==================== block 1
Figure 1. Metal layers overlaid (block 1).
Scale bar: 50 microns.
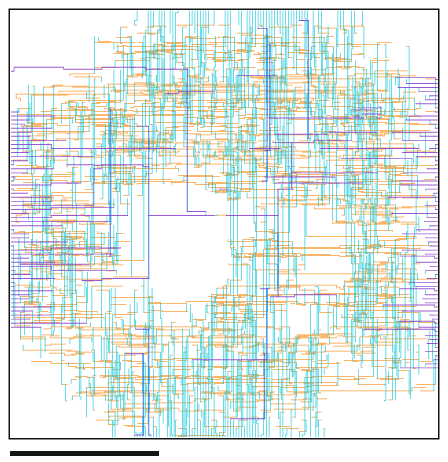

$ cat src/rtl/fetch_pkg.sv
// Shared types and constants for the fetch stage: the IF/ID pipeline record
// and the default reset PC.
package fetch_pkg;

  // Default first fetch address after reset.
  localparam logic [31:0] RESET_PC_DEFAULT = 32'h0000_0000;

  // History capacity of the IF/ID record; the GHR may be no wider than this.
  localparam int IF_ID_GHR_WIDTH = 8;

  // Everything ID needs to resolve the prediction made in IF.
  typedef struct packed {
    logic                       valid;
    logic [31:0]                pc;
    logic [31:0]                pc_plus4;
    logic                       pred_taken;
    logic                       btb_hit;
    logic [IF_ID_GHR_WIDTH-1:0] ghr;
  } if_id_t;

endpackage

$ cat src/rtl/fetch_pc_unit_ghr_reg.sv
// Global history register: shifts in the predicted direction on a BTB hit,
// and is repaired from the snapshot carried by a mispredicted instruction.
module ghr_reg
  import fetch_pkg::*;
#(
  parameter int GHR_WIDTH = 8
) (
  input  logic                 clk,
  input  logic                 rst,
  input  logic                 stall,
  input  logic                 btb_hit,
  input  logic                 prediction,
  input  logic                 mispredict,
  input  logic                 is_jmp,
  input  logic                 br_decision,
  input  logic [GHR_WIDTH-1:0] repair_ghr,
  output logic [GHR_WIDTH-1:0] ghr
);

  logic [GHR_WIDTH-1:0] ghr_r;
  logic [GHR_WIDTH-1:0] ghr_next_s;

  // Repair wins over speculation; a jump's snapshot is pre-shift, so its real outcome is appended.
  always_comb begin
    ghr_next_s = ghr_r;
    if (mispredict) begin
      if (is_jmp) begin
        ghr_next_s = {repair_ghr[GHR_WIDTH-2:0], br_decision};
      end else begin
        ghr_next_s = repair_ghr;
      end
    end else if (!stall && btb_hit) begin
      ghr_next_s = {ghr_r[GHR_WIDTH-2:0], prediction};
    end else begin
      ghr_next_s = ghr_r;
    end
  end

  // History state register.
  always_ff @(posedge clk or posedge rst) begin
    if (rst) begin
      ghr_r <= {GHR_WIDTH{1'b0}};
    end else begin
      ghr_r <= ghr_next_s;
    end
  end

  assign ghr = ghr_r;

endmodule

$ cat src/rtl/fetch_pc_unit.sv
// Fetch-stage next-PC generator and IF/ID register. Feeds the branch
// predictor its read tag/indices from the current PC, forms the gshare PHT
// index, and forwards prediction metadata to ID.
module fetch_pc_unit
  import fetch_pkg::*;
#(
  parameter int          BTB_INDEX_WIDTH = 6,
  parameter int          PHT_INDEX_WIDTH = 8,
  parameter int          GHR_WIDTH       = 8,
  parameter logic [31:0] RESET_PC        = RESET_PC_DEFAULT
) (
  input  logic                          clk_i,
  input  logic                          rst_i,
  input  logic                          stall_i,
  input  logic                          IF_btb_hit_i,
  input  logic                          IF_prediction_i,
  input  logic [31:0]                   IF_btb_rd_target_i,
  output logic [31:0]                   IF_pc_o,
  output logic [31-BTB_INDEX_WIDTH-2:0] IF_PC_tag_o,
  output logic [BTB_INDEX_WIDTH-1:0]    IF_btb_rd_index_o,
  output logic [PHT_INDEX_WIDTH-1:0]    IF_pht_rd_index_o,
  input  logic                          EXMEM_mispredict_i,
  input  logic [31:0]                   EXMEM_redirect_pc_i,
  input  logic                          EXMEM_is_jmp_i,
  input  logic                          EXMEM_br_decision_i,
  input  logic [GHR_WIDTH-1:0]          EXMEM_ghr_i,
  output logic                          ID_valid_o,
  output logic [31:0]                   ID_pc_o,
  output logic [31:0]                   ID_pc_plus4_o,
  output logic                          ID_pred_taken_o,
  output logic                          ID_btb_hit_o,
  output logic [GHR_WIDTH-1:0]          ID_ghr_o,
  output logic [15:0]                   mispredict_cnt_o
);

  if (GHR_WIDTH > PHT_INDEX_WIDTH) begin : g_ghr_too_wide
    $error("fetch_pc_unit: GHR_WIDTH must not exceed PHT_INDEX_WIDTH");
  end
  if (GHR_WIDTH < 2 || GHR_WIDTH > IF_ID_GHR_WIDTH) begin : g_ghr_range
    $error("fetch_pc_unit: GHR_WIDTH out of supported range");
  end

  localparam logic [15:0] CNT_MAX = 16'hFFFF;

  logic [31:0]                pc_r;
  logic [31:0]                pc_next_s;
  logic [31:0]                pc_plus4_s;
  logic [GHR_WIDTH-1:0]       ghr_s;
  logic [PHT_INDEX_WIDTH-1:0] ghr_ext_s;
  if_id_t                     id_r;
  if_id_t                     id_next_s;
  logic [15:0]                cnt_r;
  logic [15:0]                cnt_next_s;

  // Sequential fetch address; wraps naturally at the top of the address space.
  assign pc_plus4_s = pc_r + 32'd4;

  ghr_reg #(
    .GHR_WIDTH (GHR_WIDTH)
  ) u_ghr_reg (
    .clk         (clk_i),
    .rst         (rst_i),
    .stall       (stall_i),
    .btb_hit     (IF_btb_hit_i),
    .prediction  (IF_prediction_i),
    .mispredict  (EXMEM_mispredict_i),
    .is_jmp      (EXMEM_is_jmp_i),
    .br_decision (EXMEM_br_decision_i),
    .repair_ghr  (EXMEM_ghr_i),
    .ghr         (ghr_s)
  );

  // Zero-extend history to the PHT index width for the gshare hash.
  always_comb begin
    ghr_ext_s                = {PHT_INDEX_WIDTH{1'b0}};
    ghr_ext_s[GHR_WIDTH-1:0] = ghr_s;
  end

  // Predictor read ports come straight from the PC register so the prediction is usable this cycle.
  assign IF_pc_o           = pc_r;
  assign IF_PC_tag_o       = pc_r[31:BTB_INDEX_WIDTH+2];
  assign IF_btb_rd_index_o = pc_r[BTB_INDEX_WIDTH+1:2];
  assign IF_pht_rd_index_o = pc_r[PHT_INDEX_WIDTH+1:2] ^ ghr_ext_s;

  // Next-PC select: redirect, then stall hold, then predicted target, then PC+4.
  always_comb begin
    pc_next_s = pc_plus4_s;
    if (EXMEM_mispredict_i) begin
      pc_next_s = EXMEM_redirect_pc_i;
    end else if (stall_i) begin
      pc_next_s = pc_r;
    end else if (IF_prediction_i) begin
      pc_next_s = IF_btb_rd_target_i;
    end else begin
      pc_next_s = pc_plus4_s;
    end
  end

  // PC register.
  always_ff @(posedge clk_i or posedge rst_i) begin
    if (rst_i) begin
      pc_r <= RESET_PC;
    end else begin
      pc_r <= pc_next_s;
    end
  end

  // IF/ID next value: a redirect squashes the wrong-path fetch even when stalled.
  always_comb begin
    id_next_s = id_r;
    if (EXMEM_mispredict_i) begin
      id_next_s = '0;
    end else if (stall_i) begin
      id_next_s = id_r;
    end else begin
      id_next_s.valid      = 1'b1;
      id_next_s.pc         = pc_r;
      id_next_s.pc_plus4   = pc_plus4_s;
      id_next_s.pred_taken = IF_prediction_i;
      id_next_s.btb_hit    = IF_btb_hit_i;
      id_next_s.ghr        = IF_ID_GHR_WIDTH'(ghr_s);
    end
  end

  // IF/ID pipeline register.
  always_ff @(posedge clk_i or posedge rst_i) begin
    if (rst_i) begin
      id_r <= '0;
    end else begin
      id_r <= id_next_s;
    end
  end

  assign ID_valid_o      = id_r.valid;
  assign ID_pc_o         = id_r.pc;
  assign ID_pc_plus4_o   = id_r.pc_plus4;
  assign ID_pred_taken_o = id_r.pred_taken;
  assign ID_btb_hit_o    = id_r.btb_hit;
  assign ID_ghr_o        = id_r.ghr[GHR_WIDTH-1:0];

  // Mispredict counter next value, saturating at all-ones.
  always_comb begin
    cnt_next_s = cnt_r;
    if (EXMEM_mispredict_i && (cnt_r != CNT_MAX)) begin
      cnt_next_s = cnt_r + 16'd1;
    end else begin
      cnt_next_s = cnt_r;
    end
  end

  // Mispredict counter register.
  always_ff @(posedge clk_i or posedge rst_i) begin
    if (rst_i) begin
      cnt_r <= 16'd0;
    end else begin
      cnt_r <= cnt_next_s;
    end
  end

  assign mispredict_cnt_o = cnt_r;

endmodule

$ cat config.mk
export PLATFORM = sky130hd
export DESIGN_NAME = fetch_pc_unit
export DESIGN_NICKNAME = d
export VERILOG_FILES = /design/src/rtl/fetch_pkg.sv /design/src/rtl/fetch_pc_unit_ghr_reg.sv /design/src/rtl/fetch_pc_unit.sv
export SDC_FILE = /design/constraint.sdc
export NUM_CORES = 1
export LEC_CHECK = 0
export CAP_MARGIN = 30
export CELL_PAD_IN_SITES_DETAIL_PLACEMENT = 1
export CELL_PAD_IN_SITES_GLOBAL_PLACEMENT = 1
export CORE_MARGIN = 2
export CORE_UTILIZATION = 35
export CTS_BUF_LIST = sky130_fd_sc_hd__clkbuf_8
export DETAILED_ROUTE_END_ITERATION = 12
export PLACE_DENSITY = 0.92
export SLEW_MARGIN = 25
export SYNTH_ARGS = -nofsm -noshare
export SYNTH_HDL_FRONTEND = slang
export SYNTH_HIERARCHICAL = 1
export SYNTH_SLANG_ARGS = --single-unit
$ cat constraint.sdc
create_clock -name clk_i -period 5.28 [get_ports clk_i]
set_input_delay 1.056 -clock clk_i [delete_from_list [all_inputs] [get_ports clk_i]]
set_output_delay 1.056 -clock clk_i [all_outputs]
set_load 0.05 [all_outputs]
==================== block 2
<file path="src/rtl/video_pkg.sv">
// Shared definitions for the binarize / bounding-box / overlay video stage.
package video_pkg;

   localparam int unsigned XY_W  = 12;
   localparam int unsigned CNT_W = 20;
   localparam int unsigned RGB_W = 24;

   typedef enum logic [1:0] {
      ST_IDLE  = 2'd0,
      ST_ACCUM = 2'd1,
      ST_LATCH = 2'd2
   } state_e;

   localparam logic [RGB_W-1:0] COLOR_WHITE = 24'hFFFFFF;
   localparam logic [RGB_W-1:0] COLOR_BLACK = 24'h000000;

   // Inclusive bounding box, columns then lines.
   typedef struct packed {
      logic [XY_W-1:0] x0;
      logic [XY_W-1:0] x1;
      logic [XY_W-1:0] y0;
      logic [XY_W-1:0] y1;
   } box_t;

   function automatic logic in_span(input logic [XY_W-1:0] v,
                                    input logic [XY_W-1:0] lo,
                                    input logic [XY_W-1:0] hi);
      return (v >= lo) && (v <= hi);
   endfunction

endpackage

</file>
<file path="src/rtl/video_xy_counter.sv">
// Pixel position tracker: de/vsync edge detection and saturating x/y counters.
// x_o/y_o give the position of the pixel currently presented on the input.
module video_xy_counter
   import video_pkg::*;
#(
   parameter int unsigned H_ACTIVE    = 1280,
   parameter int unsigned V_ACTIVE    = 720,
   parameter logic        SYNC_ACTIVE = 1'b1
)(
   input  logic            clk,
   input  logic            rst_n,
   input  logic            de_i,
   input  logic            vs_i,
   output logic [XY_W-1:0] x_o,
   output logic [XY_W-1:0] y_o,
   output logic            sof_c_o,
   output logic            eol_c_o
);

   localparam logic [XY_W-1:0] X_MAX = XY_W'(H_ACTIVE - 1);
   localparam logic [XY_W-1:0] Y_MAX = XY_W'(V_ACTIVE - 1);

   logic            de_q;
   logic            vs_q;
   logic [XY_W-1:0] x_q, x_d;
   logic [XY_W-1:0] y_q, y_d;

   assign sof_c_o = (vs_i == SYNC_ACTIVE) && (vs_q != SYNC_ACTIVE);
   assign eol_c_o = de_q && !de_i;

   always_comb begin
      x_d = x_q;
      y_d = y_q;
      if (sof_c_o) begin
         x_d = '0;
         y_d = '0;
      end else begin
         if (de_i) begin
            if (x_q != X_MAX) x_d = x_q + XY_W'(1);
         end else if (eol_c_o) begin
            x_d = '0;
         end
         if (eol_c_o && (y_q != Y_MAX)) y_d = y_q + XY_W'(1);
      end
   end

   // vs_q resets to the active level so a reset released mid-vsync cannot fake an edge.
   always_ff @(posedge clk or negedge rst_n) begin
      if (!rst_n) begin
         de_q <= 1'b0;
         vs_q <= SYNC_ACTIVE;
         x_q  <= '0;
         y_q  <= '0;
      end else begin
         de_q <= de_i;
         vs_q <= vs_i;
         x_q  <= x_d;
         y_q  <= y_d;
      end
   end

   assign x_o = x_q;
   assign y_o = y_q;

endmodule

</file>
<file path="src/rtl/bin_bbox_overlay.sv">
// Binarizes the Sobel magnitude stream, tracks the per-frame foreground bounding box
// and draws the previous frame's box over the binary image (2-cycle video latency).
module bin_bbox_overlay
   import video_pkg::*;
#(
   parameter int unsigned H_ACTIVE    = 1280,
   parameter int unsigned V_ACTIVE    = 720,
   parameter logic [7:0]  THRESHOLD   = 8'd32,
   parameter logic [19:0] MIN_PIXELS  = 20'd64,
   parameter logic [23:0] BOX_COLOR   = 24'hFF0000,
   parameter logic        SYNC_ACTIVE = 1'b1
)(
   input  logic            clk,
   input  logic            rst_n,
   input  logic            in_de,
   input  logic            in_hs,
   input  logic            in_vs,
   input  logic [7:0]      in_data,
   output logic            out_de,
   output logic            out_hs,
   output logic            out_vs,
   output logic [7:0]      out_r,
   output logic [7:0]      out_g,
   output logic [7:0]      out_b,
   output logic [XY_W-1:0] box_x0,
   output logic [XY_W-1:0] box_x1,
   output logic [XY_W-1:0] box_y0,
   output logic [XY_W-1:0] box_y1,
   output logic            box_valid,
   output logic            box_stb
);

   localparam logic [CNT_W-1:0] CNT_MAX = '1;
   localparam logic [XY_W-1:0]  XY_ONES = '1;

   logic [XY_W-1:0] pix_x, pix_y;
   logic            sof_c;
   logic            unused_eol_c;
   logic            fg_c;

   video_xy_counter #(
      .H_ACTIVE    (H_ACTIVE),
      .V_ACTIVE    (V_ACTIVE),
      .SYNC_ACTIVE (SYNC_ACTIVE)
   ) u_xy (
      .clk     (clk),
      .rst_n   (rst_n),
      .de_i    (in_de),
      .vs_i    (in_vs),
      .x_o     (pix_x),
      .y_o     (pix_y),
      .sof_c_o (sof_c),
      .eol_c_o (unused_eol_c)
   );

   assign fg_c = in_de && (in_data >= THRESHOLD);

   state_e           state_q;
   logic [XY_W-1:0]  min_x_q, min_x_d, max_x_q, max_x_d;
   logic [XY_W-1:0]  min_y_q, min_y_d, max_y_q, max_y_d;
   logic [CNT_W-1:0] cnt_q, cnt_d;
   box_t             box_q, close_box_c;
   logic             box_valid_q;
   logic             box_stb_q;

   // Accumulators including the current pixel, so a pixel coincident with sof still counts.
   always_comb begin
      min_x_d = min_x_q;
      max_x_d = max_x_q;
      min_y_d = min_y_q;
      max_y_d = max_y_q;
      cnt_d   = cnt_q;
      if (fg_c) begin
         if (pix_x < min_x_q) min_x_d = pix_x;
         if (pix_x > max_x_q) max_x_d = pix_x;
         if (pix_y < min_y_q) min_y_d = pix_y;
         if (pix_y > max_y_q) max_y_d = pix_y;
         if (cnt_q != CNT_MAX) cnt_d = cnt_q + CNT_W'(1);
      end
   end

   // An empty frame reports a zero box rather than the all-ones minimum.
   always_comb begin
      close_box_c = '0;
      if (cnt_d != '0) begin
         close_box_c.x0 = min_x_d;
         close_box_c.x1 = max_x_d;
         close_box_c.y0 = min_y_d;
         close_box_c.y1 = max_y_d;
      end
   end

   always_ff @(posedge clk or negedge rst_n) begin
      if (!rst_n) begin
         state_q     <= ST_IDLE;
         min_x_q     <= XY_ONES;
         max_x_q     <= '0;
         min_y_q     <= XY_ONES;
         max_y_q     <= '0;
         cnt_q       <= '0;
         box_q       <= '0;
         box_valid_q <= 1'b0;
         box_stb_q   <= 1'b0;
      end else begin
         box_stb_q <= 1'b0;
         unique case (state_q)
            ST_IDLE: begin
               if (sof_c) state_q <= ST_ACCUM;
            end
            ST_ACCUM: begin
               if (sof_c) begin
                  state_q     <= ST_LATCH;
                  box_q       <= close_box_c;
                  box_valid_q <= (cnt_d >= MIN_PIXELS);
                  box_stb_q   <= 1'b1;
                  min_x_q     <= XY_ONES;
                  max_x_q     <= '0;
                  min_y_q     <= XY_ONES;
                  max_y_q     <= '0;
                  cnt_q       <= '0;
               end else begin
                  min_x_q <= min_x_d;
                  max_x_q <= max_x_d;
                  min_y_q <= min_y_d;
                  max_y_q <= max_y_d;
                  cnt_q   <= cnt_d;
               end
            end
            ST_LATCH: begin
               state_q <= ST_ACCUM;
               min_x_q <= min_x_d;
               max_x_q <= max_x_d;
               min_y_q <= min_y_d;
               max_y_q <= max_y_d;
               cnt_q   <= cnt_d;
            end
            default: state_q <= ST_IDLE;
         endcase
      end
   end

   logic            s1_de_q, s1_hs_q, s1_vs_q, s1_fg_q;
   logic [XY_W-1:0] s1_x_q, s1_y_q;

   // Stage 1: timing, binarized pixel and its position.
   always_ff @(posedge clk or negedge rst_n) begin
      if (!rst_n) begin
         s1_de_q <= 1'b0;
         s1_hs_q <= ~SYNC_ACTIVE;
         s1_vs_q <= ~SYNC_ACTIVE;
         s1_fg_q <= 1'b0;
         s1_x_q  <= '0;
         s1_y_q  <= '0;
      end else begin
         s1_de_q <= in_de;
         s1_hs_q <= in_hs;
         s1_vs_q <= in_vs;
         s1_fg_q <= fg_c;
         s1_x_q  <= pix_x;
         s1_y_q  <= pix_y;
      end
   end

   logic              on_border_c;
   logic [RGB_W-1:0]  pix_rgb_c;

   always_comb begin
      on_border_c = 1'b0;
      if (box_valid_q) begin
         on_border_c =
            (((s1_x_q == box_q.x0) || (s1_x_q == box_q.x1)) &&
             in_span(s1_y_q, box_q.y0, box_q.y1)) ||
            (((s1_y_q == box_q.y0) || (s1_y_q == box_q.y1)) &&
             in_span(s1_x_q, box_q.x0, box_q.x1));
      end
      pix_rgb_c = COLOR_BLACK;
      if (s1_de_q) begin
         if (on_border_c)  pix_rgb_c = BOX_COLOR;
         else if (s1_fg_q) pix_rgb_c = COLOR_WHITE;
      end
   end

   logic             out_de_q, out_hs_q, out_vs_q;
   logic [RGB_W-1:0] out_rgb_q;

   // Stage 2: registered overlay result.
   always_ff @(posedge clk or negedge rst_n) begin
      if (!rst_n) begin
         out_de_q  <= 1'b0;
         out_hs_q  <= ~SYNC_ACTIVE;
         out_vs_q  <= ~SYNC_ACTIVE;
         out_rgb_q <= '0;
      end else begin
         out_de_q  <= s1_de_q;
         out_hs_q  <= s1_hs_q;
         out_vs_q  <= s1_vs_q;
         out_rgb_q <= pix_rgb_c;
      end
   end

   assign out_de    = out_de_q;
   assign out_hs    = out_hs_q;
   assign out_vs    = out_vs_q;
   assign out_r     = out_rgb_q[23:16];
   assign out_g     = out_rgb_q[15:8];
   assign out_b     = out_rgb_q[7:0];
   assign box_x0    = box_q.x0;
   assign box_x1    = box_q.x1;
   assign box_y0    = box_q.y0;
   assign box_y1    = box_q.y1;
   assign box_valid = box_valid_q;
   assign box_stb   = box_stb_q;

endmodule

</file>
<file path="config.mk">
export PLATFORM = sky130hd
export DESIGN_NAME = bin_bbox_overlay
export DESIGN_NICKNAME = d
export VERILOG_FILES = /design/src/rtl/video_pkg.sv /design/src/rtl/video_xy_counter.sv /design/src/rtl/bin_bbox_overlay.sv
export SDC_FILE = /design/constraint.sdc
export NUM_CORES = 1
export LEC_CHECK = 0
export CAP_MARGIN = 40
export CELL_PAD_IN_SITES_DETAIL_PLACEMENT = 1
export CELL_PAD_IN_SITES_GLOBAL_PLACEMENT = 1
export CORE_AREA = 3 3 191 193
export CTS_CLUSTER_DIAMETER = 100
export DETAILED_ROUTE_END_ITERATION = 8
export DIE_AREA = 0 0 194 196
export MAX_ROUTING_LAYER = met4
export PLACE_DENSITY = 0.63
export SLEW_MARGIN = 20
export SYNTH_ARGS = -nofsm -noshare
export SYNTH_HDL_FRONTEND = slang
export SYNTH_SLANG_ARGS = --single-unit
</file>
<file path="constraint.sdc">
create_clock -name clk -period 6.1 [get_ports clk]
set_clock_uncertainty 0.15 [all_clocks]
set_input_delay 0.915 -clock clk [delete_from_list [all_inputs] [get_ports clk]]
set_output_delay 0.915 -clock clk [all_outputs]
set_load 0.05 [all_outputs]
</file>
==================== block 3
$ cat config.mk
export PLATFORM = sky130hd
export DESIGN_NAME = apb_bus_arbiter_flat
export DESIGN_NICKNAME = d
export VERILOG_FILES = /design/src/rtl/apb_bus_arbiter_if.sv /design/src/rtl/apb_bus_arbiter.sv /design/src/flat_wrapper.sv
export SDC_FILE = /design/constraint.sdc
export NUM_CORES = 1
export LEC_CHECK = 0
export CELL_PAD_IN_SITES_DETAIL_PLACEMENT = 0
export CELL_PAD_IN_SITES_GLOBAL_PLACEMENT = 2
export CORE_MARGIN = 3
export CORE_UTILIZATION = 25
export DETAILED_ROUTE_END_ITERATION = 16
export PLACE_DENSITY_LB_ADDON = 0.1
export SLEW_MARGIN = 20
export SYNTH_ARGS = -nofsm -noshare
export SYNTH_HDL_FRONTEND = slang
export SYNTH_SLANG_ARGS = --single-unit
$ cat constraint.sdc
create_clock -name PCLK -period 10.5 [get_ports PCLK]
set_input_delay 2.1 -clock PCLK [delete_from_list [all_inputs] [get_ports PCLK]]
set_output_delay 2.1 -clock PCLK [all_outputs]
set_load 0.1 [all_outputs]
$ cat src/rtl/apb_bus_arbiter_if.sv
// apb_bus_arbiter_if: requester-side and APB-side signals of the two-master APB arbiter.
// The master modport is the arbiter's view; slave is the view of the requesters plus the decoder/mux.
interface apb_bus_arbiter_if #(
    parameter int AW = 32,
    parameter int DW = 32
);
    logic          m0_req;
    logic          m1_req;
    logic [AW-1:0] m0_addr;
    logic [AW-1:0] m1_addr;
    logic [DW-1:0] m0_wdata;
    logic [DW-1:0] m1_wdata;
    logic          m0_write;
    logic          m1_write;
    logic [DW-1:0] m0_rdata;
    logic [DW-1:0] m1_rdata;
    logic          m0_ready;
    logic          m1_ready;
    logic          m0_err;
    logic          m1_err;
    logic [AW-1:0] PADDR;
    logic [DW-1:0] PWDATA;
    logic          PWRITE;
    logic          PSEL;
    logic          PENABLE;
    logic [DW-1:0] PRDATA;
    logic          PREADY;

    modport master (
        input  m0_req, m1_req, m0_addr, m1_addr, m0_wdata, m1_wdata, m0_write, m1_write,
        input  PRDATA, PREADY,
        output m0_rdata, m1_rdata, m0_ready, m1_ready, m0_err, m1_err,
        output PADDR, PWDATA, PWRITE, PSEL, PENABLE
    );

    modport slave (
        output m0_req, m1_req, m0_addr, m1_addr, m0_wdata, m1_wdata, m0_write, m1_write,
        output PRDATA, PREADY,
        input  m0_rdata, m1_rdata, m0_ready, m1_ready, m0_err, m1_err,
        input  PADDR, PWDATA, PWRITE, PSEL, PENABLE
    );
endinterface

$ cat src/rtl/apb_bus_arbiter.sv
// apb_bus_arbiter: round-robin two-requester arbiter driving the APB SETUP/ACCESS sequence.
// A stalled ACCESS phase is aborted with an error after TIMEOUT_CYC cycles (0 disables it).
module apb_bus_arbiter #(
    parameter int TIMEOUT_CYC = 16,
    parameter int AW          = 32,
    parameter int DW          = 32
) (
    input  logic                PCLK,
    input  logic                PRESET,
    apb_bus_arbiter_if.master   bus
);
    localparam int CW = (TIMEOUT_CYC > 1) ? $clog2(TIMEOUT_CYC) : 1;

    typedef enum logic [1:0] {IDLE, SETUP, ACCESS, DONE} state_t;

    state_t        r_state;
    state_t        w_next;
    logic          r_last;
    logic          r_gnt;
    logic          r_err;
    logic [CW-1:0] r_cnt;
    logic [AW-1:0] r_paddr;
    logic [DW-1:0] r_pwdata;
    logic          r_pwrite;
    logic [DW-1:0] r_rdata0;
    logic [DW-1:0] r_rdata1;
    logic          w_any;
    logic          w_gnt;
    logic          w_timeout;
    logic          w_cap;
    logic [DW-1:0] w_rd_val;

    assign w_any     = bus.m0_req | bus.m1_req;
    assign w_gnt     = (bus.m0_req & bus.m1_req) ? ~r_last : bus.m1_req;
    assign w_timeout = (TIMEOUT_CYC != 0) && (r_cnt == CW'(TIMEOUT_CYC - 1));
    assign w_cap     = (r_state == ACCESS) && !r_pwrite && (bus.PREADY || w_timeout);
    // A timed-out read returns zero rather than whatever sits on PRDATA.
    assign w_rd_val  = bus.PREADY ? bus.PRDATA : '0;

    always_ff @(posedge PCLK or posedge PRESET) begin
        if (PRESET) r_state <= IDLE;
        else        r_state <= w_next;
    end

    always_comb begin
        w_next = r_state;
        case (r_state)
            IDLE:    w_next = w_any ? SETUP : IDLE;
            SETUP:   w_next = ACCESS;
            ACCESS:  w_next = (bus.PREADY || w_timeout) ? DONE : ACCESS;
            default: w_next = IDLE;
        endcase
    end

    always_comb begin
        bus.PSEL     = (r_state == SETUP) || (r_state == ACCESS);
        bus.PENABLE  = r_state == ACCESS;
        bus.m0_ready = (r_state == DONE) && !r_gnt;
        bus.m1_ready = (r_state == DONE) && r_gnt;
        bus.m0_err   = bus.m0_ready && r_err;
        bus.m1_err   = bus.m1_ready && r_err;
        bus.PADDR    = r_paddr;
        bus.PWDATA   = r_pwdata;
        bus.PWRITE   = r_pwrite;
        bus.m0_rdata = r_rdata0;
        bus.m1_rdata = r_rdata1;
    end

    always_ff @(posedge PCLK or posedge PRESET) begin
        if (PRESET) begin
            r_last   <= 1'b1;
            r_gnt    <= 1'b0;
            r_err    <= 1'b0;
            r_cnt    <= '0;
            r_paddr  <= '0;
            r_pwdata <= '0;
            r_pwrite <= 1'b0;
            r_rdata0 <= '0;
            r_rdata1 <= '0;
        end else begin
            if (r_state == IDLE && w_any) begin
                r_gnt    <= w_gnt;
                r_paddr  <= w_gnt ? bus.m1_addr : bus.m0_addr;
                r_pwdata <= w_gnt ? bus.m1_wdata : bus.m0_wdata;
                r_pwrite <= w_gnt ? bus.m1_write : bus.m0_write;
                if (bus.m0_req && bus.m1_req) r_last <= w_gnt;
            end
            if (r_state == SETUP) r_cnt <= '0;
            if (r_state == ACCESS && !bus.PREADY && !w_timeout) r_cnt <= r_cnt + 1'b1;
            if (r_state == ACCESS && !bus.PREADY && w_timeout) r_err <= 1'b1;
            if (r_state == DONE) r_err <= 1'b0;
            if (w_cap && !r_gnt) r_rdata0 <= w_rd_val;
            if (w_cap && r_gnt) r_rdata1 <= w_rd_val;
        end
    end
endmodule

$ cat src/flat_wrapper.sv
// flat-port wrapper written by rule: the top's interface ports become plain ports
module apb_bus_arbiter_flat 
#(
    parameter int TIMEOUT_CYC = 16,
    parameter int AW          = 32,
    parameter int DW          = 32
)
  (PCLK, PRESET, bus_m0_req, bus_m1_req, bus_m0_addr, bus_m1_addr, bus_m0_wdata, bus_m1_wdata, bus_m0_write, bus_m1_write, bus_PRDATA, bus_PREADY, bus_m0_rdata, bus_m1_rdata, bus_m0_ready, bus_m1_ready, bus_m0_err, bus_m1_err, bus_PADDR, bus_PWDATA, bus_PWRITE, bus_PSEL, bus_PENABLE);
  apb_bus_arbiter_if #(.AW(AW), .DW(DW)) bus_i ();
  input  logic PCLK;
  input  logic PRESET;
  input wire logic [$bits(bus_i.m0_req)-1:0] bus_m0_req;
  input wire logic [$bits(bus_i.m1_req)-1:0] bus_m1_req;
  input wire logic [$bits(bus_i.m0_addr)-1:0] bus_m0_addr;
  input wire logic [$bits(bus_i.m1_addr)-1:0] bus_m1_addr;
  input wire logic [$bits(bus_i.m0_wdata)-1:0] bus_m0_wdata;
  input wire logic [$bits(bus_i.m1_wdata)-1:0] bus_m1_wdata;
  input wire logic [$bits(bus_i.m0_write)-1:0] bus_m0_write;
  input wire logic [$bits(bus_i.m1_write)-1:0] bus_m1_write;
  input wire logic [$bits(bus_i.PRDATA)-1:0] bus_PRDATA;
  input wire logic [$bits(bus_i.PREADY)-1:0] bus_PREADY;
  output wire logic [$bits(bus_i.m0_rdata)-1:0] bus_m0_rdata;
  output wire logic [$bits(bus_i.m1_rdata)-1:0] bus_m1_rdata;
  output wire logic [$bits(bus_i.m0_ready)-1:0] bus_m0_ready;
  output wire logic [$bits(bus_i.m1_ready)-1:0] bus_m1_ready;
  output wire logic [$bits(bus_i.m0_err)-1:0] bus_m0_err;
  output wire logic [$bits(bus_i.m1_err)-1:0] bus_m1_err;
  output wire logic [$bits(bus_i.PADDR)-1:0] bus_PADDR;
  output wire logic [$bits(bus_i.PWDATA)-1:0] bus_PWDATA;
  output wire logic [$bits(bus_i.PWRITE)-1:0] bus_PWRITE;
  output wire logic [$bits(bus_i.PSEL)-1:0] bus_PSEL;
  output wire logic [$bits(bus_i.PENABLE)-1:0] bus_PENABLE;
  assign bus_i.m0_req = bus_m0_req;
  assign bus_i.m1_req = bus_m1_req;
  assign bus_i.m0_addr = bus_m0_addr;
  assign bus_i.m1_addr = bus_m1_addr;
  assign bus_i.m0_wdata = bus_m0_wdata;
  assign bus_i.m1_wdata = bus_m1_wdata;
  assign bus_i.m0_write = bus_m0_write;
  assign bus_i.m1_write = bus_m1_write;
  assign bus_i.PRDATA = bus_PRDATA;
  assign bus_i.PREADY = bus_PREADY;
  assign bus_m0_rdata = bus_i.m0_rdata;
  assign bus_m1_rdata = bus_i.m1_rdata;
  assign bus_m0_ready = bus_i.m0_ready;
  assign bus_m1_ready = bus_i.m1_ready;
  assign bus_m0_err = bus_i.m0_err;
  assign bus_m1_err = bus_i.m1_err;
  assign bus_PADDR = bus_i.PADDR;
  assign bus_PWDATA = bus_i.PWDATA;
  assign bus_PWRITE = bus_i.PWRITE;
  assign bus_PSEL = bus_i.PSEL;
  assign bus_PENABLE = bus_i.PENABLE;
  apb_bus_arbiter #(.TIMEOUT_CYC(TIMEOUT_CYC), .AW(AW), .DW(DW)) u_core (.PCLK(PCLK), .PRESET(PRESET), .bus(bus_i));
endmodule
==================== block 4
`src/rtl/if_stage_pkg.sv`:
```
// if_stage_pkg: shared constants and state encoding for the instruction fetch stage.
package if_stage_pkg;

    localparam logic [31:0] IF_NOP_INSTR = 32'h00000013;
    localparam int          PC_INC       = 4;

    typedef enum logic [1:0] {
        FETCH = 2'd0,
        WAIT  = 2'd1,
        HOLD  = 2'd2,
        DROP  = 2'd3
    } if_state_e;

endpackage

```
`src/rtl/if_stage.sv`:
```
// if_stage: fetch stage owning the fetch PC; one outstanding imem request,
// a one-entry hold buffer for stalls and flush-on-redirect.
module if_stage
    import if_stage_pkg::*;
#(
    parameter int                    WORD_SIZE = 32,
    parameter int                    ADDR_SIZE = 10,
    parameter logic [ADDR_SIZE-1:0]  RESET_PC  = '0,
    parameter logic [WORD_SIZE-1:0]  NOP_INSTR = IF_NOP_INSTR
) (
    input  logic                 clk,
    input  logic                 rst,
    input  logic                 stall,
    input  logic                 redirect,
    input  logic [ADDR_SIZE-1:0] redirect_pc,
    output logic                 imem_req,
    output logic [ADDR_SIZE-1:0] imem_addr,
    input  logic                 imem_ready,
    input  logic                 imem_rvalid,
    input  logic [WORD_SIZE-1:0] imem_rdata,
    output logic [ADDR_SIZE-1:0] pc,
    output logic [WORD_SIZE-1:0] instr,
    output logic                 instr_valid
);

    if_state_e            r_state, w_next;
    logic                 r_req, r_valid;
    logic [ADDR_SIZE-1:0] r_fetch_pc, r_req_pc, r_hold_pc, r_pc;
    logic [WORD_SIZE-1:0] r_hold_instr, r_instr;
    logic                 w_accept, w_rsp, w_take_hold, w_load_rsp, w_load_hold;

    assign w_accept    = (r_state == FETCH) && r_req && imem_ready;
    assign w_rsp       = (r_state == WAIT) && imem_rvalid;
    assign w_take_hold = w_rsp && stall && !redirect;
    assign w_load_rsp  = w_rsp && !stall && !redirect;
    assign w_load_hold = (r_state == HOLD) && !stall && !redirect;

    // A redirect with a request still in flight must swallow its response in DROP.
    always_comb begin
        w_next = r_state;
        case (r_state)
            FETCH:   w_next = w_accept ? (redirect ? DROP : WAIT) : FETCH;
            WAIT:    w_next = imem_rvalid ? (w_take_hold ? HOLD : FETCH) : (redirect ? DROP : WAIT);
            HOLD:    w_next = (stall && !redirect) ? HOLD : FETCH;
            default: w_next = imem_rvalid ? FETCH : DROP;
        endcase
    end

    always_ff @(posedge clk or negedge rst) begin
        if (!rst) begin
            r_state      <= FETCH;
            r_req        <= 1'b0;
            r_fetch_pc   <= RESET_PC;
            r_req_pc     <= RESET_PC;
            r_hold_pc    <= RESET_PC;
            r_hold_instr <= NOP_INSTR;
            r_pc         <= RESET_PC;
            r_instr      <= NOP_INSTR;
            r_valid      <= 1'b0;
        end else begin
            r_state <= w_next;
            r_req   <= (w_next == FETCH);
            if (redirect)
                r_fetch_pc <= {redirect_pc[ADDR_SIZE-1:2], 2'b00};
            else if (w_accept)
                r_fetch_pc <= r_fetch_pc + ADDR_SIZE'(PC_INC);
            if (w_accept)
                r_req_pc <= r_fetch_pc;
            if (w_take_hold) begin
                r_hold_pc    <= r_req_pc;
                r_hold_instr <= imem_rdata;
            end
            if (redirect || !stall) begin
                r_pc    <= w_load_rsp ? r_req_pc : w_load_hold ? r_hold_pc : r_pc;
                r_instr <= w_load_rsp ? imem_rdata : w_load_hold ? r_hold_instr : NOP_INSTR;
                r_valid <= w_load_rsp || w_load_hold;
            end
        end
    end

    assign imem_req    = r_req;
    assign imem_addr   = r_fetch_pc;
    assign pc          = r_pc;
    assign instr       = r_instr;
    assign instr_valid = r_valid;

endmodule

```
`config.mk`:
```
export PLATFORM = sky130hd
export DESIGN_NAME = if_stage
export DESIGN_NICKNAME = d
export VERILOG_FILES = /design/src/rtl/if_stage_pkg.sv /design/src/rtl/if_stage.sv
export SDC_FILE = /design/constraint.sdc
export NUM_CORES = 1
export LEC_CHECK = 0
export CORE_MARGIN = 10
export CORE_UTILIZATION = 35
export CTS_BUF_LIST = sky130_fd_sc_hd__clkbuf_4
export DETAILED_ROUTE_END_ITERATION = 10
export PLACE_DENSITY = 0.68
export SLEW_MARGIN = 20
export SYNTH_ARGS = -nofsm -noshare
export SYNTH_HDL_FRONTEND = slang
export SYNTH_SLANG_ARGS = --single-unit
```
`constraint.sdc`:
```
create_clock -name clk -period 1.8 [get_ports clk]
set_clock_uncertainty 0.05 [all_clocks]
set_input_delay 0.54 -clock clk [delete_from_list [all_inputs] [get_ports clk]]
set_output_delay 0.54 -clock clk [all_outputs]
set_load 0.1 [all_outputs]
```
Figure 2. I/O pins on the die edge (block 4).
Pins as bars across the die edge, other pins in gray.
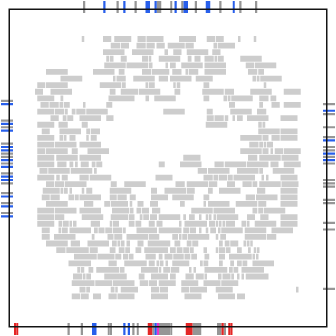
Key: redirect_pc = red [pins 10, direction input, edge bottom]; imem_rvalid = magenta [pins 1, direction input, edge bottom]; imem_rdata = blue [pins 32, direction input, edge 12 left, 11 top, 5 bottom, 4 right]
All pins by edge: 36 bottom, 24 left, 22 top, 20 right.

==> reports/results.ini, block 4 <==
[status]
status = complete, no violations

[floorplan]
nWellTaps = 147
die_x_microns = 130

[setup_path]
max_stage_delay_ns = 0.59
endpoint = instr[1]

[final_timing]
whs_ns = 0.450
fin_crit_sh_pct = 99.8
maxSlewViolCount = 0
hold_viol_final = 0

[layout]
nFillCells = 1025
seq_area_share_pct = 40.3
area_delta_synth_final_pct = 47.0
drive_above_1_share_pct = 24.7

[synth]
largest_area_cell = dfrtp_1
edf_count = 0
yosys.area_share.simple_pct = 14.5
area_leaders = dfrtp_1 (55%), mux2_1 (11%), nand2_1 (5.2%), a22oi_1 (5.1%), nand3_1 (3.9%)
ys.flops = 100
top_cell_area_share_pct = 55.3
fa_ha_area_share_pct = 0.294
ys_types = 40
aoi_share_pct = 10.8
topCombFamilyByArea = simple AND/OR/NAND/NOR gates

[place]
portBuffers = 95
dp_hpwl_microns = 8080

[grt]
grt_busiest_layer = met2

[flow_run]
tool_warnings = 31

[clock_tree]
postCtsHoldBufs = 1

[hold_path]
holdPathEnd = instr[5]$_DFFE_PN0P_

[route]
via_per_inst = 5.22

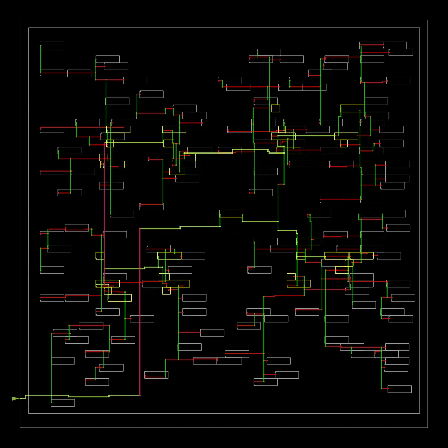
Figure 3: block 3, clock wiring as the flow saved it.
flop count: 138
clk_buf instances: 18
clock latency (worst-skew pair): 0.42 ns

==> reports/results.ini, block 3 <==
[final_timing]
maxSlewViolCount = 0

[synth]
yosys.stat.seqShare_pct = 59.8
xor_share_pct = 0.152
synth.avg_cell_area_sq_um = 12.0
ys.flops = 138
yosys.area_share.simple_pct = 6.67

[layout]
n_all_inverters = 6
clkCellAreaFrac_pct = 5.93

[place]
place_inst = 1040
pre_cts_ws_ns = 6.03

[clock_tree]
clock_path_buffers = 2
cts_setup_buffers = 0
cts_made_buffers = 17
postCtsResizedCells = 0
htreeDepth = 4
root_buffer = clkbuf_16

[setup_path]
r2r_end = u_core.bus.PWDATA[24]$_DFFE_PP0P_
crit_slowest_cell = clkdlybuf4s50_1

[status]
status = complete, no violations

[grt]
grt_use_met2_pct = 25.0

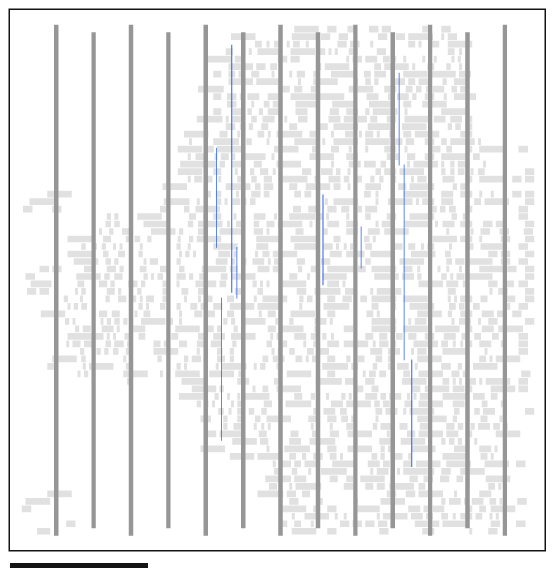
Figure 4: block 2, met4 routing.
Scale bar: 50 microns. Supply wires on this layer in gray. Cells faint in the background.
The wires run mostly vertical. The layer holds 1.4% of the routed length. The longest straight run is 89.8 microns. The layer carries 386 microns of wire. 4 nets have wire on it.
Via Count: 8075
Post-Route WL: 27800 microns

==> reports/results.ini, block 2 <==
[layout]
largest-register = cnt_q
area_delta_synth_final_pct = 16.5
flop_area_sq_um = 4490
nFillCells = 3928
fin_cells = 1571
sh_comb_area_pct = 42.6
n_clock_buffer = 17
clkCellAreaFrac_pct = 4.76

[status]
status = complete, no violations

[clock_tree]
cts.sinks = 178
postCtsResizedCells = 0
htreeDepth = 4
root_buffer = clkbuf_16
clk_latency_ns = 0.45
cts_setup_buffers = 0

[floorplan]
ioPinCount = 90
core_sq_um = 34700
die_x_microns = 194
nWellTaps = 455
rows = 68

[synth]
aoi_share_pct = 18.4
synth_area_sq_um = 10500
netlist_instances = 1065
top_cells_by_count = dfrtp_1 (153), inv_1 (103), ha_1 (102)
synth.yosys.warnings = 0
top_cell_area_share_pct = 36.5
synth.avg_cell_area_sq_um = 9.85
yosysCellCount = 1065
ys_sh_mux_pct = 5.07
fa_ha_area_share_pct = 12.2
async_reset_ff_share_pct = 100

[final_timing]
finalSetupViolations = 0
period_minus_slack_ns = 4.33
maxSlewViolCount = 0
rsz0062_at_grt = false
whs_ns = 0.201
hold_viol_final = 0
worstMarginPinSlew_ns = 0.803
post-route-worst-setup-slack_ns = 1.77
slew_headroom_pct = 46.2

[place]
place_area_sq_um = 11600
dp_hpwl_microns = 20100
gp_congestion = 0.813

[setup_path]
required_ns = 6.25
cp-end-kind = register
crit_family = buffers and inverters
crit_type = input port to register
cp.depth = 10
r2r_start = cnt_q[0]$_DFFE_PN0P_
path_common_cell = a211oi_1
endpoint = box_y1[5]$_DFFE_PN0P_
cp_num_buf_inv = 3

[route]
drt-initial-drc-count = 357
route.detailed.wl_per_inst_microns = 17.7
m1WireLength_microns = 13900

[grt]
grt_max_degree = 88
antenna_found_initial = 1
grt_pass1_vias = 8286

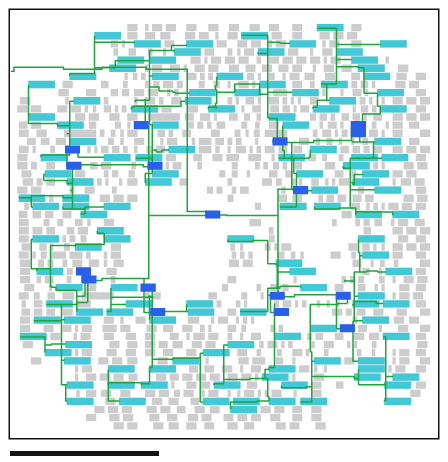
Figure 5: block 1, clock network drawn from the DEF.
Scale bar: 50 microns.
Key: flip-flops = cyan [count 129]; clock wires = green [length 1790 microns]; clock-net drivers = blue [count 17]
Position of the flops: all over the die.
Max Clock Skew: 0.0166 ns
clock latency (worst-skew pair): 0.43 ns

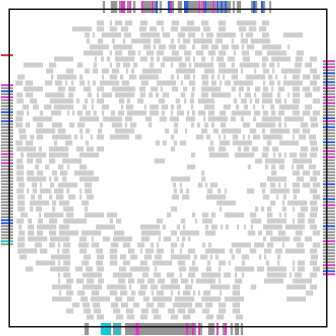
Figure 6: block 1, I/O pins on the die edge.
Pins as bars across the die edge, other pins in gray.
Key: EXMEM_ghr_i = cyan [pins 8, direction input, edge 7 bottom, 1 left]; EXMEM_redirect_pc_i = magenta [pins 32, direction input, edge 12 right, 9 top, 7 bottom, 4 left]; clk_i = red [pins 1, direction input, edge left]; IF_PC_tag_o = blue [pins 24, direction output, edge 10 top, 9 right, 5 left]
All pins by edge: 72 right, 58 bottom, 56 top, 55 left.
die width: 143 microns
IO buf count: 240
die extent in y: 143 microns

Notes on Figure 1 above:
Key: M1 = orange [wire length 9420 microns]; M4 = blue [wire length 445 microns]; M2 = cyan [wire length 11400 microns]; M3 = purple [wire length 1730 microns]

==> reports/results.ini, block 1 <==
[grt]
gr-total-overflow = 0
grt_usage_pct = 22.6
grt_busiest_layer = met2
grt_max_degree = 90

[layout]
n_clock_buffer = 19
area_dominant_class = registers
buffer_area_share_pct = 25.6
nFillCells = 2091
final_nets = 944
clkCellAreaFrac_pct = 4.29
n_all_inverters = 16
antennaDiodeCount = 0

[final_timing]
post-route-worst-setup-slack_ns = 2.10
maxSlewViolCount = 0
fin_crit_sh_pct = 60.2
rsz0062_at_grt = false

[synth]
ys_sh_mux_pct = 10.8
async_reset_ff_share_pct = 100
yosys.area_share.simple_pct = 15.9
ys_area_sq_um = 6790

[place]
pre_cts_ws_ns = 2.03
place_area_sq_um = 9080

[route]
highest_layer = met4

[hold_path]
hold_depth = 1

[setup_path]
r2r_end = IF_pc_o[31]$_DFFE_PP0P_
cp-end-kind = output pin
critPathLaunchType = register
r2r_cells = 5
endpoint = IF_pht_rd_index_o[6]
cp.arrival_ns = 2.12

[status]
status = complete, no violations

[clock_tree]
clock_path_buffers = 2


==================== block 5
Figure 7. I/O pins on the die edge (block 5).
Pins as bars across the die edge, other pins in gray.
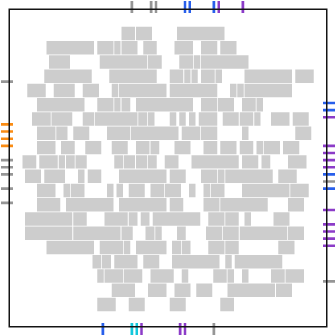

==> config.mk <==
export PLATFORM = sky130hd
export DESIGN_NAME = shift_unit_flat
export DESIGN_NICKNAME = d
export VERILOG_FILES = /design/src/rtl/shift_unit_if.sv /design/src/rtl/shift_unit.sv /design/src/flat_wrapper.sv
export SDC_FILE = /design/constraint.sdc
export NUM_CORES = 1
export LEC_CHECK = 0
export CORE_MARGIN = 2
export CORE_UTILIZATION = 48
export DETAILED_ROUTE_END_ITERATION = 16
export GPL_TIMING_DRIVEN = 1
export PLACE_DENSITY = 0.8
export SETUP_SLACK_MARGIN = 0.1
export SYNTH_ARGS = -nofsm -noshare
export SYNTH_HDL_FRONTEND = slang
export SYNTH_SLANG_ARGS = --single-unit
==> constraint.sdc <==
create_clock -name clk -period 2.2 [get_ports clk]
set_clock_uncertainty 0.15 [all_clocks]
set_input_delay 0.44 -clock clk [delete_from_list [all_inputs] [get_ports clk]]
set_output_delay 0.44 -clock clk [all_outputs]
set_load 0.05 [all_outputs]
==> src/rtl/shift_unit_if.sv <==
// Operand/control and status bundle for shift_unit.
// The control FSM drives the master side; the shifter is the slave.
interface shift_unit_if #(
  parameter int IN_W  = 8,
  parameter int OUT_W = 2*IN_W-1,
  parameter int CNT_W = $clog2(OUT_W+1)
);
  logic [IN_W-1:0]  in;
  logic             load;
  logic             sign_ext;
  logic [1:0]       mode;
  logic [CNT_W-1:0] n_shifts;
  logic             en;
  logic [OUT_W-1:0] out;
  logic [CNT_W-1:0] count;
  logic             busy;
  logic             done;
  logic             shift_out;

  modport master (
    output in, load, sign_ext, mode, n_shifts, en,
    input  out, count, busy, done, shift_out
  );

  modport slave (
    input  in, load, sign_ext, mode, n_shifts, en,
    output out, count, busy, done, shift_out
  );
endinterface

==> src/rtl/shift_unit.sv <==
// Multi-mode shift register for the sequential multiplier: loads an operand,
// then performs a programmed number of 1-bit shifts and pulses done.
module shift_unit #(
  parameter int IN_W  = 8,
  parameter int OUT_W = 2*IN_W-1,
  parameter int CNT_W = $clog2(OUT_W+1)
) (
  input logic         clk,
  input logic         rst_n,
  shift_unit_if.slave bus
);

  typedef enum logic [1:0] {
    MODE_LSL = 2'b00,
    MODE_LSR = 2'b01,
    MODE_ASR = 2'b10,
    MODE_ROL = 2'b11
  } mode_e;

  typedef enum logic {IDLE, SHIFT} state_e;

  localparam logic [CNT_W-1:0] MAX_SHIFTS = CNT_W'(OUT_W);

  state_e           state_q, state_d;
  mode_e            mode_q, mode_d;
  logic [OUT_W-1:0] out_q, out_d;
  logic [CNT_W-1:0] count_q, count_d;
  logic [CNT_W-1:0] target_q, target_d;
  logic             done_q, done_d;
  logic             shift_out_q, shift_out_d;

  logic [OUT_W-1:0] in_ext;
  logic [CNT_W-1:0] target_sat;

  // Sign or zero extension of the operand, valid for OUT_W == IN_W too.
  always_comb begin
    for (int i = 0; i < OUT_W; i++) begin
      if (i < IN_W) in_ext[i] = bus.in[i];
      else          in_ext[i] = bus.sign_ext & bus.in[IN_W-1];
    end
  end

  assign target_sat = (bus.n_shifts > MAX_SHIFTS) ? MAX_SHIFTS : bus.n_shifts;

  // NOTE: every signal written here gets a default first, so no path can infer a latch.
  always_comb begin
    state_d     = state_q;
    mode_d      = mode_q;
    out_d       = out_q;
    count_d     = count_q;
    target_d    = target_q;
    shift_out_d = shift_out_q;
    done_d      = 1'b0;

    if (bus.load) begin
      // Load wins in either state; an in-flight job is silently abandoned.
      out_d       = in_ext;
      count_d     = '0;
      mode_d      = mode_e'(bus.mode);
      target_d    = target_sat;
      shift_out_d = 1'b0;
      if (target_sat == '0) begin
        state_d = IDLE;
        done_d  = 1'b1;
      end else begin
        state_d = SHIFT;
      end
    end else begin
      case (state_q)
        IDLE: ;
        SHIFT: begin
          if (bus.en) begin
            case (mode_q)
              MODE_LSL: begin
                out_d       = {out_q[OUT_W-2:0], 1'b0};
                shift_out_d = out_q[OUT_W-1];
              end
              MODE_LSR: begin
                out_d       = {1'b0, out_q[OUT_W-1:1]};
                shift_out_d = out_q[0];
              end
              MODE_ASR: begin
                out_d       = {out_q[OUT_W-1], out_q[OUT_W-1:1]};
                shift_out_d = out_q[0];
              end
              MODE_ROL: begin
                out_d       = {out_q[OUT_W-2:0], out_q[OUT_W-1]};
                shift_out_d = out_q[OUT_W-1];
              end
              default: ;
            endcase
            count_d = count_q + CNT_W'(1);
            if (count_d == target_q) begin
              state_d = IDLE;
              done_d  = 1'b1;
            end
          end
        end
        default: state_d = IDLE;
      endcase
    end
  end

  // NOTE: sequential state uses non-blocking assignments so all registers update together.
  always_ff @(posedge clk or negedge rst_n) begin
    if (!rst_n) begin
      state_q     <= IDLE;
      mode_q      <= MODE_LSL;
      out_q       <= '0;
      count_q     <= '0;
      target_q    <= '0;
      done_q      <= 1'b0;
      shift_out_q <= 1'b0;
    end else begin
      state_q     <= state_d;
      mode_q      <= mode_d;
      out_q       <= out_d;
      count_q     <= count_d;
      target_q    <= target_d;
      done_q      <= done_d;
      shift_out_q <= shift_out_d;
    end
  end

  assign bus.out       = out_q;
  assign bus.count     = count_q;
  assign bus.busy      = (state_q == SHIFT);
  assign bus.done      = done_q;
  assign bus.shift_out = shift_out_q;

endmodule
==> src/flat_wrapper.sv <==
// flat-port wrapper written by rule: the top's interface ports become plain ports
module shift_unit_flat 
#(
  parameter int IN_W  = 8,
  parameter int OUT_W = 2*IN_W-1,
  parameter int CNT_W = $clog2(OUT_W+1)
)
  (clk, rst_n, bus_in, bus_load, bus_sign_ext, bus_mode, bus_n_shifts, bus_en, bus_out, bus_count, bus_busy, bus_done, bus_shift_out);
  shift_unit_if #(.IN_W(IN_W), .OUT_W(OUT_W), .CNT_W(CNT_W)) bus_i ();
  input logic clk;
  input logic rst_n;
  input wire logic [$bits(bus_i.in)-1:0] bus_in;
  input wire logic [$bits(bus_i.load)-1:0] bus_load;
  input wire logic [$bits(bus_i.sign_ext)-1:0] bus_sign_ext;
  input wire logic [$bits(bus_i.mode)-1:0] bus_mode;
  input wire logic [$bits(bus_i.n_shifts)-1:0] bus_n_shifts;
  input wire logic [$bits(bus_i.en)-1:0] bus_en;
  output wire logic [$bits(bus_i.out)-1:0] bus_out;
  output wire logic [$bits(bus_i.count)-1:0] bus_count;
  output wire logic [$bits(bus_i.busy)-1:0] bus_busy;
  output wire logic [$bits(bus_i.done)-1:0] bus_done;
  output wire logic [$bits(bus_i.shift_out)-1:0] bus_shift_out;
  assign bus_i.in = bus_in;
  assign bus_i.load = bus_load;
  assign bus_i.sign_ext = bus_sign_ext;
  assign bus_i.mode = bus_mode;
  assign bus_i.n_shifts = bus_n_shifts;
  assign bus_i.en = bus_en;
  assign bus_out = bus_i.out;
  assign bus_count = bus_i.count;
  assign bus_busy = bus_i.busy;
  assign bus_done = bus_i.done;
  assign bus_shift_out = bus_i.shift_out;
  shift_unit #(.IN_W(IN_W), .OUT_W(OUT_W), .CNT_W(CNT_W)) u_core (.clk(clk), .rst_n(rst_n), .bus(bus_i));
endmodule
==================== block 6
## src/rtl/pcm_lane_feeder.sv

```systemverilog
`default_nettype none
// +----------------------------------------------------------------------------+
// | Module      : pcm_lane_feeder                                              |
// | Description : Paces a valid/ready PCM stream into one FIR lane's buffer    |
// |               write port with a minimum spacing between writes. Pulses the |
// |               lane start strobe every N-th write and captures the lane     |
// |               output on each start as a one-cycle result strobe.           |
// | Revision    : 1.0 - initial release                                        |
// +----------------------------------------------------------------------------+
module pcm_lane_feeder #(
  parameter int pcmaw = 8,
  parameter int dsw   = 8
) (
  input  logic              pcm_clk,
  input  logic              rst_n,
  input  logic              clear,
  input  logic              s_valid,
  output logic              s_ready,
  input  logic [15:0]       s_data,
  input  logic [dsw-1:0]    cfg_downsample,
  input  logic [11:0]       cfg_min_gap,
  output logic              pcm_in_wr,
  output logic [15:0]       pcm_in,
  output logic [pcmaw-1:0]  pcm_in_address,
  output logic              fir_start,
  input  logic [15:0]       pcm_out,
  output logic              res_valid,
  output logic [15:0]       res_data
);

  localparam logic [11:0] c_gcnt_max = 12'hFFF;

  logic [11:0]      gcnt_q, gcnt_d;
  logic [pcmaw-1:0] wptr_q, wptr_d;
  logic [dsw-1:0]   dcnt_q, dcnt_d;
  logic             primed_q, primed_d;
  logic             pcm_in_wr_q, pcm_in_wr_d;
  logic [15:0]      pcm_in_q, pcm_in_d;
  logic [pcmaw-1:0] pcm_in_address_q, pcm_in_address_d;
  logic             fir_start_q, fir_start_d;
  logic             res_valid_q, res_valid_d;
  logic [15:0]      res_data_q, res_data_d;

  logic [11:0]      g_eff;
  logic [dsw-1:0]   n_eff;
  logic             gap_ok;
  logic             accept;
  logic             dec_hit;

  // Effective config (0 behaves as 1), pacing gate and handshake; the compares
  // are one bit wider so neither the gap count nor the decimation count wraps.
  always_comb begin
    g_eff   = (cfg_min_gap == '0) ? 12'd1 : cfg_min_gap;
    n_eff   = (cfg_downsample == '0) ? dsw'(1) : cfg_downsample;
    gap_ok  = ({1'b0, gcnt_q} + 13'd1) >= {1'b0, g_eff};
    s_ready = rst_n & ~clear & gap_ok;
    accept  = s_valid & s_ready;
    dec_hit = ({1'b0, dcnt_q} + (dsw + 1)'(1)) >= {1'b0, n_eff};
  end

  // Next-state: write registration, pointer/decimation/gap counters, result
  // capture; clear overrides the counters but lets in-flight strobes finish.
  always_comb begin
    gcnt_d           = gcnt_q;
    wptr_d           = wptr_q;
    dcnt_d           = dcnt_q;
    primed_d         = primed_q;
    pcm_in_wr_d      = accept;
    fir_start_d      = accept & dec_hit;
    pcm_in_d         = pcm_in_q;
    pcm_in_address_d = pcm_in_address_q;
    res_valid_d      = 1'b0;
    res_data_d       = res_data_q;

    if (accept) begin
      pcm_in_d         = s_data;
      pcm_in_address_d = wptr_q;
      wptr_d           = wptr_q + pcmaw'(1);
      dcnt_d           = dec_hit ? '0 : dcnt_q + dsw'(1);
      gcnt_d           = '0;
    end else if (gcnt_q != c_gcnt_max) begin
      gcnt_d = gcnt_q + 12'd1;
    end

    // The first start after reset/clear sees a stale lane output, so it only arms.
    if (fir_start_q) begin
      if (primed_q) begin
        res_valid_d = 1'b1;
        res_data_d  = pcm_out;
      end
      primed_d = 1'b1;
    end

    if (clear) begin
      wptr_d   = '0;
      dcnt_d   = '0;
      primed_d = 1'b0;
      gcnt_d   = c_gcnt_max;
    end
  end

  // State register with asynchronous reset; gap count resets saturated so the
  // first sample after reset is accepted immediately.
  always_ff @(posedge pcm_clk or negedge rst_n) begin
    if (!rst_n) begin
      gcnt_q           <= c_gcnt_max;
      wptr_q           <= '0;
      dcnt_q           <= '0;
      primed_q         <= 1'b0;
      pcm_in_wr_q      <= 1'b0;
      pcm_in_q         <= '0;
      pcm_in_address_q <= '0;
      fir_start_q      <= 1'b0;
      res_valid_q      <= 1'b0;
      res_data_q       <= '0;
    end else begin
      gcnt_q           <= gcnt_d;
      wptr_q           <= wptr_d;
      dcnt_q           <= dcnt_d;
      primed_q         <= primed_d;
      pcm_in_wr_q      <= pcm_in_wr_d;
      pcm_in_q         <= pcm_in_d;
      pcm_in_address_q <= pcm_in_address_d;
      fir_start_q      <= fir_start_d;
      res_valid_q      <= res_valid_d;
      res_data_q       <= res_data_d;
    end
  end

  assign pcm_in_wr      = pcm_in_wr_q;
  assign pcm_in         = pcm_in_q;
  assign pcm_in_address = pcm_in_address_q;
  assign fir_start      = fir_start_q;
  assign res_valid      = res_valid_q;
  assign res_data       = res_data_q;

endmodule
`default_nettype wire

```

## config.mk

```make
export PLATFORM = sky130hd
export DESIGN_NAME = pcm_lane_feeder
export DESIGN_NICKNAME = d
export VERILOG_FILES = /design/src/rtl/pcm_lane_feeder.sv
export SDC_FILE = /design/constraint.sdc
export NUM_CORES = 1
export LEC_CHECK = 0
export CORE_MARGIN = 1
export CORE_UTILIZATION = 44
export DETAILED_ROUTE_END_ITERATION = 12
export PLACE_DENSITY = 0.72
export SYNTH_ARGS = -nofsm -noshare
export SYNTH_HDL_FRONTEND = slang
export SYNTH_SLANG_ARGS = --single-unit
```

## constraint.sdc

```tcl
create_clock -name pcm_clk -period 3.5 [get_ports pcm_clk]
set_input_delay 0.525 -clock pcm_clk [delete_from_list [all_inputs] [get_ports pcm_clk]]
set_output_delay 0.525 -clock pcm_clk [all_outputs]
set_load 0.01 [all_outputs]
```

==================== block 7
File: config.mk
export PLATFORM = sky130hd
export DESIGN_NAME = midi_note_rx
export DESIGN_NICKNAME = d
export VERILOG_FILES = /design/src/rtl/midi_note_rx.sv
export SDC_FILE = /design/constraint.sdc
export NUM_CORES = 1
export LEC_CHECK = 0
export CORE_AREA = 2 2 74 76
export CTS_CLUSTER_SIZE = 30
export DETAILED_ROUTE_END_ITERATION = 7
export DIE_AREA = 0 0 76 78
export PLACE_DENSITY = 0.7
export SLEW_MARGIN = 5
export SYNTH_ARGS = -nofsm -noshare
export SYNTH_HDL_FRONTEND = slang
export SYNTH_SLANG_ARGS = --single-unit
File: constraint.sdc
create_clock -name clk -period 2.35 [get_ports clk]
set_input_delay 0.47 -clock clk [delete_from_list [all_inputs] [get_ports clk]]
set_output_delay 0.47 -clock clk [all_outputs]
set_load 0.005 [all_outputs]
File: src/rtl/midi_note_rx.sv
// MIDI serial receiver with a note-on/note-off parser.
// Emits {noteOn, note, 1'b0, velocity} words and a pending flag that the consumer acknowledges.
module midi_note_rx #(
    parameter int unsigned CLKS_PER_BIT = 1600
) (
    input  logic        clk,
    input  logic        reset,
    input  logic        midiRx,
    input  logic        resetNoteForMem,
    output logic [15:0] midiNotes,
    output logic        midiInterrupt,
    output logic        noteForMem,
    output logic        overrun,
    output logic        frameErr
);

    localparam int unsigned CW = (CLKS_PER_BIT > 1) ? $clog2(CLKS_PER_BIT) : 1;
    localparam logic [CW-1:0] CntLast = CW'(CLKS_PER_BIT - 1);
    localparam logic [CW-1:0] CntHalf = CW'(CLKS_PER_BIT / 2);

    typedef enum logic [1:0] {StIdle, StStart, StData, StStop} rx_state_e;
    typedef enum logic [1:0] {RsNone, RsNoteOn, RsNoteOff} run_status_e;

    rx_state_e   state_q, state_d;
    logic [CW-1:0] cnt_q, cnt_d;
    logic [2:0]  bit_idx_q, bit_idx_d;
    logic [7:0]  shreg_q, shreg_d;
    logic        sync1_q, sync2_q, rx_last_q;
    logic        fall, byte_valid, stop_err;

    run_status_e rs_q;
    logic        wait_vel_q;
    logic [6:0]  note_q;
    logic        is_rt, emit;
    logic [15:0] word;

    // rx_last_q only feeds the edge detector; all sampling uses sync2_q.
    always_ff @(posedge clk) begin
        if (reset) begin
            sync1_q   <= 1'b1;
            sync2_q   <= 1'b1;
            rx_last_q <= 1'b1;
        end else begin
            sync1_q   <= midiRx;
            sync2_q   <= sync1_q;
            rx_last_q <= sync2_q;
        end
    end

    assign fall = rx_last_q & ~sync2_q;

    always_ff @(posedge clk) begin
        if (reset) begin
            state_q   <= StIdle;
            cnt_q     <= '0;
            bit_idx_q <= '0;
            shreg_q   <= '0;
        end else begin
            state_q   <= state_d;
            cnt_q     <= cnt_d;
            bit_idx_q <= bit_idx_d;
            shreg_q   <= shreg_d;
        end
    end

    always_comb begin
        state_d   = state_q;
        cnt_d     = cnt_q + CW'(1);
        bit_idx_d = bit_idx_q;
        shreg_d   = shreg_q;
        unique case (state_q)
            StIdle: begin
                cnt_d     = '0;
                bit_idx_d = '0;
                if (fall) state_d = StStart;
            end
            StStart: begin
                if (cnt_q == CntHalf) begin
                    cnt_d   = '0;
                    state_d = sync2_q ? StIdle : StData;
                end
            end
            StData: begin
                if (cnt_q == CntLast) begin
                    cnt_d     = '0;
                    shreg_d   = {sync2_q, shreg_q[7:1]};
                    bit_idx_d = bit_idx_q + 3'd1;
                    if (bit_idx_q == 3'd7) state_d = StStop;
                end
            end
            StStop: begin
                if (cnt_q == CntLast) begin
                    cnt_d   = '0;
                    state_d = StIdle;
                end
            end
            default: state_d = StIdle;
        endcase
    end

    always_comb begin
        byte_valid = 1'b0;
        stop_err   = 1'b0;
        if (state_q == StStop && cnt_q == CntLast) begin
            byte_valid = sync2_q;
            stop_err   = ~sync2_q;
        end
    end

    always_comb begin
        is_rt = (shreg_q[7:3] == 5'b11111);
        emit  = byte_valid && !shreg_q[7] && (rs_q != RsNone) && wait_vel_q;
        word  = {(rs_q == RsNoteOn) && (shreg_q[6:0] != 7'd0), note_q, 1'b0, shreg_q[6:0]};
    end

    always_ff @(posedge clk) begin
        if (reset) begin
            rs_q       <= RsNone;
            wait_vel_q <= 1'b0;
            note_q     <= '0;
        end else if (byte_valid) begin
            if (shreg_q[7]) begin
                if (!is_rt) begin
                    wait_vel_q <= 1'b0;
                    if (shreg_q[7:4] == 4'h9)      rs_q <= RsNoteOn;
                    else if (shreg_q[7:4] == 4'h8) rs_q <= RsNoteOff;
                    else                           rs_q <= RsNone;
                end
            end else if (rs_q != RsNone) begin
                if (!wait_vel_q) begin
                    note_q     <= shreg_q[6:0];
                    wait_vel_q <= 1'b1;
                end else begin
                    wait_vel_q <= 1'b0;
                end
            end
        end
    end

    // A same-cycle acknowledge loses to a new word and does not count as overrun.
    always_ff @(posedge clk) begin
        if (reset) begin
            midiNotes     <= 16'h0000;
            midiInterrupt <= 1'b0;
            noteForMem    <= 1'b0;
            overrun       <= 1'b0;
            frameErr      <= 1'b0;
        end else begin
            midiInterrupt <= emit;
            if (emit) midiNotes <= word;
            if (emit)                 noteForMem <= 1'b1;
            else if (resetNoteForMem) noteForMem <= 1'b0;
            if (emit && noteForMem && !resetNoteForMem) overrun <= 1'b1;
            if (stop_err) frameErr <= 1'b1;
        end
    end

endmodule

==================== block 8
`src/rtl/meas_pkg.sv`:
```
// rtl/meas_pkg.sv - shared states, ASCII constants and digit encoding for meas_scheduler
package meas_pkg;

   typedef logic [1:0] state_t;

   localparam state_t S_IDLE  = 2'd0;
   localparam state_t S_START = 2'd1;
   localparam state_t S_WAIT  = 2'd2;
   localparam state_t S_SEND  = 2'd3;

   localparam logic [7:0] ASCII_ZERO  = 8'h30;
   localparam logic [7:0] ASCII_DASH  = 8'h2D;
   localparam logic [7:0] ASCII_QMARK = 8'h3F;
   localparam logic [7:0] ASCII_CR    = 8'h0D;
   localparam logic [7:0] ASCII_LF    = 8'h0A;

   localparam int LINE_LEN = 6;

   // Non-decimal nibbles are shown as '?' so a corrupt result is still visible on the line.
   function automatic logic [7:0] digit_to_ascii(input logic [3:0] digit);
      if (digit > 4'd9)
         return ASCII_QMARK;
      return ASCII_ZERO + {4'd0, digit};
   endfunction

endpackage

```
`src/rtl/period_timer.sv`:
```
// rtl/period_timer.sv - enable-gated free-running counter producing a periodic tick
module period_timer #(
   parameter int PERIOD_CYCLES = 6_000_000
) (
   input  logic clk,
   input  logic rst,
   input  logic enable,
   output logic tick
);

   localparam int CW = $clog2(PERIOD_CYCLES);
   localparam logic [CW-1:0] LAST = CW'(PERIOD_CYCLES - 1);

   logic [CW-1:0] cnt;

   assign tick = enable && (cnt == LAST);

   // Dropping enable restarts the period from zero.
   always_ff @(posedge clk) begin
      if (rst || !enable)
         cnt <= '0;
      else if (tick)
         cnt <= '0;
      else
         cnt <= cnt + 1'b1;
   end

endmodule

```
`src/rtl/meas_scheduler.sv`:
```
// rtl/meas_scheduler.sv - triggers ranging measurements and streams each result as an ASCII line
module meas_scheduler
   import meas_pkg::*;
#(
   parameter int DATA_WIDTH     = 8,
   parameter int PERIOD_CYCLES  = 6_000_000,
   parameter int TIMEOUT_CYCLES = 4_000_000
) (
   input  logic                  clk,
   input  logic                  rst,
   input  logic                  go_btn,
   input  logic                  auto_en,
   output logic                  meas_start,
   input  logic                  meas_done,
   input  logic [15:0]           meas_bcd,
   output logic [DATA_WIDTH-1:0] data_out,
   output logic                  valid_out,
   input  logic                  ready_in,
   output logic                  busy,
   output logic                  timeout_err
);

   localparam int TW = $clog2(TIMEOUT_CYCLES);
   localparam logic [TW-1:0] T_LAST = TW'(TIMEOUT_CYCLES - 1);
   localparam logic [2:0] IDX_LAST = 3'(LINE_LEN - 1);

   state_t        state;
   logic          go_q;
   logic          pending;
   logic [TW-1:0] tcnt;
   logic [2:0]    idx;
   logic [15:0]   res;
   logic          err;
   logic          tick;
   logic          btn_rise;
   logic          req;
   logic          xfer;
   logic [7:0]    line_byte;

   period_timer #(
      .PERIOD_CYCLES(PERIOD_CYCLES)
   ) u_period_timer (
      .clk   (clk),
      .rst   (rst),
      .enable(auto_en),
      .tick  (tick)
   );

   assign btn_rise    = go_btn & ~go_q;
   assign req         = btn_rise | tick;
   assign xfer        = valid_out & ready_in;
   assign busy        = (state != S_IDLE);
   assign meas_start  = (state == S_START);
   assign timeout_err = (state == S_WAIT) && !meas_done && (tcnt == T_LAST);

   always_ff @(posedge clk) begin
      if (rst) begin
         state     <= S_IDLE;
         go_q      <= 1'b0;
         pending   <= 1'b0;
         tcnt      <= '0;
         idx       <= '0;
         res       <= '0;
         err       <= 1'b0;
         valid_out <= 1'b0;
      end else begin
         go_q <= go_btn;
         // Only one request is remembered while busy; further ones are dropped.
         if (busy && req)
            pending <= 1'b1;
         case (state)
            S_IDLE: begin
               if (req || pending) begin
                  state   <= S_START;
                  pending <= 1'b0;
               end
            end
            S_START: begin
               tcnt  <= '0;
               state <= S_WAIT;
            end
            S_WAIT: begin
               if (meas_done) begin
                  res       <= meas_bcd;
                  err       <= 1'b0;
                  idx       <= '0;
                  valid_out <= 1'b1;
                  state     <= S_SEND;
               end else if (tcnt == T_LAST) begin
                  err       <= 1'b1;
                  idx       <= '0;
                  valid_out <= 1'b1;
                  state     <= S_SEND;
               end else begin
                  tcnt <= tcnt + 1'b1;
               end
            end
            S_SEND: begin
               if (xfer) begin
                  if (idx == IDX_LAST) begin
                     idx       <= '0;
                     valid_out <= 1'b0;
                     state     <= S_IDLE;
                  end else begin
                     idx <= idx + 1'b1;
                  end
               end
            end
            default: begin
               valid_out <= 1'b0;
               state     <= S_IDLE;
            end
         endcase
      end
   end

   always_comb begin
      line_byte = ASCII_LF;
      case (idx)
         3'd0:    line_byte = err ? ASCII_DASH : digit_to_ascii(res[15:12]);
         3'd1:    line_byte = err ? ASCII_DASH : digit_to_ascii(res[11:8]);
         3'd2:    line_byte = err ? ASCII_DASH : digit_to_ascii(res[7:4]);
         3'd3:    line_byte = err ? ASCII_DASH : digit_to_ascii(res[3:0]);
         3'd4:    line_byte = ASCII_CR;
         default: line_byte = ASCII_LF;
      endcase
   end

   // Driven from registered idx/res/err only, so the byte cannot change under backpressure.
   assign data_out = valid_out ? DATA_WIDTH'(line_byte) : '0;

endmodule

```
`config.mk`:
```
export PLATFORM = sky130hd
export DESIGN_NAME = meas_scheduler
export DESIGN_NICKNAME = d
export VERILOG_FILES = /design/src/rtl/meas_pkg.sv /design/src/rtl/period_timer.sv /design/src/rtl/meas_scheduler.sv
export SDC_FILE = /design/constraint.sdc
export NUM_CORES = 1
export LEC_CHECK = 0
export CORE_ASPECT_RATIO = 0.5
export CORE_UTILIZATION = 50
export DETAILED_ROUTE_END_ITERATION = 16
export GPL_TIMING_DRIVEN = 0
export PLACE_DENSITY = 0.71
export SLEW_MARGIN = 0
export SYNTH_ARGS = -nofsm -noshare
export SYNTH_HDL_FRONTEND = slang
export SYNTH_HIERARCHICAL = 1
export SYNTH_SLANG_ARGS = --single-unit
export TNS_END_PERCENT = 100
```
`constraint.sdc`:
```
create_clock -name clk -period 2.5 [get_ports clk]
set_input_delay 0.5 -clock clk [delete_from_list [all_inputs] [get_ports clk]]
set_output_delay 0.5 -clock clk [all_outputs]
set_load 0.01 [all_outputs]
```
==================== block 9
<file path="src/rtl/cpu_divider.sv">
// ============================================================================
// Module  : cpu_divider
// Brief   : Radix-2 restoring DIV/DIVU unit producing LO (quotient) and HI
//           (remainder), one quotient bit per clock, with pipeline stall.
// Revision: 1.0
// ============================================================================
`default_nettype none

module cpu_divider #(
  parameter int WIDTH = 32
) (
  input  logic             clk,
  input  logic             rst_n,
  input  logic             start_i,
  input  logic             signed_i,
  input  logic             flush_i,
  input  logic [WIDTH-1:0] dividend_i,
  input  logic [WIDTH-1:0] divisor_i,
  output logic             busy_o,
  output logic             done_o,
  output logic             stall_o,
  output logic [WIDTH-1:0] quotient_o,
  output logic [WIDTH-1:0] remainder_o
);

  localparam int CW = (WIDTH > 1) ? $clog2(WIDTH) : 1;

  typedef enum logic [1:0] {
    IDLE   = 2'd0,
    DIVIDE = 2'd1,
    FIXUP  = 2'd2,
    DONE   = 2'd3
  } state_t;

  state_t           state;
  logic [WIDTH-1:0] rem;
  logic [WIDTH-1:0] quo;
  logic [WIDTH-1:0] dvs;
  logic [CW-1:0]    count;
  logic             neg_q;
  logic             neg_r;
  logic             div_zero;

  logic [WIDTH:0]   shifted;
  logic             take;
  logic [WIDTH-1:0] rem_next;
  logic [WIDTH-1:0] dividend_mag;
  logic [WIDTH-1:0] divisor_mag;

  // Partial remainder can reach WIDTH+1 bits after the shift, so compare wide.
  assign shifted  = {rem, quo[WIDTH-1]};
  assign take     = (shifted >= {1'b0, dvs});
  assign rem_next = take ? WIDTH'(shifted - {1'b0, dvs}) : shifted[WIDTH-1:0];

  assign dividend_mag = (signed_i && dividend_i[WIDTH-1]) ? -dividend_i : dividend_i;
  assign divisor_mag  = (signed_i && divisor_i[WIDTH-1])  ? -divisor_i  : divisor_i;

  assign busy_o  = (state == DIVIDE) || (state == FIXUP);
  assign done_o  = (state == DONE);
  assign stall_o = busy_o || (start_i && (state == IDLE));

  always_ff @(posedge clk or negedge rst_n) begin
    if (!rst_n) begin
      state       <= IDLE;
      rem         <= '0;
      quo         <= '0;
      dvs         <= '0;
      count       <= '0;
      neg_q       <= 1'b0;
      neg_r       <= 1'b0;
      div_zero    <= 1'b0;
      quotient_o  <= '0;
      remainder_o <= '0;
    end else begin
      case (state)
        IDLE: begin
          if (start_i && !flush_i) begin
            neg_q    <= signed_i && (dividend_i[WIDTH-1] ^ divisor_i[WIDTH-1]);
            neg_r    <= signed_i && dividend_i[WIDTH-1];
            div_zero <= (divisor_i == '0);
            quo      <= dividend_mag;
            dvs      <= divisor_mag;
            rem      <= '0;
            count    <= CW'(WIDTH - 1);
            state    <= DIVIDE;
          end
        end
        DIVIDE: begin
          if (flush_i) begin
            state <= IDLE;
          end else begin
            rem <= rem_next;
            quo <= {quo[WIDTH-2:0], take};
            if (count == '0) state <= FIXUP;
            else             count <= count - 1'b1;
          end
        end
        FIXUP: begin
          if (flush_i) begin
            state <= IDLE;
          end else begin
            // Divide by zero leaves |dividend| in rem, so re-signing restores the raw dividend.
            quotient_o  <= div_zero ? '1 : (neg_q ? -quo : quo);
            remainder_o <= neg_r ? -rem : rem;
            state       <= DONE;
          end
        end
        DONE:    state <= IDLE;
        default: state <= IDLE;
      endcase
    end
  end

endmodule

`default_nettype wire
</file>
<file path="config.mk">
export PLATFORM = sky130hd
export DESIGN_NAME = cpu_divider
export DESIGN_NICKNAME = d
export VERILOG_FILES = /design/src/rtl/cpu_divider.sv
export SDC_FILE = /design/constraint.sdc
export NUM_CORES = 1
export LEC_CHECK = 0
export CORE_MARGIN = 8
export CORE_UTILIZATION = 45
export CTS_CLUSTER_DIAMETER = 200
export DETAILED_ROUTE_END_ITERATION = 6
export GPL_TIMING_DRIVEN = 1
export PLACE_DENSITY = 0.67
export SYNTH_ARGS = -nofsm -noshare
export SYNTH_HDL_FRONTEND = slang
export SYNTH_SLANG_ARGS = --single-unit
</file>
<file path="constraint.sdc">
create_clock -name clk -period 7.16 [get_ports clk]
set_input_delay 1.432 -clock clk [delete_from_list [all_inputs] [get_ports clk]]
set_output_delay 1.432 -clock clk [all_outputs]
set_load 0.01 [all_outputs]
</file>
Figure 8. Metal layers overlaid (block 5).
Scale bar: 20 microns.
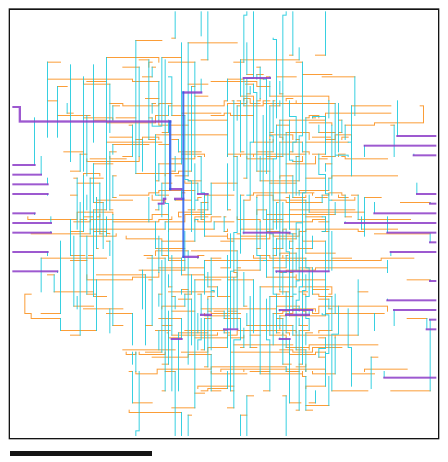
Key: M2 = cyan [wire length 1730 microns]; M4 = blue [wire length 32.6 microns]; M3 = purple [wire length 186 microns]; M1 = orange [wire length 1420 microns]
Via Count: 1291
Routed WL per cell: 15.0 microns
Post-Route WL: 3370 microns
total global-route track usage: 20.0%

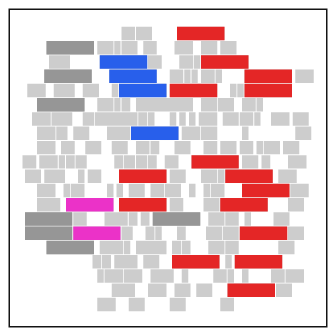
Figure 9: block 5, sequential cells grouped by signal name.
Other sequential cells in the stronger gray, the rest of the logic in the fainter gray.
Key: u_core.bus.out = red [placed flops 15]; u_core.bus.count = blue [placed flops 4, where top middle]; u_core.mode_q = magenta [placed flops 2]
Another 7 sequential cells are not colored.

## Picture notes: Figure 7
Key: bus_n_shifts = orange [pins 4, direction input, edge left]; bus_out = purple [pins 15, direction output, edge 10 right, 3 bottom, 2 top]; bus_in = blue [pins 8, direction input, edge 4 right, 3 top, 1 bottom]; bus_mode = cyan [pins 2, direction input, edge bottom]
die width: 60.2 microns
IO buf count: 40
die extent in y: 60.2 microns

==> reports/results.ini, block 5 <==
[synth]
fa_ha_area_share_pct = 4.12
topCombFamilyByArea = AND-OR/OR-AND gates
async_reset_ff_share_pct = 100
edf_count = 0
xor_share_pct = 4.95
synth_area_sq_um = 1520
yosysCellCount = 144
ys_area_sq_um = 1520
synth.avg_cell_area_sq_um = 10.5
synth.yosys.warnings = 0
area_leaders = dfrtp_1 (46%), a221oi_1 (7.5%), o31ai_1 (6.9%), nor2_1 (4.2%), ha_1 (4.1%)

[setup_path]
cp-end-kind = output pin
cp.arrival_ns = 1.34
ff2ff_setup_slack_ns = 0.45
r2r_cells = 5
max_stage_delay_ns = 0.55
crit_type = register to output pin
cp.depth = 1
crit_fanout = 5
crit_start = u_core.bus.out[14]$_DFFE_PN0P_
endpoint = bus_out[14]
r2r_start = u_core.mode_q[0]$_DFFE_PN0P_

[pwr]
cellPowerDensity_nw_per_um2 = 738
combPwrFrac_pct = 32.4
comb_power_uw = 461
power.total_uw = 1420
max-vdd-ir-drop_uv = 321

[final_timing]
slew_headroom_pct = 66.8
rsz0062_at_grt = false
period_minus_slack_ns = 1.93
post-route-worst-setup-slack_ns = 0.271
hold_viol_final = 0
whs_ns = 0.304

[flow_run]
tool_warnings = 29
cap_violations = 0

[clock_tree]
cts_made_buffers = 3
postCtsHoldBufs = 0
clk_pin_slew_worst_paths_ns = 0.15
clock_path_buffers = 2
clk_latency_ns = 0.33

[layout]
fin_cells = 225
antennaDiodeCount = 0
area_delta_synth_final_pct = 27.2
n_clock_buffer = 3
seq_area_share_pct = 36.3
n_all_inverters = 3
comb_cells = 103
flop_area_sq_um = 701

[hold_path]
hold_path_class = input port to async pin

[floorplan]
rows = 20
dieArea_sq_um = 3630

[place]
place_area_sq_um = 1900
gp_congestion = 0.773
pre_cts_ws_ns = 0.244

[grt]
antenna_found_initial = 0
use_met1_pct = 26.0
grt_pass1_vias = 1228
gr-total-overflow = 0
grt_busiest_layer = met2
use_met3_pct = 2.60
grt_max_degree = 29

[route]
wl_met3_microns = 185
via_per_inst = 5.74
drt-initial-drc-count = 48
wl_met2_microns = 1730

[status]
status = complete, no violations

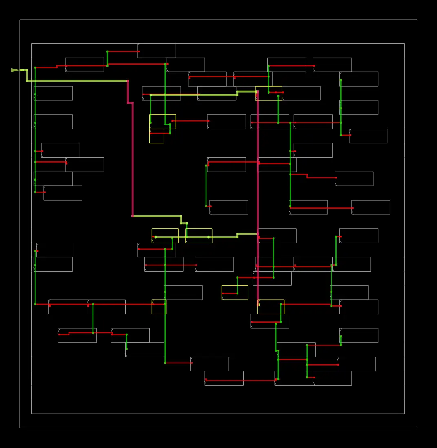
Figure 10: block 7, clock wiring as the flow saved it.
clock sinks: 56
Max Clock Skew: 0.00969 ns
clk_buf instances: 6
flop count: 56

==> reports/results.ini, block 7 <==
[final_timing]
slew_headroom_pct = 63.5
rsz0062_at_grt = false
fmax_mhz = 510
period_minus_slack_ns = 1.96

[layout]
clkCellAreaFrac_pct = 3.43
n_all_inverters = 8
drive_above_1_share_pct = 9.59
mi_logic_area_sq_um = 1220
utilization_pct = 56.5
n_all_buffers = 31

[route]
m1WireLength_microns = 2350
antenna_left = 0
highest_layer = met4
via_per_inst = 5.54

[floorplan]
fp.dieH_microns = 78
fp_util_pct = 49.3

[setup_path]
cp.depth = 6
crit_slowest_cell = or4bb_1

[synth]
async_reset_ff_share_pct = 0
fa_ha_area_share_pct = 2.01
yosys.area_share.simple_pct = 25.3
netlist_instances = 273
synth.yosys.warnings = 0

[pwr]
max-vdd-ir-drop_uv = 283
cellPowerDensity_nw_per_um2 = 541
seq_power_share_pct = 62.2

[grt]
grt_usage_pct = 18.1
use_met3_pct = 3.95
antenna_found_initial = 0

[status]
status = complete, no violations

[flow_run]
tool_warnings = 27

[clock_tree]
cts_tree = yes
root_buffer = clkbuf_8

[hold_path]
hold_depth = 1

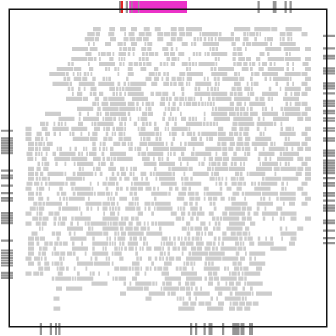
Figure 11: block 9, I/O pins on the die edge.
Pins as bars across the die edge, other pins in gray.
Key: dividend_i = magenta [pins 32, direction input, edge top]; busy_o = red [pins 1, direction output, edge top]
All pins by edge: 45 right, 42 top, 31 left, 18 bottom.
die extent in y: 172 microns
die width: 172 microns

==> reports/results.ini, block 9 <==
[layout]
mostFrequentLayoutCell = nand2_1
comb_cells = 1038
drive_above_1_share_pct = 4.16
mi_logic_area_sq_um = 6290
final_cell_mix = nand2_1 (182), dfrtp_1 (170), o21ai_0 (162)

[synth]
top_cell = nand2_1
largest_area_cell = dfrtp_1
area_leaders = dfrtp_1 (39%), xor2_1 (7.4%), o21ai_0 (7.4%), a21oi_1 (6.4%), nand2_1 (6.2%)
synth_area_sq_um = 11000
fa_ha_area_share_pct = 4.97
top_cells_by_count = nand2_1 (182), dfrtp_1 (170), o21ai_0 (162)
ys.flops = 170
xor_share_pct = 11.2

[grt]
grt_pass1_vias = 9193

[final_timing]
worstMarginPinSlew_ns = 1.20
rsz0062_at_grt = false

[setup_path]
critPathLaunchType = input port
r2r_end = rem[7]$_DFFE_PN0P_
required_ns = 7.44
crit_start = dividend_i[2]
crit_type = input port to register

[status]
status = complete, no violations

[floorplan]
nWellTaps = 324
ioPinCount = 136

[place]
portBuffers = 135
pre_cts_ws_ns = 2.50

[route]
antenna_left = 0
wl_met2_microns = 12500

[clock_tree]
htreeDepth = 4
clk_latency_ns = 0.44
postCtsHoldBufs = 0

[flow_run]
cap_violations = 0

[pwr]
power_switching_uw = 2930

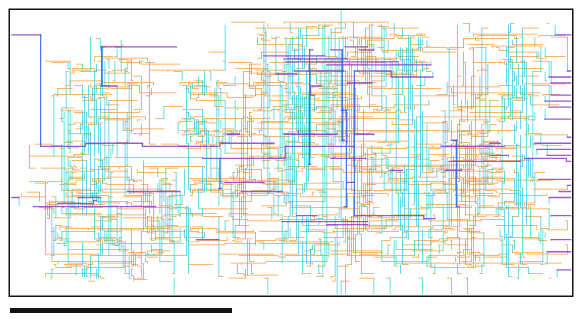
Figure 12: block 8, metal layers overlaid.
Scale bar: 50 microns.
Key: M3 = purple [wire length 558 microns]; M2 = cyan [wire length 4280 microns]; M4 = blue [wire length 156 microns]; M1 = orange [wire length 4470 microns]
Post-Route WL: 9460 microns
total global-route track usage: 24.8%
Routed WL per cell: 15.1 microns
Via Count: 3692

==> reports/results.ini, block 8 <==
[status]
status = complete, no violations

[layout]
area_delta_synth_final_pct = 21.7
mi_logic_area_sq_um = 2300
fin_cells = 628
nFillCells = 679
n_all_buffers = 70
largestRegisters = u_period_timer/cnt (23), tcnt (22), res (16)
buffer_area_share_pct = 12.4
comb_cells = 362
seq_area_share_pct = 29.8
sh_comb_area_pct = 48.5
final_nets = 556
fin_area_sq_um = 4740

[synth]
async_reset_ff_share_pct = 0
netlist_instances = 472
ys_area_sq_um = 3900
fa_ha_area_share_pct = 2.50
largest_area_cell = dfxtp_1
synth.avg_cell_area_sq_um = 8.25

[grt]
antenna_found_initial = 0
gr-total-overflow = 0
grt_pass1_vias = 3434

[floorplan]
fp_util_pct = 52.4
rows = 22
fp.dieH_microns = 64.4
ioPinCount = 34

[clock_tree]
cts.sinks = 70
clk_pin_slew_worst_paths_ns = 0.06
cts_tree = yes

[place]
place_area_sq_um = 4330
gp_congestion = 0.862
portBuffers = 31

[setup_path]
cp.arrival_ns = 1.94
crit_type = register to output pin
critPathLaunchType = register
crit_slowest_cell = or3_4
crit_family = simple AND/OR/NAND/NOR gates
cp-end-kind = output pin

[final_timing]
fmax_mhz = 410
whs_ns = 0.459
slew_headroom_pct = 64.3
fin_skew_ns = 0.00493
period_minus_slack_ns = 2.44
finalSetupViolations = 0

[pwr]
swShare_pct = 33.1
power_frac_clock_pct = 33.8
power.total_uw = 3450
p_leak_uw = 0.00159
combPwrFrac_pct = 29.4
pg_clk_uw = 1160

[route]
drt-initial-drc-count = 213

[hold_path]
holdPathEnd = res[4]$_SDFFE_PP0P_

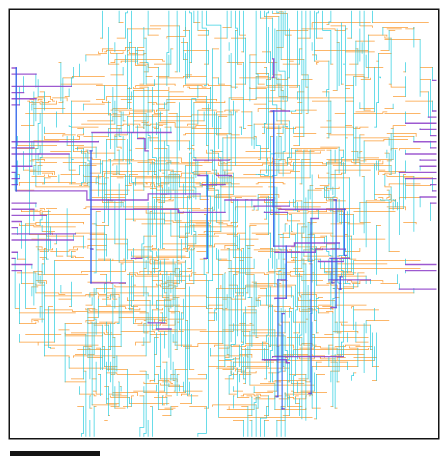
Figure 13: block 6, metal layers overlaid.
Scale bar: 20 microns.
Key: M3 = purple [wire length 468 microns]; M4 = blue [wire length 244 microns]; M1 = orange [wire length 4040 microns]; M2 = cyan [wire length 5090 microns]

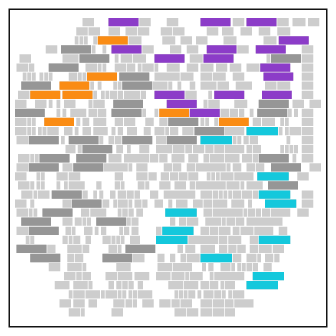
Figure 14: block 6, sequential cells grouped by signal name.
Other sequential cells in the stronger gray, the rest of the logic in the fainter gray.
Key: pcm_in_address = orange [placed flops 8]; res_data = purple [placed flops 16]; gcnt_q = cyan [placed flops 12]
Another 36 sequential cells are not colored.

==> reports/results.ini, block 6 <==
[pwr]
p_int_uw = 2460
swShare_pct = 35.0
power_switching_uw = 1320
p_leak_uw = 0.00275
seq_power_share_pct = 31.3
pg_seq_uw = 1180
combPwrFrac_pct = 51.2

[synth]
yosysCellCount = 392
fp_nets = 471
area_leaders = dfrtp_1 (40%), nand2_1 (9.4%), dfstp_2 (8.3%), ha_1 (7.6%), mux2_2 (4.8%)
synth_area_sq_um = 3790
netlist_instances = 392
edf_count = 0
top_cell = nand2_1
ys_types = 56
yosys.stat.seqShare_pct = 48.0
ys_sh_mux_pct = 5.55
topCombFamilyByArea = simple AND/OR/NAND/NOR gates

[final_timing]
fin_skew_ns = 0.0136
fmax_mhz = 275
period_minus_slack_ns = 3.63
maxSlewViolCount = 0
hold_viol_final = 0
post-route-worst-setup-slack_ns = -0.134
finalSetupViolations = 1

[route]
antenna_left = 0
drc = 0
vias = 3391
drt-initial-drc-count = 124
m1WireLength_microns = 4040

[place]
pre_cts_ws_ns = -0.381
portBuffers = 99
gp_congestion = 0.830

[status]
status = finished with violations
violations = setup timing

[grt]
grt_pass1_vias = 3498
use_met1_pct = 27.5
antenna_found_initial = 0

[layout]
comb_cells = 272
seq_cells = 72
final_nets = 624
seq_area_share_pct = 32.0
sh_comb_area_pct = 34.6

[flow_run]
tool_warnings = 28

[floorplan]
nWellTaps = 105
ioPinCount = 100

[clock_tree]
clk_pin_slew_worst_paths_ns = 0.08
clk_latency_ns = 0.35
cts_setup_buffers = 6

[setup_path]
r2r_cells = 16
r2r_end = wptr_q[1]$_DFFE_PN0P_
crit_slowest_cell = dfstp_2
cp.arrival_ns = 3.11
max_stage_delay_ns = 0.54
cp_num_buf_inv = 2
cp-end-kind = output pin


==> gallery <==
Clock network drawn from the DEF.
Plate I
Scale bar: 50 microns.
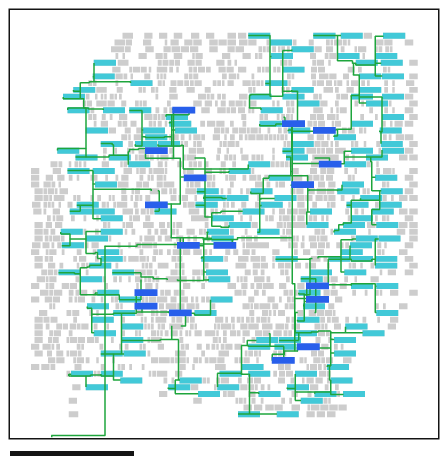
Plate II
Scale bar: 20 microns.
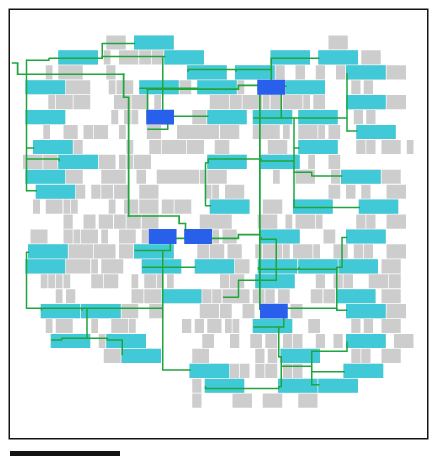
Plate III
Scale bar: 20 microns.
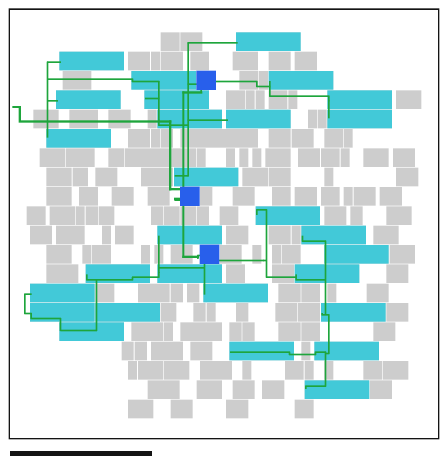
Plate IV
Scale bar: 50 microns.
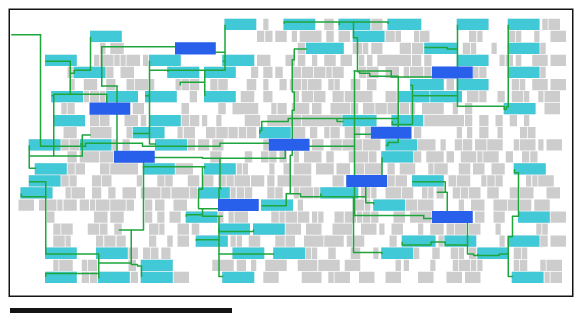
Plate V
Scale bar: 20 microns.
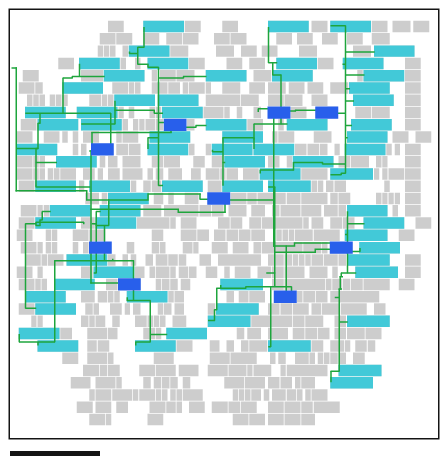
block 8 -> Plate IV
block 7 -> Plate II
block 9 -> Plate I
block 5 -> Plate III
block 6 -> Plate V


==================== block 10
Figure 15. I/O pins on the die edge (block 10).
Pins as bars across the die edge, other pins in gray.
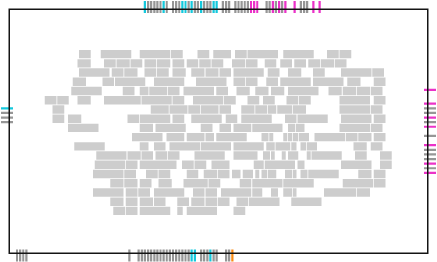

File: src/rtl/data_mem_ctrl_if.sv
// Processor data port plus RAM port of the data-memory controller.
// The controller takes the slave view; the processor/RAM side takes the master view.
interface data_mem_ctrl_if #(
  parameter int ADDR_W = 12,
  parameter int DATA_W = 16
);
  logic              ReadData;
  logic              WriteData;
  logic [15:0]       DataAddr;
  logic [DATA_W-1:0] DataOut;
  logic [DATA_W-1:0] DataIn;
  logic              DataDone;
  logic              Err;
  logic [ADDR_W-1:0] MemAddr;
  logic [DATA_W-1:0] MemWData;
  logic              MemWren;
  logic [DATA_W-1:0] MemQ;

  modport slave (
    input  ReadData, WriteData, DataAddr, DataOut, MemQ,
    output DataIn, DataDone, Err, MemAddr, MemWData, MemWren
  );

  modport master (
    output ReadData, WriteData, DataAddr, DataOut, MemQ,
    input  DataIn, DataDone, Err, MemAddr, MemWData, MemWren
  );
endinterface

File: src/rtl/data_mem_ctrl.sv
// Multi-cycle data-memory controller: one request at a time, LATENCY wait
// cycles before the RAM access, registered read data and DataDone handshake.
module data_mem_ctrl #(
  parameter int ADDR_W  = 12,
  parameter int DATA_W  = 16,
  parameter int LATENCY = 5
) (
  input  logic            Clock,
  input  logic            Reset,
  data_mem_ctrl_if.slave  bus
);
  typedef enum logic [1:0] {IDLE, WAIT, ACCESS, CAPTURE} state_t;

  localparam logic [3:0] LAT = 4'(LATENCY);

  state_t            state_q, state_d;
  logic [3:0]        cnt_q, cnt_d;
  logic              wr_q, wr_d;
  logic [ADDR_W-1:0] addr_q, addr_d;
  logic [DATA_W-1:0] wdata_q, wdata_d;
  logic [DATA_W-1:0] rdata_q, rdata_d;
  logic              err_q, err_d;
  logic              done_q, done_d;
  logic              wren_q, wren_d;

  if (ADDR_W < 16) begin : g_unused_addr
    logic unused_addr_hi;
    assign unused_addr_hi = ^bus.DataAddr[15:ADDR_W];
  end

  always_comb begin
    state_d = state_q;
    cnt_d   = cnt_q;
    wr_d    = wr_q;
    addr_d  = addr_q;
    wdata_d = wdata_q;
    rdata_d = rdata_q;
    err_d   = err_q;
    unique case (state_q)
      IDLE: begin
        if (bus.ReadData || bus.WriteData) begin
          // A read+write conflict is executed as a write and flagged.
          wr_d    = bus.WriteData;
          err_d   = err_q | (bus.ReadData & bus.WriteData);
          addr_d  = bus.DataAddr[ADDR_W-1:0];
          wdata_d = bus.DataOut;
          cnt_d   = LAT;
          state_d = (LAT != 4'd0) ? WAIT : ACCESS;
        end
      end
      WAIT: begin
        cnt_d = cnt_q - 4'd1;
        if (cnt_q == 4'd1) state_d = ACCESS;
      end
      ACCESS:  state_d = wr_q ? IDLE : CAPTURE;
      CAPTURE: begin
        rdata_d = bus.MemQ;
        state_d = IDLE;
      end
      default: state_d = IDLE;
    endcase
    // Handshake outputs come straight from flops so they cannot glitch.
    done_d = (state_d == IDLE);
    wren_d = (state_d == ACCESS) && wr_d;
  end

  always_ff @(posedge Clock or negedge Reset) begin
    if (!Reset) begin
      state_q <= IDLE;
      cnt_q   <= '0;
      wr_q    <= 1'b0;
      addr_q  <= '0;
      wdata_q <= '0;
      rdata_q <= '0;
      err_q   <= 1'b0;
      done_q  <= 1'b1;
      wren_q  <= 1'b0;
    end else begin
      state_q <= state_d;
      cnt_q   <= cnt_d;
      wr_q    <= wr_d;
      addr_q  <= addr_d;
      wdata_q <= wdata_d;
      rdata_q <= rdata_d;
      err_q   <= err_d;
      done_q  <= done_d;
      wren_q  <= wren_d;
    end
  end

  assign bus.DataIn   = rdata_q;
  assign bus.DataDone = done_q;
  assign bus.Err      = err_q;
  assign bus.MemAddr  = addr_q;
  assign bus.MemWData = wdata_q;
  assign bus.MemWren  = wren_q;
endmodule

File: src/flat_wrapper.sv
// flat-port wrapper written by rule: the top's interface ports become plain ports
module data_mem_ctrl_flat 
#(
  parameter int ADDR_W  = 12,
  parameter int DATA_W  = 16,
  parameter int LATENCY = 5
)
  (Clock, Reset, bus_ReadData, bus_WriteData, bus_DataAddr, bus_DataOut, bus_MemQ, bus_DataIn, bus_DataDone, bus_Err, bus_MemAddr, bus_MemWData, bus_MemWren);
  data_mem_ctrl_if #(.ADDR_W(ADDR_W), .DATA_W(DATA_W)) bus_i ();
  input  logic Clock;
  input  logic Reset;
  input wire logic [$bits(bus_i.ReadData)-1:0] bus_ReadData;
  input wire logic [$bits(bus_i.WriteData)-1:0] bus_WriteData;
  input wire logic [$bits(bus_i.DataAddr)-1:0] bus_DataAddr;
  input wire logic [$bits(bus_i.DataOut)-1:0] bus_DataOut;
  input wire logic [$bits(bus_i.MemQ)-1:0] bus_MemQ;
  output wire logic [$bits(bus_i.DataIn)-1:0] bus_DataIn;
  output wire logic [$bits(bus_i.DataDone)-1:0] bus_DataDone;
  output wire logic [$bits(bus_i.Err)-1:0] bus_Err;
  output wire logic [$bits(bus_i.MemAddr)-1:0] bus_MemAddr;
  output wire logic [$bits(bus_i.MemWData)-1:0] bus_MemWData;
  output wire logic [$bits(bus_i.MemWren)-1:0] bus_MemWren;
  assign bus_i.ReadData = bus_ReadData;
  assign bus_i.WriteData = bus_WriteData;
  assign bus_i.DataAddr = bus_DataAddr;
  assign bus_i.DataOut = bus_DataOut;
  assign bus_i.MemQ = bus_MemQ;
  assign bus_DataIn = bus_i.DataIn;
  assign bus_DataDone = bus_i.DataDone;
  assign bus_Err = bus_i.Err;
  assign bus_MemAddr = bus_i.MemAddr;
  assign bus_MemWData = bus_i.MemWData;
  assign bus_MemWren = bus_i.MemWren;
  data_mem_ctrl #(.ADDR_W(ADDR_W), .DATA_W(DATA_W), .LATENCY(LATENCY)) u_core (.Clock(Clock), .Reset(Reset), .bus(bus_i));
endmodule
File: config.mk
export PLATFORM = sky130hd
export DESIGN_NAME = data_mem_ctrl_flat
export DESIGN_NICKNAME = d
export VERILOG_FILES = /design/src/rtl/data_mem_ctrl_if.sv /design/src/rtl/data_mem_ctrl.sv /design/src/flat_wrapper.sv
export SDC_FILE = /design/constraint.sdc
export NUM_CORES = 1
export LEC_CHECK = 0
export CORE_ASPECT_RATIO = 0.5
export CORE_MARGIN = 10
export CORE_UTILIZATION = 40
export CTS_BUF_LIST = sky130_fd_sc_hd__clkbuf_4
export DETAILED_ROUTE_END_ITERATION = 6
export PLACE_DENSITY = 0.83
export SLEW_MARGIN = 25
export SYNTH_ARGS = -nofsm -noshare
export SYNTH_HDL_FRONTEND = slang
export SYNTH_SLANG_ARGS = --single-unit
File: constraint.sdc
create_clock -name Clock -period 2.1 [get_ports Clock]
set_input_delay 0.525 -clock Clock [delete_from_list [all_inputs] [get_ports Clock]]
set_output_delay 0.525 -clock Clock [all_outputs]
set_load 0.005 [all_outputs]
==================== block 11
`config.mk`:
```
export PLATFORM = sky130hd
export DESIGN_NAME = biquad_hpf_multich
export DESIGN_NICKNAME = d
export VERILOG_FILES = /design/src/rtl/biquad_pkg.sv /design/src/rtl/biquad_coeff_rom.sv /design/src/rtl/biquad_hpf_multich.sv
export SDC_FILE = /design/constraint.sdc
export NUM_CORES = 1
export LEC_CHECK = 0
export ABC_CLOCK_PERIOD_IN_PS = 12000
export CAP_MARGIN = 15
export CORE_MARGIN = 2
export CORE_UTILIZATION = 40
export DETAILED_ROUTE_END_ITERATION = 6
export HOLD_SLACK_MARGIN = 0.06
export SYNTH_ARGS = -nofsm -noshare
export SYNTH_HDL_FRONTEND = slang
export SYNTH_SLANG_ARGS = --single-unit
```
`constraint.sdc`:
```
create_clock -name clk_144 -period 12 [get_ports clk_144]
set_input_delay 1.2 -clock clk_144 [delete_from_list [all_inputs] [get_ports clk_144]]
set_output_delay 1.2 -clock clk_144 [all_outputs]
set_load 0.05 [all_outputs]
```
`src/rtl/biquad_pkg.sv`:
```
// biquad_pkg
//   Shared types and the fixed coefficient table for the multi-channel
//   biquad high-pass engine.
//   coeff_t      signed Q(FRAC) coefficient, FRAC = 30
//   coeff_set_t  {b0, b1, b2, a1, a2}; a1/a2 carry their sign already
//   state_t      engine FSM states
//   coeff_lookup select -> coefficient set; selects above SEL_MAX are bypass
package biquad_pkg;

  localparam int COEFF_W = 32;
  localparam int NSETS   = 5;
  localparam logic [2:0] SEL_MAX = 3'd4;

  typedef logic signed [COEFF_W-1:0] coeff_t;

  typedef struct packed {
    coeff_t b0;
    coeff_t b1;
    coeff_t b2;
    coeff_t a1;
    coeff_t a2;
  } coeff_set_t;

  typedef enum logic [2:0] {IDLE, LOAD, MAC, WB, DONE} state_t;

  // All values are exact dyadic fractions, so the Q30 integers are exact.
  function automatic coeff_set_t coeff_lookup(input logic [2:0] sel);
    coeff_set_t c;
    c = '{b0: 32'sd1073741824, b1: 32'sd0, b2: 32'sd0, a1: 32'sd0, a2: 32'sd0};
    case (sel)
      3'd1: c = '{b0:  32'sd1063911424, b1: -32'sd2127822848, b2: 32'sd1063911424,
                  a1:  32'sd2127560704, a2: -32'sd1054081024};
      3'd2: c = '{b0:  32'sd1049231360, b1: -32'sd2098462720, b2: 32'sd1049231360,
                  a1:  32'sd2097676288, a2: -32'sd1025245184};
      3'd3: c = '{b0:  32'sd1023410176, b1: -32'sd2046820352, b2: 32'sd1023410176,
                  a1:  32'sd2046820352, a2: -32'sd973078528};
      3'd4: c = '{b0:  32'sd981467136,  b1: -32'sd1962934272, b2: 32'sd981467136,
                  a1:  32'sd1946157056, a2: -32'sd889192448};
      default: ;
    endcase
    return c;
  endfunction

endpackage

```
`src/rtl/biquad_coeff_rom.sv`:
```
// biquad_coeff_rom
//   Registered coefficient lookup; one cycle from sel to coeffs.
//   clk_144  in   system clock
//   reset_n  in   async active-low reset
//   sel      in   latched cutoff select
//   coeffs   out  coefficient set for sel
module biquad_coeff_rom
  import biquad_pkg::*;
(
  input  logic       clk_144,
  input  logic       reset_n,
  input  logic [2:0] sel,
  output coeff_set_t coeffs
);

  always_ff @(posedge clk_144 or negedge reset_n) begin
    if (!reset_n) coeffs <= '0;
    else          coeffs <= coeff_lookup(sel);
  end

endmodule

```
`src/rtl/biquad_hpf_multich.sv`:
```
// biquad_hpf_multich
//   Time-multiplexed 2nd-order IIR high-pass over CH channels with one
//   shared multiplier: 5 MAC cycles + 1 writeback per channel.
//   Optional macro: BIQUAD_CLIP_FLAG_EN adds sticky per-channel clip flags.
//   clk_144     in   system clock
//   reset_n     in   async active-low reset
//   filter      in   cutoff select (0 bypass, 1..4 sets, 5..7 bypass)
//   in_valid    in   frame strobe, taken only while in_ready
//   in_ready    out  high in IDLE
//   sample_in   in   packed channel samples, ch0 in [W-1:0]
//   out_valid   out  one-cycle pulse when sample_out updates
//   sample_out  out  packed filtered samples, held between frames
//   clip_flag   out  sticky clip indicator per channel (macro only)
//   clip_clr    in   clears clip_flag; a same-cycle clip wins (macro only)
//
// state | meaning
// IDLE  | waiting for a frame, in_ready high
// LOAD  | coefficient ROM settling; history cleared on select change
// MAC   | five multiply-accumulate terms for channel ch_q
// WB    | saturate, update history, advance channel
// DONE  | out_valid pulse, sample_out holds the new frame
module biquad_hpf_multich
  import biquad_pkg::*;
#(
  parameter int CH    = 2,
  parameter int W     = 16,
  parameter int CW    = 32,
  parameter int FRAC  = 30,
  parameter int ACC_W = 64
) (
  input  logic            clk_144,
  input  logic            reset_n,
  input  logic [2:0]      filter,
  input  logic            in_valid,
  output logic            in_ready,
  input  logic [CH*W-1:0] sample_in,
  output logic            out_valid,
  output logic [CH*W-1:0] sample_out
`ifdef BIQUAD_CLIP_FLAG_EN
  ,
  output logic [CH-1:0]   clip_flag,
  input  logic            clip_clr
`endif
);

  localparam int CH_IW = (CH > 1) ? $clog2(CH) : 1;
  localparam int PW    = CW + W;
  localparam logic [2:0] K_FIRST = 3'd4;
  localparam logic signed [ACC_W-1:0] SAT_HI = (ACC_W'(1) <<< (W - 1)) - ACC_W'(1);
  localparam logic signed [ACC_W-1:0] SAT_LO = -SAT_HI;

  state_t                   state_q, state_d;
  logic [2:0]               sel_q, prev_sel;
  coeff_set_t               coeffs;
  logic [2:0]               mac_cnt;
  logic [CH_IW-1:0]         ch_q;
  logic                     last_ch;
  logic signed [ACC_W-1:0]  acc_q, acc_next, term;
  logic signed [CW-1:0]     coef_op;
  logic signed [W-1:0]      data_op;
  logic signed [PW-1:0]     prod;
  logic signed [W-1:0]      sat_val;
  logic signed [W-1:0]      x0_q [CH];
  logic signed [W-1:0]      x1_q [CH];
  logic signed [W-1:0]      x2_q [CH];
  logic signed [W-1:0]      y1_q [CH];
  logic signed [W-1:0]      y2_q [CH];

  biquad_coeff_rom u_coeff_rom (
    .clk_144 (clk_144),
    .reset_n (reset_n),
    .sel     (sel_q),
    .coeffs  (coeffs)
  );

  assign in_ready = (state_q == IDLE);
  assign last_ch  = (ch_q == CH_IW'(CH - 1));

  always_ff @(posedge clk_144 or negedge reset_n) begin
    if (!reset_n) state_q <= IDLE;
    else          state_q <= state_d;
  end

  always_comb begin
    state_d = state_q;
    case (state_q)
      IDLE:    if (in_valid) state_d = LOAD;
      LOAD:    state_d = MAC;
      MAC:     if (mac_cnt == 3'd0) state_d = WB;
      WB:      state_d = last_ch ? DONE : MAC;
      DONE:    state_d = IDLE;
      default: state_d = IDLE;
    endcase
  end

  // mac_cnt counts down 4..0; the term order is b0*x0, b1*x1, b2*x2, a1*y1, a2*y2.
  always_comb begin
    coef_op = coeffs.b0;
    data_op = x0_q[ch_q];
    case (mac_cnt)
      3'd3: begin coef_op = coeffs.b1; data_op = x1_q[ch_q]; end
      3'd2: begin coef_op = coeffs.b2; data_op = x2_q[ch_q]; end
      3'd1: begin coef_op = coeffs.a1; data_op = y1_q[ch_q]; end
      3'd0: begin coef_op = coeffs.a2; data_op = y2_q[ch_q]; end
      default: ;
    endcase
  end

  assign prod     = coef_op * data_op;
  assign term     = ACC_W'(prod >>> FRAC);
  assign acc_next = (mac_cnt == K_FIRST) ? term : acc_q + term;

  // Symmetric clamp: the most negative code is never produced.
  always_comb begin
    sat_val = acc_q[W-1:0];
    if (acc_q > SAT_HI)      sat_val = SAT_HI[W-1:0];
    else if (acc_q < SAT_LO) sat_val = SAT_LO[W-1:0];
  end

  always_ff @(posedge clk_144 or negedge reset_n) begin
    if (!reset_n) begin
      sel_q      <= '0;
      prev_sel   <= '0;
      mac_cnt    <= K_FIRST;
      ch_q       <= '0;
      acc_q      <= '0;
      out_valid  <= 1'b0;
      sample_out <= '0;
      for (int c = 0; c < CH; c++) begin
        x0_q[c] <= '0;
        x1_q[c] <= '0;
        x2_q[c] <= '0;
        y1_q[c] <= '0;
        y2_q[c] <= '0;
      end
    end else begin
      out_valid <= 1'b0;
      case (state_q)
        IDLE: begin
          if (in_valid) begin
            for (int c = 0; c < CH; c++) x0_q[c] <= sample_in[c*W +: W];
            sel_q <= (filter <= SEL_MAX) ? filter : 3'd0;
          end
        end
        LOAD: begin
          mac_cnt <= K_FIRST;
          ch_q    <= '0;
          if (sel_q != prev_sel) begin
            prev_sel <= sel_q;
            for (int c = 0; c < CH; c++) begin
              x1_q[c] <= '0;
              x2_q[c] <= '0;
              y1_q[c] <= '0;
              y2_q[c] <= '0;
            end
          end
        end
        MAC: begin
          acc_q <= acc_next;
          if (mac_cnt != 3'd0) mac_cnt <= mac_cnt - 3'd1;
        end
        WB: begin
          x2_q[ch_q] <= x1_q[ch_q];
          x1_q[ch_q] <= x0_q[ch_q];
          y2_q[ch_q] <= y1_q[ch_q];
          y1_q[ch_q] <= sat_val;
          mac_cnt    <= K_FIRST;
          ch_q       <= ch_q + 1'b1;
          if (last_ch) begin
            out_valid <= 1'b1;
            // y1_q of the current channel is only written this edge, so take sat_val directly.
            for (int c = 0; c < CH; c++)
              sample_out[c*W +: W] <= (CH_IW'(c) == ch_q) ? sat_val : y1_q[c];
          end
        end
        default: ;
      endcase
    end
  end

`ifdef BIQUAD_CLIP_FLAG_EN
  logic clip_now;
  assign clip_now = (acc_q > SAT_HI) || (acc_q < SAT_LO);

  always_ff @(posedge clk_144 or negedge reset_n) begin
    if (!reset_n) begin
      clip_flag <= '0;
    end else begin
      for (int c = 0; c < CH; c++) begin
        if (state_q == WB && ch_q == CH_IW'(c) && clip_now) clip_flag[c] <= 1'b1;
        else if (clip_clr)                                  clip_flag[c] <= 1'b0;
      end
    end
  end
`endif

endmodule

```
==================== block 12
**config.mk**
```make
export PLATFORM = sky130hd
export DESIGN_NAME = fifo_rd_ctrl
export DESIGN_NICKNAME = d
export VERILOG_FILES = /design/src/rtl/fifo_pkg.sv /design/src/rtl/fifo_gray2bin.sv /design/src/rtl/fifo_rd_ctrl.sv
export SDC_FILE = /design/constraint.sdc
export NUM_CORES = 1
export LEC_CHECK = 0
export ABC_AREA = 1
export CORE_ASPECT_RATIO = 1.75
export CORE_MARGIN = 2
export CORE_UTILIZATION = 49
export CTS_CLUSTER_DIAMETER = 100
export DETAILED_ROUTE_END_ITERATION = 10
export PLACE_DENSITY = 0.95
export SLEW_MARGIN = 25
export SYNTH_ARGS = -nofsm -noshare
export SYNTH_HDL_FRONTEND = slang
export SYNTH_SLANG_ARGS = --single-unit
```
**constraint.sdc**
```tcl
create_clock -name rclk -period 5.11 [get_ports rclk]
set_input_delay 1.022 -clock rclk [delete_from_list [all_inputs] [get_ports rclk]]
set_output_delay 1.022 -clock rclk [all_outputs]
set_load 0.05 [all_outputs]
```
**src/rtl/fifo_pkg.sv**
```systemverilog
// Shared definitions for the async FIFO: Gray/binary helpers, FWFT state codes
// and output-mode selectors.
package fifo_pkg;

  localparam int GW = 32;

  localparam logic [1:0] ST_EMPTY = 2'd0;
  localparam logic [1:0] ST_FETCH = 2'd1;
  localparam logic [1:0] ST_VALID = 2'd2;

  localparam int MODE_STD  = 0;
  localparam int MODE_FWFT = 1;

  // Callers zero-extend narrower pointers to GW bits and truncate the result.
  function automatic logic [GW-1:0] bin2gray(input logic [GW-1:0] b);
    return b ^ (b >> 1);
  endfunction

  function automatic logic [GW-1:0] gray2bin(input logic [GW-1:0] g);
    logic [GW-1:0] b;
    b = '0;
    for (int i = 0; i < GW; i++) b[i] = ^(g >> i);
    return b;
  endfunction

endpackage

```
**src/rtl/fifo_gray2bin.sv**
```systemverilog
// Combinational Gray-to-binary converter; each binary bit is the XOR of all
// Gray bits at or above it.
module fifo_gray2bin #(
  parameter int W = 4
) (
  input  logic [W-1:0] gray_i,
  output logic [W-1:0] bin_o
);

  always_comb begin
    bin_o = '0;
    for (int i = 0; i < W; i++) bin_o[i] = ^(gray_i >> i);
  end

endmodule

```
**src/rtl/fifo_rd_ctrl.sv**
```systemverilog
// Read-domain controller of the async FIFO: read pointers, empty/level flags,
// sticky underflow, and standard or first-word-fall-through output staging.
module fifo_rd_ctrl
  import fifo_pkg::*;
#(
  parameter int ADDR   = 3,
  parameter int DW     = 8,
  parameter int AE_LVL = 1,
  parameter int FWFT   = 0
) (
  input  logic            rclk,
  input  logic            rrst,
  input  logic            rinc,
  input  logic [ADDR:0]   rq2_wptr,
  input  logic [DW-1:0]   rmem_rdata,
  output logic [ADDR-1:0] raddr,
  output logic            ren,
  output logic [ADDR:0]   rptr,
  output logic [DW-1:0]   rdata,
  output logic            rvalid,
  output logic            rempty,
  output logic            ralmost_empty,
  output logic [ADDR:0]   rlevel,
  output logic            runderflow
);

  localparam int PW = ADDR + 1;
  localparam logic [PW:0] AE_THR = (PW+1)'(AE_LVL);

  logic [ADDR:0]   wq_q, rbin_q, rbin_d, rptr_q, wbin_d, level_d, rlevel_q;
  logic [1:0]      state_q, state_d;
  logic [DW-1:0]   rdata_q, rdata_d;
  logic            rvalid_q, rvalid_d, unf_q, ae_q;
  logic            mem_empty, pop, empty_vis, occ;

  // Level is computed from next-state values so the registered flag matches
  // the registered pointers and never over-reports.
  fifo_gray2bin #(.W(PW)) u_wbin (
    .gray_i (rq2_wptr),
    .bin_o  (wbin_d)
  );

  assign mem_empty = (wq_q == rptr_q);

  always_comb begin
    pop      = 1'b0;
    state_d  = state_q;
    rvalid_d = 1'b0;
    rdata_d  = rdata_q;
    if (FWFT == MODE_STD) begin
      pop      = rinc & ~mem_empty;
      rvalid_d = pop;
      if (rvalid_q) rdata_d = rmem_rdata;
    end else begin
      case (state_q)
        ST_EMPTY: begin
          if (!mem_empty) begin
            pop     = 1'b1;
            state_d = ST_FETCH;
          end
        end
        ST_FETCH: begin
          rdata_d = rmem_rdata;
          state_d = ST_VALID;
        end
        ST_VALID: begin
          if (rinc) begin
            if (!mem_empty) begin
              pop     = 1'b1;
              state_d = ST_FETCH;
            end else begin
              state_d = ST_EMPTY;
            end
          end
        end
        default: state_d = ST_EMPTY;
      endcase
      rvalid_d = (state_d == ST_VALID);
    end
  end

  assign rbin_d    = pop ? rbin_q + 1'b1 : rbin_q;
  assign occ       = (FWFT == MODE_FWFT) && (state_d != ST_EMPTY);
  assign level_d   = wbin_d - rbin_d + {{ADDR{1'b0}}, occ};
  assign empty_vis = (FWFT == MODE_STD) ? mem_empty : ~rvalid_q;

  always_ff @(posedge rclk) begin
    if (rrst) begin
      wq_q     <= '0;
      rbin_q   <= '0;
      rptr_q   <= '0;
      state_q  <= ST_EMPTY;
      rvalid_q <= 1'b0;
      rdata_q  <= '0;
      rlevel_q <= '0;
      ae_q     <= 1'b1;
      unf_q    <= 1'b0;
    end else begin
      wq_q     <= rq2_wptr;
      rbin_q   <= rbin_d;
      rptr_q   <= PW'(bin2gray(GW'(rbin_d)));
      state_q  <= state_d;
      rvalid_q <= rvalid_d;
      rdata_q  <= rdata_d;
      rlevel_q <= level_d;
      ae_q     <= ({1'b0, level_d} <= AE_THR);
      if (rinc && empty_vis) unf_q <= 1'b1;
    end
  end

  // In standard mode the memory word is passed straight through while valid;
  // rdata_q keeps it afterwards.
  assign rdata         = ((FWFT == MODE_STD) && rvalid_q) ? rmem_rdata : rdata_q;
  assign raddr         = rbin_q[ADDR-1:0];
  assign ren           = pop;
  assign rptr          = rptr_q;
  assign rvalid        = rvalid_q;
  assign rempty        = empty_vis;
  assign ralmost_empty = ae_q;
  assign rlevel        = rlevel_q;
  assign runderflow    = unf_q;

endmodule

```
Figure 16. Clock wiring as the flow saved it (block 12).
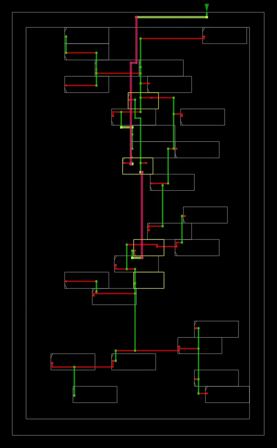
flop count: 26
CTS Buf Count: 3
clock latency (worst-skew pair): 0.27 ns

==> reports/results.ini, block 12 <==
[setup_path]
crit_start = rinc
cp_num_buf_inv = 3
cp.depth = 4
required_ns = 4.09

[synth]
yosysCellCount = 172
ys_types = 23
ys.flops = 26
topCombFamilyByArea = simple AND/OR/NAND/NOR gates
top_cell = nand2_1
ys_area_sq_um = 1240
netlist_instances = 172
synth_area_sq_um = 1240
dominantRegCellSynth = dfxtp_1
aoi_share_pct = 5.15
edf_count = 0

[layout]
antennaDiodeCount = 0
mi_logic_area_sq_um = 581
largest_register_ffs = 8
area_delta_synth_final_pct = 36.8
sh_comb_area_pct = 34.3

[place]
pre_cts_ws_ns = 1.50

[final_timing]
worstMarginPinSlew_ns = 0.869
tns_ns = 0
whs_ns = 0.459
fmax_mhz = 275

[route]
vias = 1155
wl_met3_microns = 96
drc = 0

[grt]
gr-total-overflow = 0
grt_usage_pct = 20.5
grt_busiest_layer = met2

[clock_tree]
htreeDepth = 1
cts_setup_buffers = 0

[floorplan]
ioPinCount = 39
fp_util_pct = 50.9

[hold_path]
holdPathEnd = runderflow$_SDFFE_PP0P_

[status]
status = complete, no violations

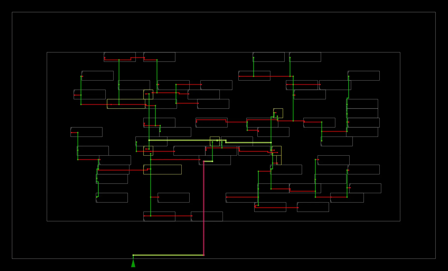
Figure 17: block 10, clock wiring as the flow saved it.
Max Clock Skew: 0.00586 ns
flop count: 54

## Picture notes: Figure 15
Key: bus_WriteData = orange [pins 1, direction input, edge bottom]; bus_DataIn = magenta [pins 16, direction output, edge 9 top, 7 right]; bus_MemAddr = cyan [pins 12, direction output, edge 8 top, 3 bottom, 1 left]
All pins by edge: 47 top, 33 bottom, 15 right, 4 left.
IO buf count: 94
die width: 123 microns

==> reports/results.ini, block 10 <==
[place]
place_inst = 296
pre_cts_ws_ns = 0.135
place_area_sq_um = 3160
dp_hpwl_microns = 4230

[synth]
ys.flops = 54
xor_share_pct = 0.413
netlist_instances = 133
edf_count = 0
yosys.stat.seqShare_pct = 63.8
top_cells_by_count = dfrtp_1 (53), mux2_2 (35), mux2_4 (9)
top_cell_area_share_pct = 62.5

[setup_path]
cp.arrival_ns = 1.40
max_stage_delay_ns = 0.54
critPathLaunchType = register
required_ns = 1.57
cp_num_buf_inv = 1
cp.depth = 1

[final_timing]
rsz0062_at_grt = false
post-route-worst-setup-slack_ns = 0.176

[layout]
sh_comb_area_pct = 22.2
mostFrequentLayoutCell = clkdlybuf4s50_1
antennaDiodeCount = 0
buffer_area_share_pct = 30.2
utilization_pct = 64.9
fin_cells = 304
comb_cells = 72
final_cell_mix = clkdlybuf4s50_1 (93), dfrtp_1 (53), mux2_2 (35)

[route]
antenna_left = 0
drc = 0
wl_met3_microns = 219
wl_met2_microns = 3120

[clock_tree]
cts_made_buffers = 5
postCtsHoldBufs = 0
clock_path_buffers = 2

[floorplan]
dieArea_sq_um = 8790
nWellTaps = 70
ioPinCount = 99

[grt]
gr-total-overflow = 0
grt_use_met2_pct = 24.6
grt_busiest_layer = met2

[status]
status = complete, no violations

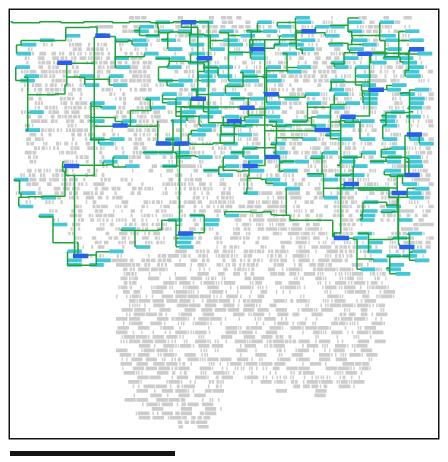
Figure 18: block 11, clock network drawn from the DEF.
Scale bar: 100 microns.
Key: clock wires = green [length 4010 microns]; flip-flops = cyan [count 283]; clock-net drivers = blue [count 29]
There are 30 routed clock nets.

==> reports/results.ini, block 11 <==
[floorplan]
nWellTaps = 855
dieArea_sq_um = 67100
rows = 93
core_sq_um = 64300

[synth]
yosys.area_share.simple_pct = 19.3
fa_ha_area_share_pct = 27.4
ys.flops = 283
topCombFamilyByArea = adder cells
netlist_instances = 3021
top_cell_area_share_pct = 27.1
edf_count = 0
ys_types = 74
dominantRegCellSynth = dfrtp_1
synth.yosys.warnings = 0
yosys.stat.seqShare_pct = 27.2

[clock_tree]
cts_made_buffers = 29
htreeDepth = 1
clk_pin_slew_worst_paths_ns = 0.07
postCtsResizedCells = 0
clock_path_buffers = 3
cts_tree = yes
cts_setup_buffers = 0

[layout]
area_dominant_class = multi-input combinational cells
largest-register = acc_q
drive_above_1_share_pct = 6.27
n_all_buffers = 139
buffer_area_share_pct = 4.47
largest_register_ffs = 64
fin_area_sq_um = 28800
mostFrequentLayoutCell = nand2_1
area_delta_synth_final_pct = 10.8
flop_area_sq_um = 7090
sh_comb_area_pct = 59.3

[setup_path]
crit_type = register to register
cp.arrival_ns = 11.88
ff2ff_setup_slack_ns = 0.57
max_stage_delay_ns = 0.65
critPathLaunchType = register

[place]
place_area_sq_um = 27700

[grt]
grt_use_met2_pct = 36.5
use_met1_pct = 32.3
grt_busiest_layer = met2
grt_pass1_wl_microns = 122000

[flow_run]
cap_violations = 0

[hold_path]
holdPathEnd = sample_out[29]$_DFFE_PN0P_
hold_depth = 1
min_from = sample_out[29]$_DFFE_PN0P_

[final_timing]
period_minus_slack_ns = 11.43
fmax_mhz = 87.5
worstMarginPinSlew_ns = 1.09
fin_skew_ns = 0.0135

[route]
wl_met2_microns = 34900
antenna_left = 0
via_per_inst = 5.47

[status]
status = complete, no violations


==> notes/layouts.md <==
Pictures saved along the way, in no particular order.

Metal layers overlaid.
(a)
Scale bar: 10 microns.
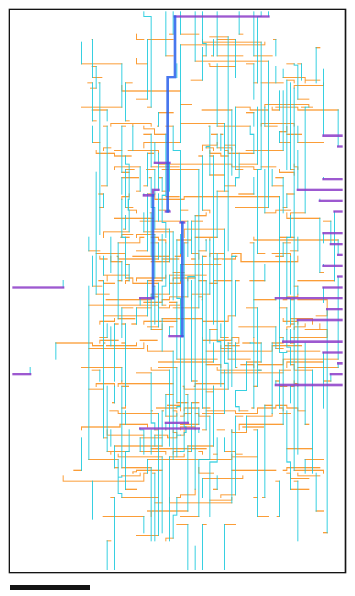
(b)
Scale bar: 20 microns.
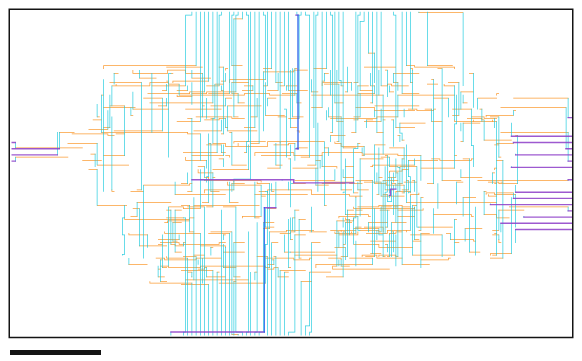
(c)
Scale bar: 100 microns.
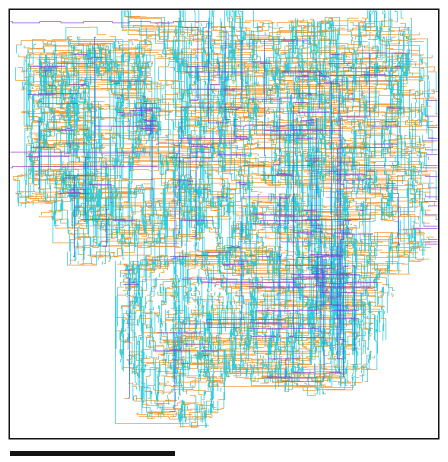
(a): block 12
(c): block 11
(b): block 10
- most wire: (c)
- smallest die: (a)



## Gallery

Metal layers overlaid.
panel A
Scale bar: 50 microns.
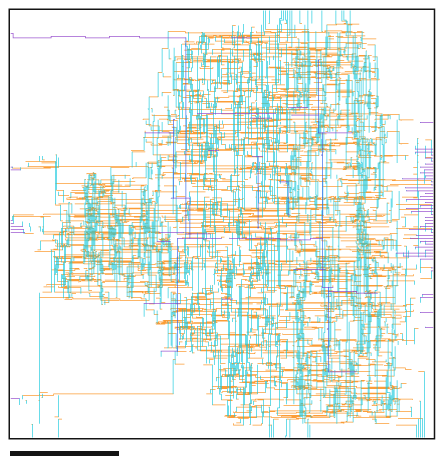
panel B
Scale bar: 50 microns.
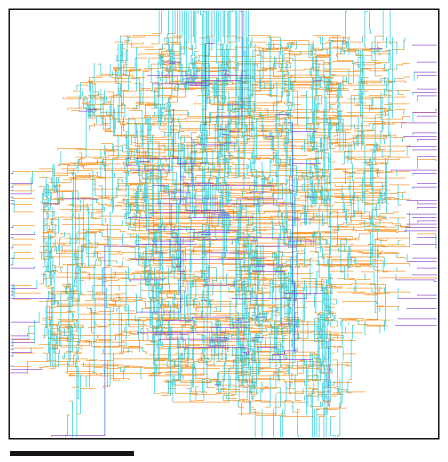
panel C
Scale bar: 50 microns.
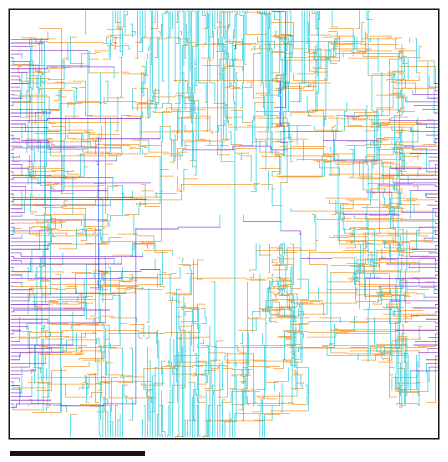
panel D
Scale bar: 50 microns.
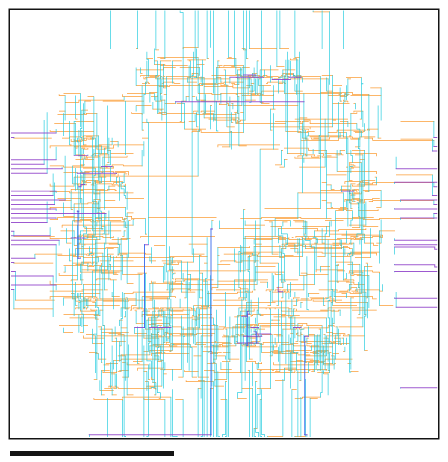
panel E
Scale bar: 20 microns.
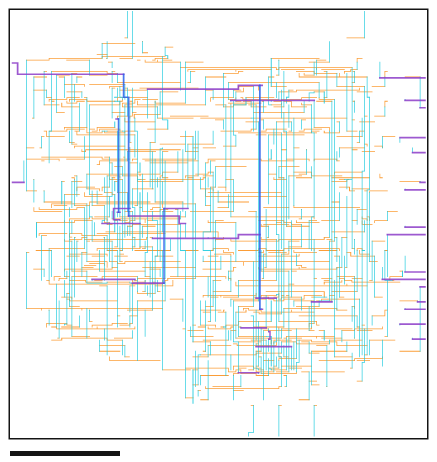
For block 9, see panel B.
For block 7, see panel E.
For block 3, see panel C.
For block 4, see panel D.
For block 2, see panel A.

Key to panel B:
Key: M3 = purple [wire length 1750 microns]; M2 = cyan [wire length 12500 microns]; M1 = orange [wire length 14900 microns]; M4 = blue [wire length 370 microns]


==> notes/layouts.md <==
Pictures saved along the way, in no particular order.

Clock network drawn from the DEF.
shot_01.png
Scale bar: 50 microns.
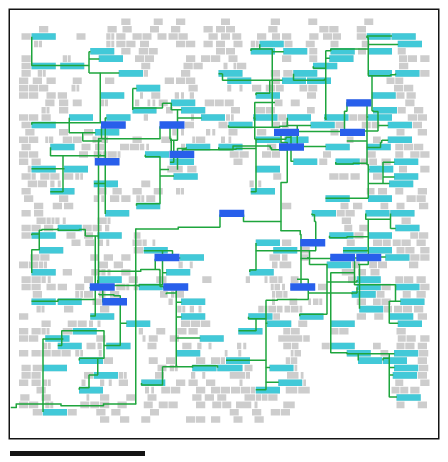
shot_02.png
Scale bar: 50 microns.
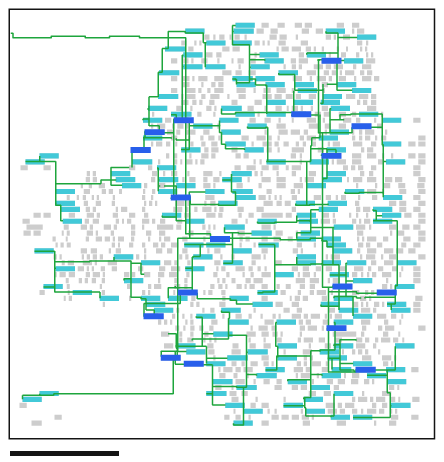
shot_03.png
Scale bar: 10 microns.
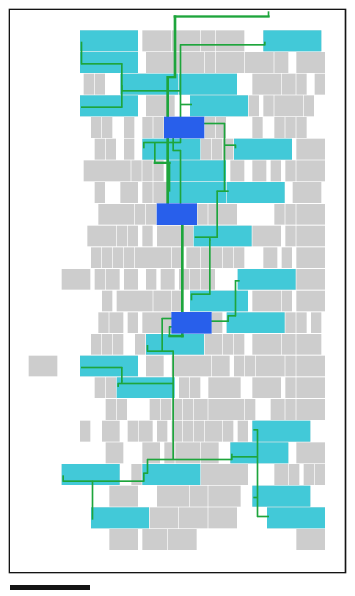
shot_04.png
Scale bar: 20 microns.
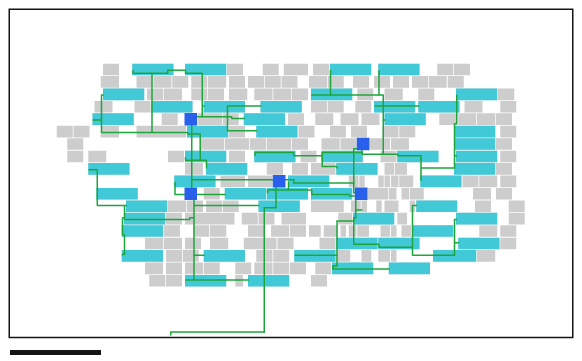
shot_05.png
Scale bar: 50 microns.
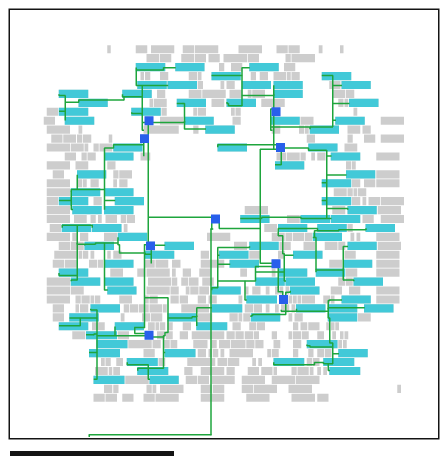
The one with the smallest die is shot_03.png.
The one with the fewest sequential cells is shot_03.png.
block 2: shot_02.png
block 12: shot_03.png
block 4: shot_05.png
block 3: shot_01.png
block 10: shot_04.png

Key to shot_03.png:
Key: clock wires = green [length 269 microns]; flip-flops = cyan [count 26]; clock-net drivers = blue [count 3]
There are 4 routed clock nets.

Power and IR drop assume default switching activity.
